=== block 1 ===
Fig. 1: block 1, logic cells by family
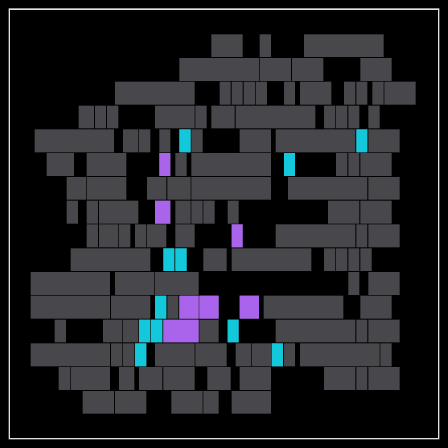

### src/rtl/maxpool_pkg.sv
// Shared state encoding, default frame dimensions and counter sizing for the
// 2x2 max-pool stream controller.
package maxpool_pkg;

    typedef enum logic [1:0] {
        IDLE  = 2'd0,
        RUN   = 2'd1,
        DRAIN = 2'd2,
        DONE  = 2'd3
    } state_t;

    localparam int DEF_IMAGE_WIDTH  = 8;
    localparam int DEF_IMAGE_HEIGHT = 8;
    localparam int DEF_DATA_W       = 8;

    // Counter width for a position range of n; never narrower than one bit.
    function automatic int cnt_width(input int n);
        return (n > 2) ? $clog2(n) : 1;
    endfunction

endpackage

### src/rtl/maxpool_pos_cnt.sv
// Column/row position tracker for one frame: raster wrap, the odd/odd flag
// marking the pixel that completes a 2x2 block, and the last-pixel flag.
module maxpool_pos_cnt
    import maxpool_pkg::*;
#(
    parameter int IMAGE_WIDTH  = DEF_IMAGE_WIDTH,
    parameter int IMAGE_HEIGHT = DEF_IMAGE_HEIGHT
) (
    input  logic clk,
    input  logic reset,
    input  logic clear,
    input  logic advance,
    output logic pool_pixel,
    output logic last_pixel
);

    localparam int COL_W = cnt_width(IMAGE_WIDTH);
    localparam int ROW_W = cnt_width(IMAGE_HEIGHT);

    logic [COL_W-1:0] col_reg, col_next;
    logic [ROW_W-1:0] row_reg, row_next;
    logic             col_last, row_last;

    assign col_last = (col_reg == COL_W'(IMAGE_WIDTH - 1));
    assign row_last = (row_reg == ROW_W'(IMAGE_HEIGHT - 1));

    always_comb begin
        col_next = col_reg;
        row_next = row_reg;
        if (clear) begin
            col_next = '0;
            row_next = '0;
        end else if (advance) begin
            if (col_last) begin
                col_next = '0;
                row_next = row_last ? '0 : row_reg + ROW_W'(1);
            end else begin
                col_next = col_reg + COL_W'(1);
            end
        end
    end

    always_ff @(posedge clk or posedge reset) begin
        if (reset) begin
            col_reg <= '0;
            row_reg <= '0;
        end else begin
            col_reg <= col_next;
            row_reg <= row_next;
        end
    end

    // Bottom-right pixel of each 2x2 block sits at odd column and odd row.
    assign pool_pixel = col_reg[0] & row_reg[0];
    assign last_pixel = col_last & row_last;

endmodule

### src/rtl/maxpool_stream_ctrl.sv
// Stream controller for an external 2x2 max-pool datapath: paces pixel input,
// captures each pooled result and hands it downstream with valid/ready.
// Optional abort input enabled by defining MAXPOOL_CTRL_ABORT_EN.
module maxpool_stream_ctrl
    import maxpool_pkg::*;
#(
    parameter int IMAGE_WIDTH  = DEF_IMAGE_WIDTH,
    parameter int IMAGE_HEIGHT = DEF_IMAGE_HEIGHT,
    parameter int DATA_W       = DEF_DATA_W
) (
    input  logic              clk,
    input  logic              reset,
    input  logic              start,
`ifdef MAXPOOL_CTRL_ABORT_EN
    input  logic              abort,
`endif
    input  logic              in_valid,
    output logic              in_ready,
    output logic              shift_en,
    input  logic [DATA_W-1:0] pool_in,
    output logic [DATA_W-1:0] out_data,
    output logic              out_valid,
    input  logic              out_ready,
    output logic              busy,
    output logic              done
);

    state_t            state_reg, state_next;
    logic              pending_reg, pending_next;
    logic [DATA_W-1:0] out_data_reg;
    logic              out_valid_reg;
    logic              abort_hit;
    logic              cnt_clear;
    logic              pool_pixel;
    logic              last_pixel;

`ifdef MAXPOOL_CTRL_ABORT_EN
    assign abort_hit = abort & ((state_reg == RUN) | (state_reg == DRAIN));
`else
    assign abort_hit = 1'b0;
`endif

    assign cnt_clear = (state_reg == IDLE) | abort_hit;

    maxpool_pos_cnt #(
        .IMAGE_WIDTH  (IMAGE_WIDTH),
        .IMAGE_HEIGHT (IMAGE_HEIGHT)
    ) u_pos_cnt (
        .clk        (clk),
        .reset      (reset),
        .clear      (cnt_clear),
        .advance    (shift_en),
        .pool_pixel (pool_pixel),
        .last_pixel (last_pixel)
    );

    always_comb begin
        state_next   = state_reg;
        in_ready     = 1'b0;
        shift_en     = 1'b0;
        pending_next = 1'b0;
        busy         = 1'b0;
        done         = 1'b0;
        case (state_reg)
            IDLE: begin
                if (start) state_next = RUN;
            end
            RUN: begin
                busy = 1'b1;
                // Stall input while an unconsumed result is stuck downstream.
                in_ready     = ~(out_valid_reg & ~out_ready) & ~abort_hit;
                shift_en     = in_valid & in_ready;
                pending_next = shift_en & pool_pixel;
                if (abort_hit)                    state_next = IDLE;
                else if (shift_en && last_pixel)  state_next = DRAIN;
            end
            DRAIN: begin
                busy = 1'b1;
                if (abort_hit)                          state_next = IDLE;
                else if (!pending_reg && !out_valid_reg) state_next = DONE;
            end
            DONE: begin
                done       = 1'b1;
                state_next = IDLE;
            end
            default: state_next = IDLE;
        endcase
    end

    always_ff @(posedge clk or posedge reset) begin
        if (reset) begin
            state_reg     <= IDLE;
            pending_reg   <= 1'b0;
            out_data_reg  <= '0;
            out_valid_reg <= 1'b0;
        end else begin
            state_reg   <= state_next;
            pending_reg <= pending_next;
            // Capture wins over consume so back-to-back results never drop.
            if (abort_hit) begin
                out_valid_reg <= 1'b0;
            end else if (pending_reg) begin
                out_data_reg  <= pool_in;
                out_valid_reg <= 1'b1;
            end else if (out_ready) begin
                out_valid_reg <= 1'b0;
            end
        end
    end

    assign out_data  = out_data_reg;
    assign out_valid = out_valid_reg;

endmodule

### config.mk
export PLATFORM = sky130hd
export DESIGN_NAME = maxpool_stream_ctrl
export DESIGN_NICKNAME = d
export VERILOG_FILES = /design/src/rtl/maxpool_pkg.sv /design/src/rtl/maxpool_pos_cnt.sv /design/src/rtl/maxpool_stream_ctrl.sv
export SDC_FILE = /design/constraint.sdc
export NUM_CORES = 1
export LEC_CHECK = 0
export ABC_AREA = 1
export ABC_CLOCK_PERIOD_IN_PS = 2500
export CAP_MARGIN = 40
export CORE_MARGIN = 2
export CORE_UTILIZATION = 45
export CTS_CLUSTER_SIZE = 8
export DETAILED_ROUTE_END_ITERATION = 8
export PLACE_DENSITY = 0.76
export SLEW_MARGIN = 10
export SYNTH_ARGS = -nofsm -noshare
export SYNTH_HDL_FRONTEND = slang
export SYNTH_SLANG_ARGS = --single-unit
### constraint.sdc
create_clock -name clk -period 2.5 [get_ports clk]
set_clock_uncertainty 0.15 [all_clocks]
set_input_delay 0.5 -clock clk [delete_from_list [all_inputs] [get_ports clk]]
set_output_delay 0.5 -clock clk [all_outputs]
set_load 0.02 [all_outputs]
=== block 2 ===
File: src/rtl/gray_conv_arbiter.sv
// Round-robin arbitrated gray/binary converter: one shared conversion datapath,
// num_req requesters in, one tagged result out.
module gray_conv_arbiter #(
    parameter int data_width = 4,
    parameter int num_req    = 4,
    parameter int id_width   = 2
) (
    input  logic                           clk,
    input  logic                           rst_n,
    input  logic [num_req-1:0]             req_valid,
    input  logic [num_req-1:0]             req_mode,
    input  logic [num_req*data_width-1:0]  req_data,
    output logic [num_req-1:0]             req_ready,
    output logic                           resp_valid,
    input  logic                           resp_ready,
    output logic [data_width-1:0]          resp_data,
    output logic [id_width-1:0]            resp_id,
    output logic                           resp_mode,
    output logic                           busy,
    output logic [1:0]                     fsm_state
);

    typedef enum logic [1:0] {
        IDLE = 2'd0,
        CONV = 2'd1,
        RESP = 2'd2
    } state_t;

    state_t                state, state_next;
    logic [id_width-1:0]   rr_ptr;
    logic [id_width-1:0]   winner;
    logic                  found;
    logic                  accept;
    logic [data_width-1:0] op_data;
    logic                  op_mode;
    logic [id_width-1:0]   op_id;
    logic [data_width-1:0] conv_result;

    // Handshakes: a transfer happens on a rising edge where valid and ready are
    // both high; valid side holds its payload until then, ready never waits on valid's partner.
    always_comb begin : rr_search
        int                  idx;
        logic [id_width-1:0] idx_v;
        found  = 1'b0;
        winner = '0;
        idx    = 0;
        idx_v  = '0;
        for (int i = 0; i < num_req; i++) begin
            idx = int'(rr_ptr) + i;
            if (idx >= num_req) idx = idx - num_req;
            idx_v = id_width'(idx);
            if (!found && req_valid[idx_v]) begin
                found  = 1'b1;
                winner = idx_v;
            end
        end
    end

    always_comb begin
        req_ready = '0;
        if (rst_n && state == IDLE && found) req_ready[winner] = 1'b1;
    end

    assign accept    = |(req_valid & req_ready);
    assign busy      = (state != IDLE);
    assign fsm_state = state;

    always_ff @(posedge clk or negedge rst_n) begin
        if (!rst_n) state <= IDLE;
        else        state <= state_next;
    end

    always_comb begin
        state_next = state;
        case (state)
            IDLE:    if (accept) state_next = CONV;
            CONV:    state_next = RESP;
            RESP:    if (resp_ready) state_next = IDLE;
            default: state_next = IDLE;
        endcase
    end

    // Shared converter; gray->binary is a running XOR from the MSB down.
    always_comb begin
        conv_result = '0;
        if (op_mode) begin
            conv_result = op_data ^ (op_data >> 1);
        end else begin
            conv_result[data_width-1] = op_data[data_width-1];
            for (int i = data_width - 2; i >= 0; i--)
                conv_result[i] = conv_result[i+1] ^ op_data[i];
        end
    end

    always_ff @(posedge clk or negedge rst_n) begin
        if (!rst_n) begin
            rr_ptr     <= '0;
            op_data    <= '0;
            op_mode    <= 1'b0;
            op_id      <= '0;
            resp_valid <= 1'b0;
            resp_data  <= '0;
            resp_id    <= '0;
            resp_mode  <= 1'b0;
        end else begin
            case (state)
                IDLE: begin
                    if (accept) begin
                        op_data <= req_data[winner*data_width +: data_width];
                        op_mode <= req_mode[winner];
                        op_id   <= winner;
                        rr_ptr  <= (winner == id_width'(num_req - 1)) ? '0 : winner + 1'b1;
                    end
                end
                CONV: begin
                    resp_data  <= conv_result;
                    resp_id    <= op_id;
                    resp_mode  <= op_mode;
                    resp_valid <= 1'b1;
                end
                RESP: begin
                    if (resp_ready) resp_valid <= 1'b0;
                end
                default: ;
            endcase
        end
    end

endmodule

File: config.mk
export PLATFORM = sky130hd
export DESIGN_NAME = gray_conv_arbiter
export DESIGN_NICKNAME = d
export VERILOG_FILES = /design/src/rtl/gray_conv_arbiter.sv
export SDC_FILE = /design/constraint.sdc
export NUM_CORES = 1
export LEC_CHECK = 0
export ABC_AREA = 1
export CORE_ASPECT_RATIO = 1.25
export CORE_UTILIZATION = 48
export DETAILED_ROUTE_END_ITERATION = 6
export GPL_ROUTABILITY_DRIVEN = 1
export PLACE_DENSITY = 0.85
export SLEW_MARGIN = 5
export SYNTH_ARGS = -nofsm -noshare
export SYNTH_HDL_FRONTEND = slang
export SYNTH_SLANG_ARGS = --single-unit
File: constraint.sdc
create_clock -name clk -period 2.5 [get_ports clk]
set_input_delay 0.5 -clock clk [delete_from_list [all_inputs] [get_ports clk]]
set_output_delay 0.5 -clock clk [all_outputs]
set_load 0.05 [all_outputs]

==> notes/layouts.md <==
Pictures saved along the way, in no particular order.

Wire density map.
Plate I
10 x 10 tiles, from white (low) to dark blue (high), scaled to the fullest tile. Values are wire area over tile area, all layers added.
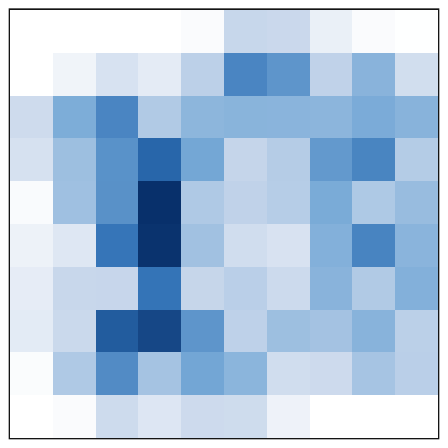
Plate II
10 x 13 tiles, from white (low) to dark blue (high), scaled to the fullest tile. Values are wire area over tile area, all layers added.
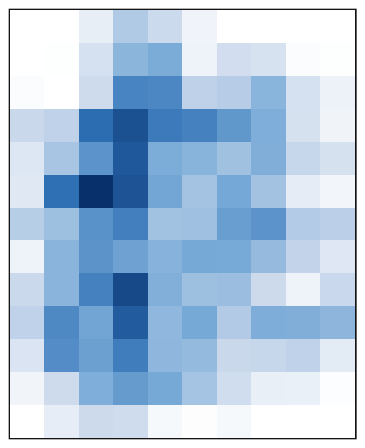
For block 2, see Plate II.
For block 1, see Plate I.

Fig. 2: block 2, ports around the boundary
Bar = 20 um. Pins as bars across the die edge, other pins in gray.
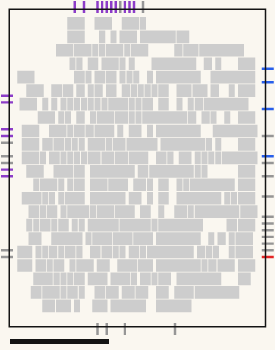
[resp_data] blue | pins: 4 | direction: output | edge: right
[resp_valid] red | pins: 1 | direction: output | edge: right
[req_data] purple | pins: 16 | direction: input | edge: 10 top, 6 left

==> results.txt, block 2 <==
Update from the flow run.

The fraction of layout cells with a size suffix above 1 is 0.3018. For the pin with the worst max-slew slack, the measured transition is 0.4933 ns. Hold analysis shows the worst path with a depth of 2. The floorplan utilization is 0.5043. The cell-mix breakdown from Yosys lists the XOR/XNOR area share as 0.01786.

The highest metal layer with signal wires is met4. The final reports fail on negative setup slack. The flow ran to the end, but the final reports show violations. The maximum level of the CTS H-tree is 1. The global routing report lists met2 layer usage as 0.4399. Per the finish-stage timing summary, setup violations number 4.

Looking at area per cell type in the netlist, the leader is sky130_fd_sc_hd__dfrtp_1. In the synthesis report, Yosys lists the chip area as 1471 um^2. The amount of wire on met3 after detailed routing is 177 um. In this run the most used layer during global routing was met2. The final timing report gives a worst setup slack of -0.09289 ns. The die extent in x is 51.52 um.
==> block 2: sequential cells by signal, summed over array words and instances (netlist names) <==
register / cells
resp_id: 2
rr_ptr: 2
resp_valid: 1
fsm_state: 2
op_mode: 1
op_id: 2
resp_data: 4
op_data: 4
resp_mode: 1
==> block 2: layout make-up <==
cell class / count / area [um^2] / share of cell area
clock buffers: 4 / 26.28 / 0.01173
repair buffers: 64 / 640.6 / 0.2860
well taps: 36 / 45.04 / 0.02011
multi-input cells: 158 / 925.9 / 0.4134
flip-flops and latches: 19 / 476.7 / 0.2128
inverters: 30 / 125.1 / 0.05587
Fig. 3: block 1, a small window of the routed layout
Bar = 5 um. Window x 14 to 34, y 24 to 44 um. Cells in gray, sequential cells in the stronger gray; small squares are vias.
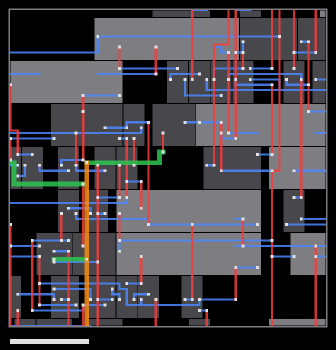
[met1] blue
[met2] red
[met4] orange
[met3] green
sequential cells in the window: 5
netlist names of flops here include: out_data (2), u_pos_cnt.col_reg (2)
cells with their middle in the window: 29
most frequent: nand2_1 (13), dfrtp_1 (5)

About Fig. 1:
[NOR gates] purple | cells: 7 | most used: nor2_2
[inverters] cyan | cells: 11 | most used: inv_1

==> results.txt, block 1 <==
Update from the flow run.

The flow ran to the end, and the final reports show no timing, DRC or antenna violations. The cell count listed in synth_stat.txt is 106. The first-pass detailed-route iteration total is 3. After the last flow step, the layout net total stands at 158.

The most area-hungry cell type in the Yosys netlist is sky130_fd_sc_hd__dfrtp_1. Measured against the total synthesized area, the mux share comes to 0. The first global-routing pass estimated 3249 um of wire. The number of port buffers is 25. The pin slew with the least headroom to its limit is 0.6632 ns. The deepest clock path buffer count is 2. In the post-route analysis, the smallest setup slack over all paths is 0.1629 ns.

The worst flop-to-flop path startpoint is u_pos_cnt.col_reg[0]. The final layout contains a sequential cell count of 18. The number of global-route vias before repair was 769.

The number of synthesized flops with an enable pin is 0. Synthesis produced a netlist whose cell count is 106. The share of the synthesized area in the top cell type is 0.4952. The detailed router reports a met2 wire length of 776 um.

Post-route period utilization is reported as 0.9348. Setup repair after global routing left no endpoint under its margin. STA classifies the critical path startpoint as a flop.
## block 1: worst paths after layout
check	endpoint	slack [ns]	cells after the start
min in group asynchronous	out_data[0]	0.45	2
max in group asynchronous	state_reg[1]	1.33	2
max	busy	0.16	3
max reg2reg	u_pos_cnt.row_reg[1]	0.94	6
min	out_data[5]	0.33	2
min reg2reg	out_data[5]	0.33	2

=== block 3 ===
Fig. 4: block 3, clock nets
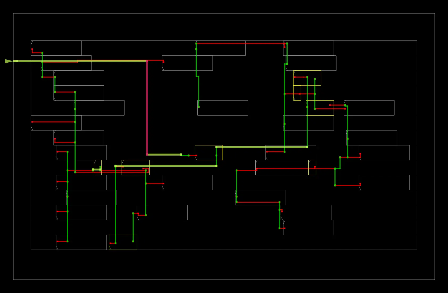

--- src/rtl/word_align.sv ---
// word_align: receive-side word aligner for the SERDES link.
// Hunts the sync byte with bit-slip pulses, then declares lock.
module word_align #(
  parameter logic [7:0]  SYNC_WORD  = 8'hF6,
  parameter int unsigned LOCK_CNT   = 4,
  parameter int unsigned UNLOCK_CNT = 3,
  parameter int unsigned SLIP_WAIT  = 4
) (
  input  logic       pclk,
  input  logic       Rs_n,
  input  logic [7:0] rx_dat,
  input  logic       cal,
  input  logic       recal,
  input  logic       train,
  output logic       bit_slip,
  output logic       aligned,
  output logic       align_err,
  output logic [2:0] slip_cnt,
  output logic [7:0] dat_out,
  output logic       dat_vld
);

  typedef enum logic [2:0] {
    S_IDLE,
    S_CHECK,
    S_SLIP,
    S_WAIT,
    S_LOCKED,
    S_FAIL
  } state_t;

  localparam logic [3:0] LOCK_N   = 4'(LOCK_CNT);
  localparam logic [3:0] UNLOCK_N = 4'(UNLOCK_CNT);
  localparam logic [3:0] WAIT_N   = 4'(SLIP_WAIT);

  state_t     state_q, state_d;
  logic [7:0] r_dat_q;
  logic [3:0] match_q, match_d;
  logic [3:0] miss_q, miss_d;
  logic [2:0] slip_q, slip_d;
  logic [3:0] wait_q, wait_d;
  logic       bit_slip_q, bit_slip_d;
  logic       aligned_q, aligned_d;
  logic       align_err_q, align_err_d;
  logic       hit;
  logic       run;

  assign hit = (r_dat_q == SYNC_WORD);
  assign run = cal && !recal;

  always_comb begin
    state_d = state_q;
    match_d = match_q;
    miss_d  = miss_q;
    slip_d  = slip_q;
    wait_d  = wait_q;
    if (!run) begin
      state_d = S_IDLE;
      match_d = '0;
      miss_d  = '0;
      slip_d  = '0;
      wait_d  = '0;
    end else begin
      unique case (state_q)
        S_IDLE: begin
          match_d = '0;
          miss_d  = '0;
          slip_d  = '0;
          state_d = S_CHECK;
        end
        S_CHECK: begin
          if (hit) begin
            match_d = match_q + 4'd1;
            if (match_q + 4'd1 == LOCK_N)
              state_d = S_LOCKED;
          end else begin
            match_d = '0;
            state_d = (slip_q == 3'd7) ? S_FAIL : S_SLIP;
          end
        end
        S_SLIP: begin
          slip_d  = slip_q + 3'd1;
          wait_d  = WAIT_N;
          state_d = S_WAIT;
        end
        S_WAIT: begin
          wait_d = wait_q - 4'd1;
          if (wait_q <= 4'd1) begin
            wait_d  = '0;
            match_d = '0;
            state_d = S_CHECK;
          end
        end
        S_LOCKED: begin
          // payload outside training is arbitrary: hold miss count
          if (train) begin
            if (hit) begin
              miss_d = '0;
            end else if (miss_q + 4'd1 == UNLOCK_N) begin
              miss_d  = '0;
              match_d = '0;
              state_d = S_CHECK;
            end else begin
              miss_d = miss_q + 4'd1;
            end
          end
        end
        S_FAIL: state_d = S_FAIL;
        default: state_d = S_IDLE;
      endcase
    end
  end

  always_comb begin
    bit_slip_d  = run && (state_q == S_SLIP);
    aligned_d   = run && (state_q == S_LOCKED);
    align_err_d = recal ? 1'b0
                : (align_err_q || (state_q == S_FAIL));
  end

  always_ff @(posedge pclk or negedge Rs_n) begin
    if (!Rs_n) begin
      state_q     <= S_IDLE;
      r_dat_q     <= '0;
      match_q     <= '0;
      miss_q      <= '0;
      slip_q      <= '0;
      wait_q      <= '0;
      bit_slip_q  <= 1'b0;
      aligned_q   <= 1'b0;
      align_err_q <= 1'b0;
    end else begin
      state_q     <= state_d;
      r_dat_q     <= rx_dat;
      match_q     <= match_d;
      miss_q      <= miss_d;
      slip_q      <= slip_d;
      wait_q      <= wait_d;
      bit_slip_q  <= bit_slip_d;
      aligned_q   <= aligned_d;
      align_err_q <= align_err_d;
    end
  end

  assign bit_slip  = bit_slip_q;
  assign aligned   = aligned_q;
  assign align_err = align_err_q;
  assign slip_cnt  = slip_q;
  assign dat_out   = r_dat_q;
  assign dat_vld   = aligned_q;

endmodule

--- config.mk ---
export PLATFORM = sky130hd
export DESIGN_NAME = word_align
export DESIGN_NICKNAME = d
export VERILOG_FILES = /design/src/rtl/word_align.sv
export SDC_FILE = /design/constraint.sdc
export NUM_CORES = 1
export LEC_CHECK = 0
export CAP_MARGIN = 10
export CORE_ASPECT_RATIO = 0.6
export CORE_MARGIN = 3
export CORE_UTILIZATION = 50
export DETAILED_ROUTE_END_ITERATION = 16
export PLACE_DENSITY_LB_ADDON = 0.3
export SETUP_SLACK_MARGIN = 0.3
export SLEW_MARGIN = 10
export SYNTH_ARGS = -nofsm -noshare
export SYNTH_HDL_FRONTEND = slang
export SYNTH_SLANG_ARGS = --single-unit
export TNS_END_PERCENT = 50
--- constraint.sdc ---
create_clock -name pclk -period 4.55 [get_ports pclk]
set_input_delay 0.91 -clock pclk [delete_from_list [all_inputs] [get_ports pclk]]
set_output_delay 0.91 -clock pclk [all_outputs]
set_load 0.01 [all_outputs]
=== block 4 ===
$ cat src/rtl/writeback_queue.sv
// -----------------------------------------------------------------------------
// writeback_queue
//
// Collects register-file write-back requests from the data-memory load path
// and the ALU, and retires them in arrival order through the single register
// file write port, one write per cycle. Requests that target the zero register
// (X31) are accepted but dropped. A combinational bypass lookup lets operand
// fetch see values that are still queued and not yet written.
//
// Ports:
//   CLOCK, RESET                          clock (rising edge), async active-high reset
//   memValid/memReady/memAddress/memData  load result handshake (higher priority)
//   aluValid/aluReady/aluAddress/aluData  ALU result handshake
//   writeAddress/writeData/regWrite       register-file write port (head of queue)
//   lookupAddress/lookupHit/lookupData    bypass search of queued entries
//   pendingCount/full/empty               occupancy status
// -----------------------------------------------------------------------------
module writeback_queue #(
    parameter int DEPTH  = 4,
    parameter int DATA_W = 64,
    parameter int ADDR_W = 5
) (
    input  logic                     CLOCK,
    input  logic                     RESET,
    input  logic                     memValid,
    output logic                     memReady,
    input  logic [ADDR_W-1:0]        memAddress,
    input  logic [DATA_W-1:0]        memData,
    input  logic                     aluValid,
    output logic                     aluReady,
    input  logic [ADDR_W-1:0]        aluAddress,
    input  logic [DATA_W-1:0]        aluData,
    output logic [ADDR_W-1:0]        writeAddress,
    output logic [DATA_W-1:0]        writeData,
    output logic                     regWrite,
    input  logic [ADDR_W-1:0]        lookupAddress,
    output logic                     lookupHit,
    output logic [DATA_W-1:0]        lookupData,
    output logic [$clog2(DEPTH):0]   pendingCount,
    output logic                     full,
    output logic                     empty
);

    localparam int PW = $clog2(DEPTH);
    localparam int CW = PW + 1;
    localparam logic [ADDR_W-1:0] ZERO_REG = ADDR_W'(31);

    logic [ADDR_W-1:0] addrMem [DEPTH];
    logic [DATA_W-1:0] dataMem [DEPTH];

    logic [PW-1:0] head;
    logic [PW-1:0] tail;
    logic [CW-1:0] count;

    logic          memPush;
    logic          aluPush;
    logic          pop;
    logic [1:0]    pushCount;
    logic [PW-1:0] aluSlot;
    logic [PW-1:0] scanIdx;

    // Readiness looks only at the registered count; a pop in the same cycle
    // earns no credit. The ALU needs two free slots when a load is actually
    // being enqueued (X31 loads consume no slot).
    assign memReady = (count < CW'(DEPTH));
    assign memPush  = memValid && memReady && (memAddress != ZERO_REG);
    assign aluReady = memPush ? (count < CW'(DEPTH - 1)) : (count < CW'(DEPTH));
    assign aluPush  = aluValid && aluReady && (aluAddress != ZERO_REG);

    // The register file always accepts, so the head retires whenever present.
    assign pop       = (count != '0);
    assign pushCount = {1'b0, memPush} + {1'b0, aluPush};

    // The load entry is older, so the ALU entry lands one slot behind it.
    assign aluSlot = tail + PW'(memPush);

    always_ff @(posedge CLOCK or posedge RESET) begin
        if (RESET) begin
            head  <= '0;
            tail  <= '0;
            count <= '0;
        end else begin
            if (pop) begin
                head <= head + PW'(1);
            end
            tail  <= tail + PW'(pushCount);
            count <= count + CW'(pushCount) - CW'(pop);
        end
    end

    // Entry storage carries no reset; occupancy is tracked by count alone.
    always_ff @(posedge CLOCK) begin
        if (memPush) begin
            addrMem[tail] <= memAddress;
            dataMem[tail] <= memData;
        end
        if (aluPush) begin
            addrMem[aluSlot] <= aluAddress;
            dataMem[aluSlot] <= aluData;
        end
    end

    always_comb begin
        regWrite     = 1'b0;
        writeAddress = '0;
        writeData    = '0;
        if (pop) begin
            regWrite     = 1'b1;
            writeAddress = addrMem[head];
            writeData    = dataMem[head];
        end
    end

    // Scan from oldest to youngest so the last match wins; the head entry
    // being written this cycle is still searched.
    always_comb begin
        lookupHit  = 1'b0;
        lookupData = '0;
        scanIdx    = head;
        for (int i = 0; i < DEPTH; i++) begin
            scanIdx = head + PW'(i);
            if ((CW'(i) < count) && (addrMem[scanIdx] == lookupAddress) &&
                (lookupAddress != ZERO_REG)) begin
                lookupHit  = 1'b1;
                lookupData = dataMem[scanIdx];
            end
        end
    end

    assign pendingCount = count;
    assign full         = (count == CW'(DEPTH));
    assign empty        = (count == '0);

endmodule
$ cat config.mk
export PLATFORM = sky130hd
export DESIGN_NAME = writeback_queue
export DESIGN_NICKNAME = d
export VERILOG_FILES = /design/src/rtl/writeback_queue.sv
export SDC_FILE = /design/constraint.sdc
export NUM_CORES = 1
export LEC_CHECK = 0
export CAP_MARGIN = 15
export CELL_PAD_IN_SITES_DETAIL_PLACEMENT = 0
export CELL_PAD_IN_SITES_GLOBAL_PLACEMENT = 1
export CORE_ASPECT_RATIO = 1.5
export CORE_UTILIZATION = 49
export DETAILED_ROUTE_END_ITERATION = 12
export GPL_TIMING_DRIVEN = 0
export PLACE_DENSITY_LB_ADDON = 0.1
export SLEW_MARGIN = 15
export SYNTH_ARGS = -nofsm -noshare
export SYNTH_HDL_FRONTEND = slang
export SYNTH_SLANG_ARGS = --single-unit
$ cat constraint.sdc
create_clock -name CLOCK -period 11 [get_ports CLOCK]
set_input_delay 1.1 -clock CLOCK [delete_from_list [all_inputs] [get_ports CLOCK]]
set_output_delay 1.1 -clock CLOCK [all_outputs]
set_load 0.02 [all_outputs]

==> notes/layouts.md <==
Pictures saved along the way, in no particular order.

A small window of the routed layout.
(a)
Bar = 5 um. Window x 77 to 97, y 173 to 193 um. Cells in gray, sequential cells in the stronger gray; small squares are vias.
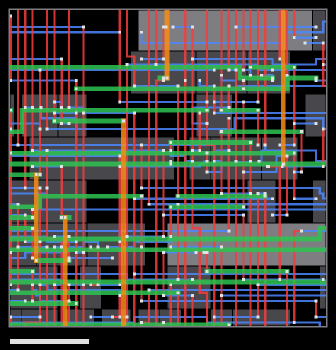
(b)
Bar = 5 um. Window x 28 to 48, y 24 to 44 um. Cells in gray, sequential cells in the stronger gray; small squares are vias.
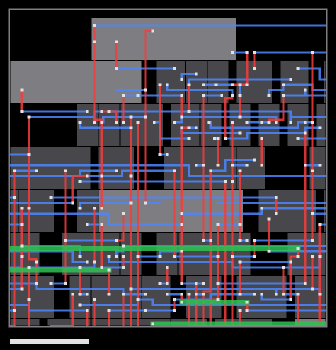
(b) -> block 3
(a) -> block 4
- largest die: (a)

Key to (b):
[met1] blue
[met2] red
[met3] green
sequential cells in the window: 3
most frequent: nand2_1 (5), nor2_1 (5), o21ai_0 (4)
cells with their middle in the window: 36
netlist names of flops here include: wait_q (2), state_q (1)

Fig. 5: block 4, ports around the boundary
Bar = 50 um. Pins as bars across the die edge, other pins in gray.
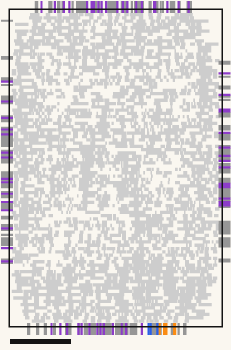
[pendingCount] blue | pins: 3 | direction: output | edge: bottom
[writeData] purple | pins: 64 | direction: output | edge: 20 top, 16 right, 15 left, 13 bottom
[memAddress] orange | pins: 5 | direction: input | edge: bottom
all pins by edge: 74 bottom, 72 left, 72 right, 71 top

==> results.txt, block 4 <==
Update from the flow run.

The area taken by multi-input logic gates is 12460 um^2. According to the cell report, flip-flops and latches in the layout number 283. In the routed design, unresolved DRC markers number 1.

The final layout net count is 2437. The count of tool warnings is 26. The number of synthesized flops with an enable pin is 276. The cell area after placement is 26010 um^2. The flow ran to the end, but the final reports show violations. Summed over all routing layers, the global router reports a total usage of 0.3652. The largest cell class by area is combinational gates. The final reports fail on design-rule violations. The final timing report gives a worst setup slack of 4.447 ns. By instance count, the cell type seen most on the critical path is sky130_fd_sc_hd__clkbuf_1. The main kind of combinational logic by area is multiplexers. Cell internal power was estimated by the tool at 0.004597 W. The library cell with the highest instance count after synthesis is sky130_fd_sc_hd__mux2_2. For the worst reg-to-reg path, the startpoint reported by OpenROAD is pendingCount[2]. The mean number of vias per cell is 6.781.
## block 4: flip-flops by register name (all words and copies together) (netlist names)
register / flops
addrMem: 20
dataMem: 256
head: 2
pendingCount: 3
tail: 2
## block 4: metal layers
layer  GRT usage  share of wire  up-vias  routed length, um
li1            -              -     8494                  -
met4      0.2092          0.058       12               4942
met1      0.4226           0.36     9542              30710
met3     0.06061          0.081      297               6866
met5           0        0.00087        -                 74
met2      0.6377           0.50     1210              42100
Fig. 6: block 3, logic cells by family
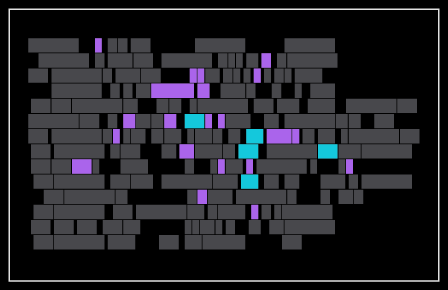
[NOR gates] purple | cells: 21 | most used: nor2_1
[AND-OR and OR-AND gates] cyan | cells: 5 | where: center

Fig. 7: block 3, wire density map
15 x 10 tiles, from white (low) to dark blue (high), scaled to the fullest tile. Values are wire area over tile area, all layers added.
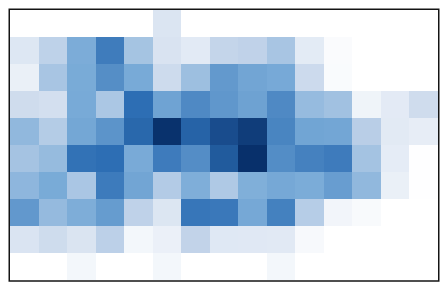
densest ninth of the die: center
mean over tiles: 0.14
nearly empty tiles: 27%
tiles over half the peak: 27%
emptiest ninth of the die: upper right

## Picture notes: Fig. 4
Clock Sink Count: 29
clock latency on the worst-skew pair: 0.27 ns

==> results.txt, block 3 <==
Update from the flow run.

The unique cell type count in the Yosys netlist is 47. The end of the worst register-to-register path is state_q[0]. The fraction of layout cells with a size suffix above 1 is 0.06818. The clock-cell share of area is 0.04238.

The share of synthesized registers carrying an async set or reset is 1.000. Across all layers, the routed design uses 1222 vias. The run finished with clean final reports. The floorplan report lists the tap cell count as 40. The flip-flop count of the largest register after layout is 8.

The root cell of the clock tree is sky130_fd_sc_hd__clkbuf_8. The routed wire length is 3299 um. Entering global routing, the biggest net connects 25 pins.

Of the total standard cell area in the layout, the multi-input combinational portion is 0.3921. The layout report lists the combined flip-flop and latch area as 725.7 um^2. The endpoint type of the worst setup path is a flop. At the end of the flow, the number of nets in the layout was 196. For this run, combinational gates with multiple inputs come to 107.

The number of clock buffers in the layout is 8. On the critical path the data arrives at 2.89 ns. STA reports the tightest min-delay check as being of type reg -> reg. The number of global-route vias before repair is 1249. Looking at the critical path, the highest net fanout was 9.

Per the area breakdown, the dominant cell category is combinational gates. Timing would allow up to 365.1 MHz. Setup slack on the critical path of the routed design comes to 1.811 ns.
==> block 3: layer usage <==
layer / global-route usage / vias up / part of all wire
met5: 0 / - / 0
met4: 0.07530 / 0 / 0.0079
met3: 0.07778 / 4 / 0.088
met2: 0.2977 / 48 / 0.43
met1: 0.2584 / 576 / 0.47
li1: - / 594 / -
==> block 3: where the power goes <==
group / internal (W) / switching (W) / total, W
registers: 0.000263 / 0.00000721 / 0.000270
clock network: 0.000108 / 0.0000921 / 0.000201
logic: 0.0000219 / 0.0000196 / 0.0000414
total: 0.000394 / 0.000119 / 0.000512

=== block 5 ===
Fig. 8: block 5, wire density map
18 x 18 tiles, from white (low) to dark blue (high), scaled to the fullest tile. Values are wire area over tile area, all layers added.
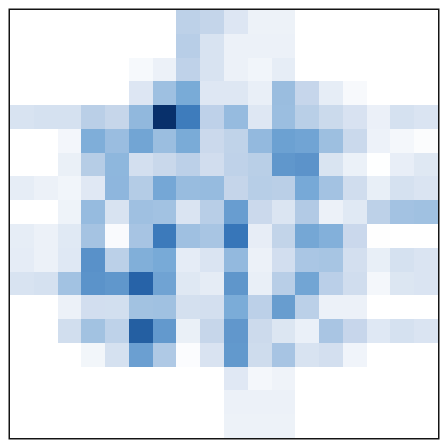

## src/rtl/sonar_adc_pkg.sv

```systemverilog
// sonar_adc_pkg: shared defaults and FSM encoding for the sonar ADC capture block
package sonar_adc_pkg;
    localparam int DEF_DATA_W      = 14;
    localparam int DEF_SCK_DIV     = 2;
    localparam int DEF_CONV_CYCLES = 8;
    localparam logic [1:0] ST_IDLE    = 2'd0;
    localparam logic [1:0] ST_CONVERT = 2'd1;
    localparam logic [1:0] ST_ACQ     = 2'd2;
    localparam logic [1:0] ST_LATCH   = 2'd3;
endpackage

```

## src/rtl/sonar_adc_shift_in.sv

```systemverilog
// sonar_adc_shift_in: serial-in/parallel-out shift register, MSB arrives first
module sonar_adc_shift_in
    import sonar_adc_pkg::*;
#(
    parameter int DATA_W = DEF_DATA_W
) (
    input  logic              clk,
    input  logic              clr,
    input  logic              en,
    input  logic              din,
    output logic [DATA_W-1:0] q
);
    always_ff @(posedge clk or posedge clr)
        if (clr) q <= '0;
        else if (en) q <= {q[DATA_W-2:0], din};
endmodule

```

## src/rtl/sonar_adc_capture.sv

```systemverilog
// sonar_adc_capture: serial ADC conversion/readout controller with valid/ready output stage
module sonar_adc_capture
    import sonar_adc_pkg::*;
#(
    parameter int DATA_W      = DEF_DATA_W,
    parameter int SCK_DIV     = DEF_SCK_DIV,
    parameter int CONV_CYCLES = DEF_CONV_CYCLES
) (
    input  logic              clk,
    input  logic              reset,
    input  logic              run,
    input  logic              adc_sdo,
    output logic              adc_cnv,
    output logic              adc_sck,
    output logic [DATA_W-1:0] sample_data,
    output logic              sample_valid,
    input  logic              sample_ready,
    input  logic              overrun_clr,
    output logic              overrun,
    output logic              busy
);
    localparam int BW = $clog2(DATA_W + 1);
    localparam int DW = SCK_DIV > 1 ? $clog2(SCK_DIV) : 1;
    localparam int CW = CONV_CYCLES > 1 ? $clog2(CONV_CYCLES) : 1;
    localparam logic [DW-1:0] DIV_LAST = DW'(SCK_DIV - 1);
    localparam logic [CW-1:0] CNV_LAST = CW'(CONV_CYCLES - 1);
    localparam logic [BW-1:0] BITS     = BW'(DATA_W);

    logic [1:0]        state, state_nx;
    logic [BW-1:0]     bit_cnt;
    logic [DW-1:0]     div_cnt;
    logic [CW-1:0]     cnv_cnt;
    logic              sck, tick, shift_en, acq_done, cnv_done, load, drop;
    logic [DATA_W-1:0] word;

    // tick marks the clk edge on which sck toggles; a rising toggle also samples sdo
    assign tick     = state == ST_ACQ && div_cnt == DIV_LAST;
    assign shift_en = tick && !sck;
    assign acq_done = tick && sck && bit_cnt == BITS;
    assign cnv_done = state == ST_CONVERT && cnv_cnt == CNV_LAST;
    assign load     = state == ST_LATCH && (!sample_valid || sample_ready);
    assign drop     = state == ST_LATCH && sample_valid && !sample_ready;
    assign adc_cnv  = state == ST_CONVERT;
    assign adc_sck  = sck;
    assign busy     = state != ST_IDLE;

    always_comb
        state_nx = state == ST_IDLE    ? (run ? ST_CONVERT : ST_IDLE) :
                   state == ST_CONVERT ? (cnv_done ? ST_ACQ : ST_CONVERT) :
                   state == ST_ACQ     ? (acq_done ? ST_LATCH : ST_ACQ) :
                                         (run ? ST_CONVERT : ST_IDLE);

    always_ff @(posedge clk or posedge reset)
        if (reset) begin
            state        <= ST_IDLE;
            bit_cnt      <= '0;
            div_cnt      <= '0;
            cnv_cnt      <= '0;
            sck          <= 1'b0;
            sample_data  <= '0;
            sample_valid <= 1'b0;
            overrun      <= 1'b0;
        end else begin
            state        <= state_nx;
            cnv_cnt      <= state == ST_CONVERT && !cnv_done ? cnv_cnt + 1'b1 : '0;
            div_cnt      <= state == ST_ACQ && !tick ? div_cnt + 1'b1 : '0;
            sck          <= tick ? !sck : sck;
            bit_cnt      <= state != ST_ACQ ? '0 : shift_en ? bit_cnt + 1'b1 : bit_cnt;
            sample_data  <= load ? word : sample_data;
            sample_valid <= load ? 1'b1 : sample_valid && !sample_ready;
            overrun      <= drop ? 1'b1 : overrun && !overrun_clr;
        end

    sonar_adc_shift_in #(.DATA_W(DATA_W)) u_shift (
        .clk (clk),
        .clr (reset),
        .en  (shift_en),
        .din (adc_sdo),
        .q   (word)
    );
endmodule
```

## config.mk

```make
export PLATFORM = sky130hd
export DESIGN_NAME = sonar_adc_capture
export DESIGN_NICKNAME = d
export VERILOG_FILES = /design/src/rtl/sonar_adc_pkg.sv /design/src/rtl/sonar_adc_shift_in.sv /design/src/rtl/sonar_adc_capture.sv
export SDC_FILE = /design/constraint.sdc
export NUM_CORES = 1
export LEC_CHECK = 0
export CELL_PAD_IN_SITES_DETAIL_PLACEMENT = 0
export CELL_PAD_IN_SITES_GLOBAL_PLACEMENT = 1
export CORE_MARGIN = 10
export CORE_UTILIZATION = 35
export DETAILED_ROUTE_END_ITERATION = 7
export GPL_TIMING_DRIVEN = 0
export PLACE_DENSITY_LB_ADDON = 0.1
export SLEW_MARGIN = 5
export SYNTH_ARGS = -nofsm -noshare
export SYNTH_HDL_FRONTEND = slang
export SYNTH_HIERARCHICAL = 1
export SYNTH_SLANG_ARGS = --single-unit
```

## constraint.sdc

```tcl
create_clock -name clk -period 2 [get_ports clk]
set_clock_uncertainty 0.2 [all_clocks]
set_input_delay 0.2 -clock clk [delete_from_list [all_inputs] [get_ports clk]]
set_output_delay 0.2 -clock clk [all_outputs]
set_load 0.03 [all_outputs]
```

=== block 6 ===
## src/rtl/riscv_arb_pkg.sv

```systemverilog
// riscv_arb_pkg: shared state/grant encodings for the unified memory port arbiter
package riscv_arb_pkg;
  typedef enum logic [1:0] {ARB_IDLE, ARB_ISSUE, ARB_WAIT, ARB_RESP} arb_state_t;
  typedef enum logic [1:0] {GNT_NONE, GNT_I, GNT_D} arb_gnt_t;
  localparam int MAX_RD_LAT = 8;
endpackage

```

## src/rtl/arb_pick.sv

```systemverilog
// arb_pick: data-first winner select with a streak counter that bounds fetch starvation
module arb_pick
  import riscv_arb_pkg::*;
#(
  parameter int STARVE_MAX = 4
) (
  input  logic     clk,
  input  logic     Rst,
  input  logic     i_req,
  input  logic     d_req,
  input  logic     grant_strobe,
  output arb_gnt_t winner
);
  localparam int SW = $clog2(STARVE_MAX + 1);
  logic [SW-1:0] streak;
  always_comb
    winner = (d_req && !(i_req && streak == SW'(STARVE_MAX))) ? GNT_D : i_req ? GNT_I : GNT_NONE;
  // a data win with fetch waiting implies streak < STARVE_MAX, so the increment saturates naturally
  always_ff @(posedge clk)
    if (!Rst) streak <= '0;
    else if (grant_strobe) streak <= (winner == GNT_D && i_req) ? streak + 1'b1 : '0;
endmodule

```

## src/rtl/mem_port_arbiter.sv

```systemverilog
// mem_port_arbiter: shares one single-ported memory between fetch and data access,
// stalling the pipeline via mem_hold while an access is outstanding.
module mem_port_arbiter
  import riscv_arb_pkg::*;
#(
  parameter int ADDR_W     = 32,
  parameter int DATA_W     = 32,
  parameter int RD_LAT     = 1,
  parameter int STARVE_MAX = 4
) (
  input  logic              clk,
  input  logic              Rst,
  input  logic              i_req,
  input  logic [ADDR_W-1:0] i_addr,
  output logic [DATA_W-1:0] i_rdata,
  output logic              i_valid,
  input  logic              d_req,
  input  logic              d_we,
  input  logic [3:0]        d_be,
  input  logic [ADDR_W-1:0] d_addr,
  input  logic [DATA_W-1:0] d_wdata,
  output logic [DATA_W-1:0] d_rdata,
  output logic              d_valid,
  output logic              mem_hold,
  output logic              m_en,
  output logic [3:0]        m_we,
  output logic [ADDR_W-1:0] m_addr,
  output logic [DATA_W-1:0] m_wdata,
  input  logic [DATA_W-1:0] m_rdata
);
  localparam int CW = $clog2(RD_LAT + 1);
  if (RD_LAT < 1 || RD_LAT > MAX_RD_LAT) begin : g_bad_lat
    $error("mem_port_arbiter: RD_LAT must be 1..%0d", MAX_RD_LAT);
  end
  if (STARVE_MAX < 1 || STARVE_MAX > 15) begin : g_bad_starve
    $error("mem_port_arbiter: STARVE_MAX must be 1..15");
  end
  arb_state_t        state, nxt;
  arb_gnt_t          grant, winner;
  logic [CW-1:0]     cnt;
  logic [ADDR_W-1:0] a_addr;
  logic              a_we;
  logic [3:0]        a_be;
  logic [DATA_W-1:0] a_wdata;
  logic              grant_strobe, issue, last;
  arb_pick #(.STARVE_MAX(STARVE_MAX)) u_pick (
    .clk(clk), .Rst(Rst), .i_req(i_req), .d_req(d_req),
    .grant_strobe(grant_strobe), .winner(winner)
  );
  always_comb begin
    issue        = state == ARB_ISSUE;
    last         = state == ARB_WAIT && cnt == CW'(1);
    grant_strobe = Rst && state == ARB_IDLE && (i_req || d_req);
    nxt = state == ARB_IDLE  ? ((i_req || d_req) ? ARB_ISSUE : ARB_IDLE) :
          state == ARB_ISSUE ? (a_we ? ARB_RESP : ARB_WAIT) :
          state == ARB_WAIT  ? (last ? ARB_RESP : ARB_WAIT) : ARB_IDLE;
    // an all-zero byte-enable write never touches the macro but still completes
    m_en     = issue && !(a_we && a_be == 4'b0);
    m_we     = (issue && a_we) ? a_be : 4'b0;
    m_addr   = issue ? a_addr : '0;
    m_wdata  = issue ? a_wdata : '0;
    i_valid  = state == ARB_RESP && grant == GNT_I;
    d_valid  = state == ARB_RESP && grant == GNT_D;
    mem_hold = Rst && (state == ARB_IDLE ? (i_req || d_req) :
                       state == ARB_RESP ? (grant == GNT_I ? d_req : i_req) : 1'b1);
  end
  always_ff @(posedge clk) begin
    if (!Rst) begin
      state   <= ARB_IDLE;
      grant   <= GNT_NONE;
      cnt     <= '0;
      a_addr  <= '0;
      a_we    <= 1'b0;
      a_be    <= 4'b0;
      a_wdata <= '0;
      i_rdata <= '0;
      d_rdata <= '0;
    end else begin
      state <= nxt;
      if (grant_strobe) begin
        grant   <= winner;
        a_addr  <= winner == GNT_D ? d_addr : i_addr;
        a_we    <= winner == GNT_D && d_we;
        a_be    <= d_be;
        a_wdata <= d_wdata;
      end
      if (issue) cnt <= CW'(RD_LAT);
      else if (state == ARB_WAIT) cnt <= cnt - 1'b1;
      if (last && grant == GNT_I) i_rdata <= m_rdata;
      if (last && grant == GNT_D) d_rdata <= m_rdata;
    end
  end
endmodule

```

## config.mk

```make
export PLATFORM = sky130hd
export DESIGN_NAME = mem_port_arbiter
export DESIGN_NICKNAME = d
export VERILOG_FILES = /design/src/rtl/riscv_arb_pkg.sv /design/src/rtl/arb_pick.sv /design/src/rtl/mem_port_arbiter.sv
export SDC_FILE = /design/constraint.sdc
export NUM_CORES = 1
export LEC_CHECK = 0
export ABC_AREA = 1
export CORE_AREA = 5 5 132 134
export CTS_BUF_LIST = sky130_fd_sc_hd__clkbuf_4 sky130_fd_sc_hd__clkbuf_8
export DETAILED_ROUTE_END_ITERATION = 7
export DIE_AREA = 0 0 137 139
export MAX_ROUTING_LAYER = met4
export PLACE_DENSITY = 0.77
export SLEW_MARGIN = 20
export SYNTH_ARGS = -nofsm -noshare
export SYNTH_HDL_FRONTEND = slang
export SYNTH_SLANG_ARGS = --single-unit
```

## constraint.sdc

```tcl
create_clock -name clk -period 1.2 [get_ports clk]
set_input_delay 0.12 -clock clk [delete_from_list [all_inputs] [get_ports clk]]
set_output_delay 0.12 -clock clk [all_outputs]
set_load 0.01 [all_outputs]
```

=== block 7 ===
## src/rtl/tile_map_pkg.sv

```systemverilog
// Shared definitions for the tile-map renderer: sprite type codes, colours,
// the renderer FSM state encoding and the orb geometry helper.
package tile_map_pkg;

    // Sprite type codes held in map memory
    localparam int TILE_BLACK     = 0;
    localparam int TILE_BIG_ORB   = 1;
    localparam int TILE_SMALL_ORB = 2;
    localparam int TILE_WALL_BLUE = 3;
    localparam int TILE_WALL_GREY = 4;

    // Palette indices understood by the VGA adapter
    localparam int COL_BLACK = 0;
    localparam int COL_BLUE  = 1;
    localparam int COL_GREY  = 2;
    localparam int COL_WHITE = 7;

    // Renderer FSM states
    typedef enum logic [2:0] {
        IDLE    = 3'd0,
        FETCH_A = 3'd1,
        FETCH_D = 3'd2,
        DRAW    = 3'd3,
        DONE    = 3'd4
    } state_t;

    // True when pixel index p lies inside a span of 'size' pixels centred in a
    // tile of 'tile' pixels (odd leftover goes to the right/bottom side).
    function automatic logic in_orb(input int tile, input int size, input int p);
        int off;
        off = (tile - size) / 2;
        return (p >= off) && (p < off + size);
    endfunction

endpackage

```

## src/rtl/tile_sprite_rom.sv

```systemverilog
// Combinational sprite pattern ROM: maps (type, px, py) to the pattern bit
// and the sprite's colour. Orb sizes scale with TILE: big = TILE-2,
// small = (TILE-1)/2, both centred. The colour output is the sprite colour;
// masking with the pattern bit is left to the caller.
module tile_sprite_rom
    import tile_map_pkg::*;
#(
    parameter int TILE    = 5,
    parameter int TYPE_W  = 3,
    parameter int COLOR_W = 3,
    parameter int PW      = 3
) (
    input  logic [TYPE_W-1:0]  sprite_type,
    input  logic [PW-1:0]      px,
    input  logic [PW-1:0]      py,
    output logic               pix_bit,
    output logic [COLOR_W-1:0] pix_color
);

    localparam int BIG_SIZE   = TILE - 2;
    localparam int SMALL_SIZE = (TILE - 1) / 2;

    // Pattern lookup per sprite type
    always_comb begin
        pix_bit   = 1'b0;
        pix_color = COLOR_W'(COL_BLACK);
        case (sprite_type)
            TYPE_W'(TILE_BLACK): begin
                pix_bit   = 1'b0;
                pix_color = COLOR_W'(COL_BLACK);
            end
            TYPE_W'(TILE_BIG_ORB): begin
                pix_bit   = in_orb(TILE, BIG_SIZE, int'(px)) && in_orb(TILE, BIG_SIZE, int'(py));
                pix_color = COLOR_W'(COL_WHITE);
            end
            TYPE_W'(TILE_SMALL_ORB): begin
                pix_bit   = in_orb(TILE, SMALL_SIZE, int'(px)) && in_orb(TILE, SMALL_SIZE, int'(py));
                pix_color = COLOR_W'(COL_WHITE);
            end
            TYPE_W'(TILE_WALL_BLUE): begin
                pix_bit   = 1'b1;
                pix_color = COLOR_W'(COL_BLUE);
            end
            default: begin
                pix_bit   = 1'b1;
                pix_color = COLOR_W'(COL_GREY);
            end
        endcase
    end

endmodule

```

## src/rtl/tile_map_renderer.sv

```systemverilog
// Tile-map renderer: walks the MAP_W x MAP_H map, fetches each tile type
// through a 1-cycle registered map read port and plots it as a TILE x TILE
// sprite through the VGA pixel-write port with vga_ready backpressure.
//
// Handshake: a pixel is transferred on every rising edge where
// vga_plot && vga_ready; while vga_plot is high and vga_ready is low the
// pixel (vga_plot, vga_x, vga_y, vga_color) is held unchanged.
//
// Build option: define TILE_MAP_SKIP_BLANK_EN to suppress plotting of blank
// pattern pixels (they still take one cycle each, regardless of vga_ready).
module tile_map_renderer
    import tile_map_pkg::*;
#(
    parameter int MAP_W   = 21,
    parameter int MAP_H   = 21,
    parameter int TILE    = 5,
    parameter int TYPE_W  = 3,
    parameter int COLOR_W = 3,
    parameter int COORD_W = 8
) (
    input  logic                       clock_50,
    input  logic                       reset,
    input  logic                       start,
    output logic                       busy,
    output logic                       done,
    output logic [$clog2(MAP_W)-1:0]   map_x,
    output logic [$clog2(MAP_H)-1:0]   map_y,
    input  logic [TYPE_W-1:0]          sprite_type,
    output logic                       vga_plot,
    input  logic                       vga_ready,
    output logic [COORD_W-1:0]         vga_x,
    output logic [COORD_W-1:0]         vga_y,
    output logic [COLOR_W-1:0]         vga_color,
    output logic [2:0]                 state_dbg
);

    localparam int XW = $clog2(MAP_W);
    localparam int YW = $clog2(MAP_H);
    localparam int PW = $clog2(TILE + 1);

    state_t              state;
    logic [TYPE_W-1:0]   tile_type;
    logic [PW-1:0]       px;
    logic [PW-1:0]       py;

    logic [PW-1:0]       nxt_px;
    logic [PW-1:0]       nxt_py;
    logic [TYPE_W-1:0]   rom_type;
    logic                rom_bit;
    logic [COLOR_W-1:0]  rom_color;
    logic [COLOR_W-1:0]  pix_color;
    logic                plot_next;
    logic [COORD_W-1:0]  base_x;
    logic [COORD_W-1:0]  base_y;
    logic                px_last;
    logic                py_last;
    logic                tile_last;
    logic                row_last;
    logic                advance;

    assign state_dbg = state;

    tile_sprite_rom #(
        .TILE    (TILE),
        .TYPE_W  (TYPE_W),
        .COLOR_W (COLOR_W),
        .PW      (PW)
    ) u_rom (
        .sprite_type (rom_type),
        .px          (nxt_px),
        .py          (nxt_py),
        .pix_bit     (rom_bit),
        .pix_color   (rom_color)
    );

`ifdef TILE_MAP_SKIP_BLANK_EN
    assign plot_next = rom_bit;
`else
    assign plot_next = 1'b1;
`endif

    // Next-pixel selection and coordinate arithmetic. In FETCH_D the tile
    // type is not latched yet, so the first pixel is looked up straight from
    // the map data; afterwards the latched type is used.
    always_comb begin
        px_last   = (px == PW'(TILE - 1));
        py_last   = (py == PW'(TILE - 1));
        row_last  = (map_x == XW'(MAP_W - 1));
        tile_last = row_last && (map_y == YW'(MAP_H - 1));
        advance   = !vga_plot || vga_ready;
        base_x    = COORD_W'(map_x) * COORD_W'(TILE);
        base_y    = COORD_W'(map_y) * COORD_W'(TILE);
        rom_type  = tile_type;
        nxt_px    = '0;
        nxt_py    = '0;
        if (state == FETCH_D) begin
            rom_type = sprite_type;
        end else if (px_last) begin
            nxt_py = py + 1'b1;
        end else begin
            nxt_px = px + 1'b1;
            nxt_py = py;
        end
        pix_color = rom_bit ? rom_color : COLOR_W'(COL_BLACK);
    end

    // FSM, tile/pixel counters and registered VGA outputs
    always_ff @(posedge clock_50) begin
        if (reset) begin
            state     <= IDLE;
            busy      <= 1'b0;
            done      <= 1'b0;
            map_x     <= '0;
            map_y     <= '0;
            tile_type <= '0;
            px        <= '0;
            py        <= '0;
            vga_plot  <= 1'b0;
            vga_x     <= '0;
            vga_y     <= '0;
            vga_color <= '0;
        end else begin
            done <= 1'b0;
            case (state)
                IDLE: begin
                    if (start) begin
                        state <= FETCH_A;
                        busy  <= 1'b1;
                        map_x <= '0;
                        map_y <= '0;
                    end
                end
                FETCH_A: begin
                    state <= FETCH_D;
                end
                FETCH_D: begin
                    tile_type <= sprite_type;
                    px        <= '0;
                    py        <= '0;
                    state     <= DRAW;
                    vga_plot  <= plot_next;
                    vga_x     <= base_x + COORD_W'(nxt_px);
                    vga_y     <= base_y + COORD_W'(nxt_py);
                    vga_color <= pix_color;
                end
                DRAW: begin
                    if (advance) begin
                        if (px_last && py_last) begin
                            vga_plot <= 1'b0;
                            if (tile_last) begin
                                state <= DONE;
                                done  <= 1'b1;
                            end else begin
                                state <= FETCH_A;
                                if (row_last) begin
                                    map_x <= '0;
                                    map_y <= map_y + 1'b1;
                                end else begin
                                    map_x <= map_x + 1'b1;
                                end
                            end
                        end else begin
                            px        <= nxt_px;
                            py        <= nxt_py;
                            vga_plot  <= plot_next;
                            vga_x     <= base_x + COORD_W'(nxt_px);
                            vga_y     <= base_y + COORD_W'(nxt_py);
                            vga_color <= pix_color;
                        end
                    end
                end
                DONE: begin
                    state <= IDLE;
                    busy  <= 1'b0;
                end
                default: begin
                    state <= IDLE;
                    busy  <= 1'b0;
                end
            endcase
        end
    end

endmodule
```

## config.mk

```make
export PLATFORM = sky130hd
export DESIGN_NAME = tile_map_renderer
export DESIGN_NICKNAME = d
export VERILOG_FILES = /design/src/rtl/tile_map_pkg.sv /design/src/rtl/tile_sprite_rom.sv /design/src/rtl/tile_map_renderer.sv
export SDC_FILE = /design/constraint.sdc
export NUM_CORES = 1
export LEC_CHECK = 0
export CAP_MARGIN = 15
export CORE_MARGIN = 2
export CORE_UTILIZATION = 40
export CTS_BUF_LIST = sky130_fd_sc_hd__clkbuf_8
export DETAILED_ROUTE_END_ITERATION = 10
export GPL_ROUTABILITY_DRIVEN = 0
export SLEW_MARGIN = 15
export SYNTH_ARGS = -nofsm -noshare
export SYNTH_HDL_FRONTEND = slang
export SYNTH_SLANG_ARGS = --single-unit
```

## constraint.sdc

```tcl
create_clock -name clock_50 -period 3.3 [get_ports clock_50]
set_input_delay 0.825 -clock clock_50 [delete_from_list [all_inputs] [get_ports clock_50]]
set_output_delay 0.825 -clock clock_50 [all_outputs]
set_load 0.02 [all_outputs]
```

=== block 8 ===
--- config.mk ---
export PLATFORM = sky130hd
export DESIGN_NAME = default_slave
export DESIGN_NICKNAME = d
export VERILOG_FILES = /design/src/rtl/default_slave_pkg.sv /design/src/rtl/default_slave.sv
export SDC_FILE = /design/constraint.sdc
export NUM_CORES = 1
export LEC_CHECK = 0
export CAP_MARGIN = 20
export CORE_AREA = 2 2 75 77
export CTS_BUF_LIST = sky130_fd_sc_hd__clkbuf_8 sky130_fd_sc_hd__clkbuf_16
export CTS_CLUSTER_DIAMETER = 40
export DETAILED_ROUTE_END_ITERATION = 10
export DIE_AREA = 0 0 77 79
export PLACE_DENSITY_LB_ADDON = 0.15
export SYNTH_ARGS = -nofsm -noshare
export SYNTH_HDL_FRONTEND = slang
export SYNTH_SLANG_ARGS = --single-unit
--- constraint.sdc ---
create_clock -name clk -period 2.83 [get_ports clk]
set_input_delay 0.566 -clock clk [delete_from_list [all_inputs] [get_ports clk]]
set_output_delay 0.566 -clock clk [all_outputs]
set_load 0.02 [all_outputs]
--- src/rtl/default_slave_pkg.sv ---
// Shared AXI widths and response codes for the interconnect's default slave.
`ifndef AXI_IDS_BITS
`define AXI_IDS_BITS 8
`endif
`ifndef AXI_LEN_BITS
`define AXI_LEN_BITS 4
`endif
`ifndef AXI_DATA_BITS
`define AXI_DATA_BITS 32
`endif
`ifndef AXI_ADDR_BITS
`define AXI_ADDR_BITS 32
`endif
`ifndef AXI_SIZE_BITS
`define AXI_SIZE_BITS 3
`endif
`ifndef AXI_BURST_BITS
`define AXI_BURST_BITS 2
`endif
`ifndef AXI_STRB_BITS
`define AXI_STRB_BITS 4
`endif

package default_slave_pkg;
  localparam logic [1:0] RESP_OKAY   = 2'b00;
  localparam logic [1:0] RESP_DECERR = 2'b11;
endpackage

--- src/rtl/default_slave.sv ---
// Default AXI slave: answers every unmapped read/write with DECERR, one transaction at a time.
// States: IDLE accept AW/AR (AW wins) | R_BURST DECERR read beats | W_DATA drain write data | W_RESP DECERR write response
module default_slave
  import default_slave_pkg::*;
(
  input  logic                        clk,
  input  logic                        rst,
  input  logic [`AXI_IDS_BITS-1:0]    ARID_SD,
  input  logic [`AXI_ADDR_BITS-1:0]   ARADDR_SD,
  input  logic [`AXI_LEN_BITS-1:0]    ARLEN_SD,
  input  logic [`AXI_SIZE_BITS-1:0]   ARSIZE_SD,
  input  logic [`AXI_BURST_BITS-1:0]  ARBURST_SD,
  input  logic                        ARVALID_SD,
  output logic                        ARREADY_SD,
  input  logic [`AXI_IDS_BITS-1:0]    AWID_SD,
  input  logic [`AXI_ADDR_BITS-1:0]   AWADDR_SD,
  input  logic [`AXI_SIZE_BITS-1:0]   AWSIZE_SD,
  input  logic [`AXI_BURST_BITS-1:0]  AWBURST_SD,
  input  logic                        AWVALID_SD,
  output logic                        AWREADY_SD,
  input  logic [`AXI_DATA_BITS-1:0]   WDATA_SD,
  input  logic [`AXI_STRB_BITS-1:0]   WSTRB_SD,
  input  logic                        WLAST_SD,
  input  logic                        WVALID_SD,
  output logic                        WREADY_SD,
  output logic [`AXI_IDS_BITS-1:0]    BID_SD,
  output logic [1:0]                  BRESP_SD,
  output logic                        BVALID_SD,
  input  logic                        BREADY_SD,
  output logic [`AXI_IDS_BITS-1:0]    RID_SD,
  output logic [`AXI_DATA_BITS-1:0]   RDATA_SD,
  output logic [1:0]                  RRESP_SD,
  output logic                        RLAST_SD,
  output logic                        RVALID_SD,
  input  logic                        RREADY_SD
);

  typedef enum logic [1:0] {IDLE, R_BURST, W_DATA, W_RESP} state_e;

  state_e                     state_q, state_d;
  logic [`AXI_IDS_BITS-1:0]   id_q, id_d;
  logic [`AXI_LEN_BITS-1:0]   len_q, len_d;
  logic [`AXI_LEN_BITS-1:0]   beat_q, beat_d;
  logic                       last_beat;

  assign last_beat = (beat_q == len_q);

  always_comb begin
    state_d = state_q;
    id_d    = id_q;
    len_d   = len_q;
    beat_d  = beat_q;
    case (state_q)
      IDLE: begin
        if (AWVALID_SD) begin
          id_d    = AWID_SD;
          state_d = W_DATA;
        end else if (ARVALID_SD) begin
          id_d    = ARID_SD;
          len_d   = ARLEN_SD;
          beat_d  = '0;
          state_d = R_BURST;
        end
      end
      R_BURST: begin
        if (RREADY_SD) begin
          if (last_beat) state_d = IDLE;
          else           beat_d  = beat_q + 1'b1;
        end
      end
      W_DATA: begin
        if (WVALID_SD && WLAST_SD) state_d = W_RESP;
      end
      W_RESP: begin
        if (BREADY_SD) state_d = IDLE;
      end
      default: state_d = IDLE;
    endcase
  end

  always_ff @(posedge clk or negedge rst) begin
    if (!rst) begin
      state_q <= IDLE;
      id_q    <= '0;
      len_q   <= '0;
      beat_q  <= '0;
    end else begin
      state_q <= state_d;
      id_q    <= id_d;
      len_q   <= len_d;
      beat_q  <= beat_d;
    end
  end

  // Write address always outranks read address while idle.
  assign AWREADY_SD = (state_q == IDLE);
  assign ARREADY_SD = (state_q == IDLE) && !AWVALID_SD;
  assign WREADY_SD  = (state_q == W_DATA);

  assign BVALID_SD  = (state_q == W_RESP);
  assign BID_SD     = BVALID_SD ? id_q : '0;
  assign BRESP_SD   = BVALID_SD ? RESP_DECERR : RESP_OKAY;

  assign RVALID_SD  = (state_q == R_BURST);
  assign RID_SD     = RVALID_SD ? id_q : '0;
  assign RRESP_SD   = RVALID_SD ? RESP_DECERR : RESP_OKAY;
  assign RLAST_SD   = RVALID_SD && last_beat;
  assign RDATA_SD   = '0;

  logic unused_inputs;
  assign unused_inputs = ^{ARADDR_SD, ARSIZE_SD, ARBURST_SD,
                           AWADDR_SD, AWSIZE_SD, AWBURST_SD, WDATA_SD, WSTRB_SD};

endmodule

Fig. 9: block 5, clock nets
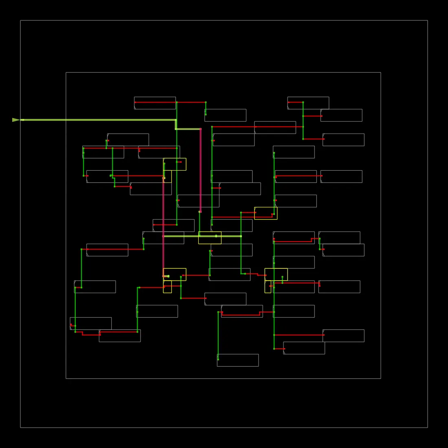
Clock Sink Count: 41
total clock network power: 0.000515 W
number of flip-flops and latches: 41

## Picture notes: Fig. 8
tiles over half the peak: 8.3%
mean over tiles: 0.054
nearly empty tiles: 35%

==> results.txt, block 5 <==
Update from the flow run.

The flow ran to the end, and the final reports show no timing, DRC or antenna violations. The number of cells upsized or downsized after cts is 2. A synthesized cell averages 14.84 um^2. The clock insertion delay at the later pin of the skew report is 0.28 ns. The worst hold path class is in -> async. The STA report counts the stages on the worst setup path as 3. According to the tapcell log, the count of inserted taps is 67. The most area-hungry cell type in the Yosys netlist is sky130_fd_sc_hd__dfrtp_1.

Of all the cell area in the finished design, non-clock buffers hold 0.1362. Looking at the post-CTS report, the setup buffer insertion count equals 0. The family of cells with the greatest summed delay on the critical path is simple AND/OR/NAND/NOR gates. The count of tool warnings is 27.

Counting distinct cell types in the post-synthesis netlist gives 25. In this run the clock root is driven by a sky130_fd_sc_hd__clkbuf_8. After detailed routing, the total wire length is 2819 um. Entering global routing, the biggest net connects 28 pins.

The endpoint of the most critical setup path is u_shift/q[4].
==> block 5: per-layer routing <==
metal,routed length (um),global-route usage,vias to the layer above
li1,-,-,457
met1,1245,0.08493,467
met2,1371,0.1174,22
met3,162,0.02993,5
met4,40,0.03581,0
met5,0,0,-
==> block 5: cells by family after synthesis <==
family,Yosys count,share of synthesized area
AOI/OAI and AO/OA,4,0.01441
xor gates and xnor gates,2,0.01009
adders and majority gates,4,0.02882
buffers and inverters,8,0.03962
DFF,41,0.5908
muxes,31,0.2205
and+or+nand+nor,27,0.09583
Fig. 10: block 7, ports around the boundary
Bar = 20 um. Pins as bars across the die edge, other pins in gray.
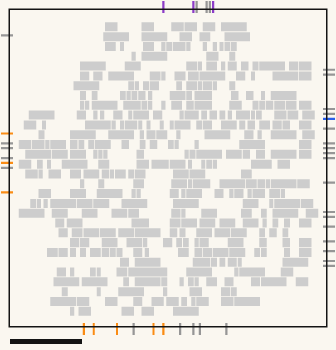
[vga_color] purple | pins: 3 | direction: output | edge: top
[vga_plot] blue | pins: 1 | direction: output | edge: right
[vga_x] orange | pins: 8 | direction: output | edge: 5 bottom, 3 left
all pins by edge: 18 right, 10 bottom, 8 left, 6 top

Fig. 11: block 7, wire density map
18 x 18 tiles, from white (low) to dark blue (high), scaled to the fullest tile. Values are wire area over tile area, all layers added.
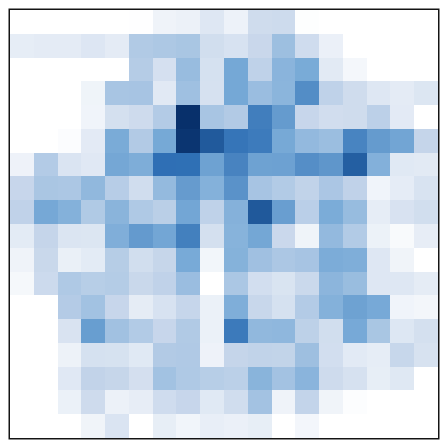
fullest tile: 0.50
emptiest ninth of the die: upper left
densest ninth of the die: center

==> results.txt, block 7 <==
Update from the flow run.

The flow ran to the end, and the final reports show no timing, DRC or antenna violations. After layout, the clock buffer instance count stands at 7. Counting only logic cells after layout, the most numerous master is sky130_fd_sc_hd__dfxtp_1. The synthesis stat section lists a flop and latch total of 44. In the finished design, the share of the clock period the worst path needs comes to 0.9116.

In the final layout, the multi-input gates occupy 1793 um^2. The gate count of the mapped netlist is 326. Multi-input logic gates represent a cell area share of 0.5224. The clock slew seen by the registers of the worst setup and hold paths is 0.09 ns. Per the placement report, the placed cell count is 455. The detailed-route wire length per cell is 13.19 um. Entering global routing, the biggest net connects 25 pins. The overall power after layout is 0.001258 W. After layout, the inverter instance count without clock inverters stands at 15.

The deepest clock path buffer count is 2. The final worst-path setup slack is 0.2917 ns. The root cell of the clock tree is sky130_fd_sc_hd__clkbuf_8. TritonCTS built the clock tree. The area of the placeable core is 6794 um^2. The initialized floorplan defines 30 standard-cell rows. The wire length of the first global-routing pass is 10180 um.
## block 7: sequential cells by signal, indices dropped and copies added (netlist names)
name / count
map_y: 5
state_dbg: 3
busy: 1
map_x: 5
vga_x: 8
vga_plot: 1
done: 1
tile_type: 3
py: 3
vga_y: 8
vga_color: 3
px: 3
## block 7: per-layer routing
layer / up-vias / wire (um) / GRT usage
li1: 1241 / - / -
met1: 1106 / 3145 / 0.2380
met2: 46 / 2684 / 0.2658
met3: 4 / 229 / 0.02545
met4: 0 / 46 / 0.05455
met5: - / 0 / 0
Fig. 12: block 8, wire density map
15 x 16 tiles, from white (low) to dark blue (high), scaled to the fullest tile. Values are wire area over tile area, all layers added.
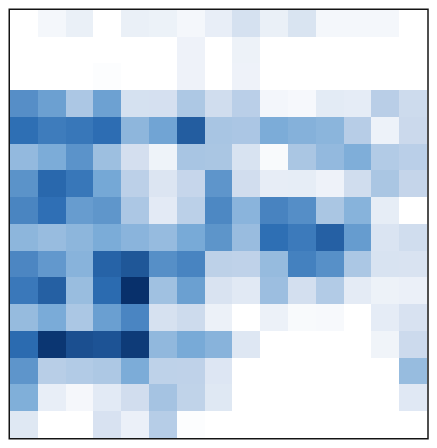
fullest tile: 0.35
nearly empty tiles: 25%
tiles over half the peak: 21%
emptiest ninth of the die: lower right
mean over tiles: 0.095

==> results.txt, block 8 <==
Update from the flow run.

The category of the most critical setup path is reg -> out. Per the area breakdown, the dominant cell category is combinational gates. The number of cells upsized or downsized after cts is 0. The area taken by multi-input logic gates is 699.4 um^2. The count of buffers added on input and output ports is 53. The clock buffer count from CTS is 3. The final setup violation count is 0. TritonCTS built the clock tree.

The clock period could shrink to 2.502 ns. The layer flagged by global routing as most heavily used is met2. The worst hold path class is reg -> reg. The most frequent standard cell in the layout excluding fill and tap cells is sky130_fd_sc_hd__clkdlybuf4s50_1. During tapcell insertion the tool placed 72 well taps. The flow ran to the end, and the final reports show no timing, DRC or antenna violations. The overall die height is 79 um.

The worst setup slack for register-to-register paths is 1.23 ns. The number of clock buffers in the layout is 3. The clock-cell share of area is 0.02224.
==> block 8: state kept, by name, summed over array words and instances, names as in the netlist <==
name / count
beat_q: 4
id_q: 8
len_q: 4
state_q: 2
==> block 8: power by group <==
| group | total (W) | switching [W] | internal, W |
|---|---|---|---|
| Clock | 0.000177 | 0.0000827 | 0.0000945 |
| Sequential | 0.000482 | 0.000101 | 0.000381 |
| Combinational | 0.00102 | 0.000556 | 0.000463 |
Fig. 13: block 6, a small window of the routed layout
Bar = 5 um. Window x 58 to 78, y 87 to 107 um. Cells in gray, sequential cells in the stronger gray; small squares are vias.
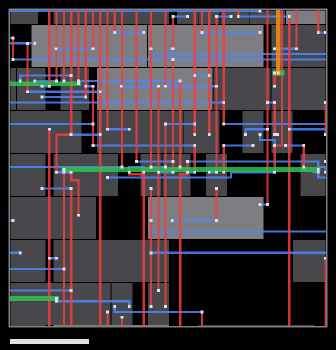
[met4] orange
[met1] blue
[met2] red
[met3] green
most frequent: nand2_1 (5)
netlist names of flops here include: a_addr (3), a_wdata (1)
cells with their middle in the window: 26
sequential cells in the window: 4

==> results.txt, block 6 <==
Update from the flow run.

The main area contributors are sky130_fd_sc_hd__dfxtp_1 46%, sky130_fd_sc_hd__nand2_1 17%, sky130_fd_sc_hd__inv_1 9.3%. The maximum level of the CTS H-tree is 4. The final worst-path setup slack is -0.5616 ns. The repair_antennas step left the layout with diodes totalling 1. The fraction of area in registers is 0.2537.

The run finished, with violations left. The flow measured a signed area growth from synthesis to layout of 82.55%. Total power for the finished layout comes to 0.01206 W. The checks that failed: negative setup slack. The non-clock inverter count in the final layout is 152. The number of core rows is 47.

Across all register-to-register paths, the minimum setup slack is -0.52 ns. The final setup violation count is 213. For this run, combinational gates with multiple inputs come to 579. The number of cells upsized or downsized after cts is 600. Counting the fill cells in the layout gives 1258. The maximum number of pins on one net before global-route repair is 66. The startpoint identified for the worst register-to-register timing path is state[1].

The part of the total power dissipated in sequential elements is 0.429. Once layout is done, the placed cells without fillers occupy 11160 um^2. The clock sink count is 141.

Of all the cell area in the finished design, the clock network holds 0.03800. The share of synthesized area in the top cell type comes to 0.4616. In the synthesized netlist, the cells that appear most often are 281 x sky130_fd_sc_hd__nand2_1, 151 x sky130_fd_sc_hd__inv_1, 141 x sky130_fd_sc_hd__dfxtp_1, 135 x sky130_fd_sc_hd__nor2_1, 74 x sky130_fd_sc_hd__o21ai_0.

Sequential power for this build is 0.00518 W. The leakage power of the design is 5.780 nW.
==> block 6: worst reg2reg max path, delay by kind of cell, from the launching register on <==
family	cells	cell delay [ns]
fa+ha+maj	1	0.17
simple gates	4	0.33
buf+inv	8	0.82
flops	1	0.34
==> block 6: worst max path at each step <==
| stage | startpoint | to | slack, ns |
|---|---|---|---|
| final | state[0] | m_addr[14] | -0.56 |
| after global routing | state[1] | m_en | -0.64 |
| after CTS | state[1] | m_addr[7] | -0.58 |
| after detailed placement | state[1] | m_we[3] | -0.53 |
| after global placement | state[1] | m_we[1] | -0.48 |
| after floorplan | state[1] | m_wdata[11] | -0.02 |


==> layout pictures side by side <==
A small window of the routed layout.
picture 1
Bar = 5 um. Window x 16 to 36, y 35 to 55 um. Cells in gray, sequential cells in the stronger gray; small squares are vias.
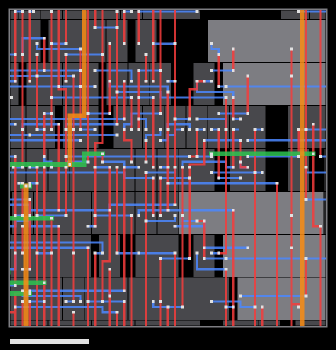
picture 2
Bar = 5 um. Window x 34 to 54, y 51 to 71 um. Cells in gray, sequential cells in the stronger gray; small squares are vias.
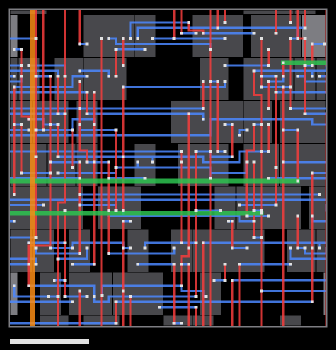
picture 3
Bar = 5 um. Window x 28 to 48, y 45 to 65 um. Cells in gray, sequential cells in the stronger gray; small squares are vias.
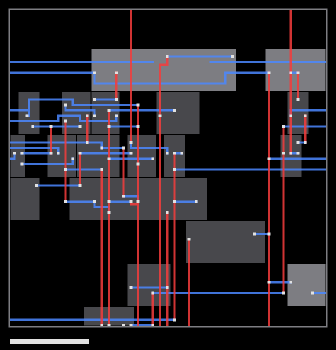
picture 4
Bar = 5 um. Window x 35 to 55, y 53 to 73 um. Cells in gray, sequential cells in the stronger gray; small squares are vias.
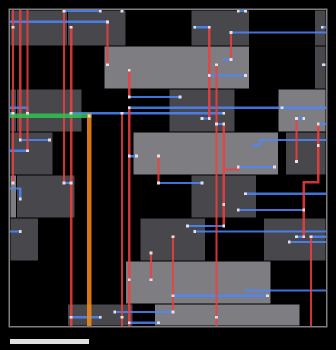
picture 1: block 2
picture 2: block 7
picture 4: block 5
picture 3: block 8
- smallest die: picture 1


## Gallery

Clock nets.
panel A
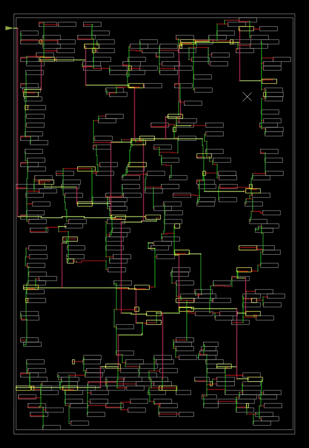
panel B
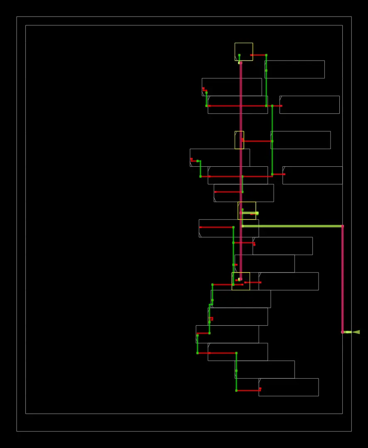
panel C
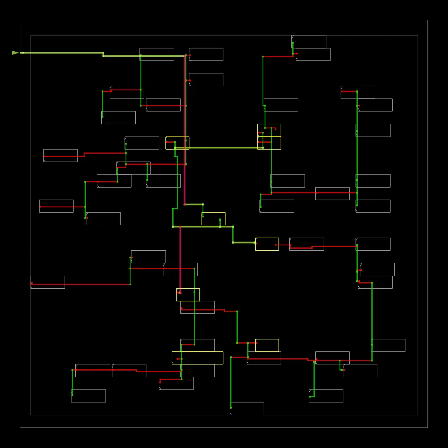
panel D
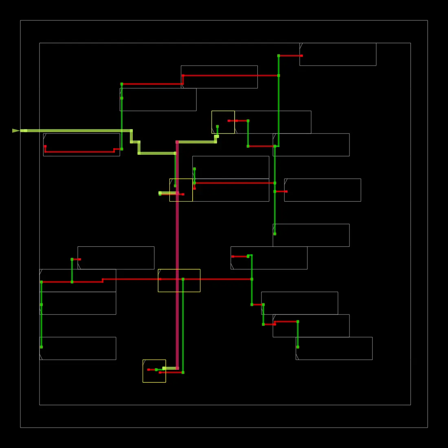
panel E
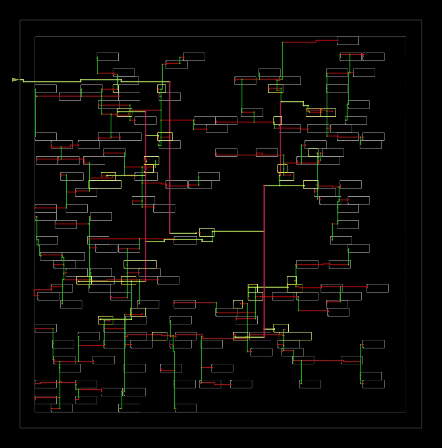
panel F
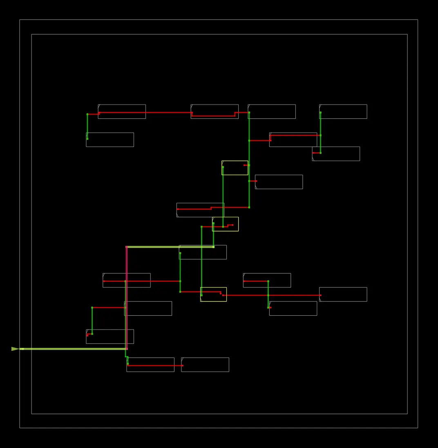
block 8: panel F
block 7: panel C
block 6: panel E
block 2: panel B
block 4: panel A
block 1: panel D
Of these, most clock buffers: panel A

Power is estimated from default activity; no workload was simulated.
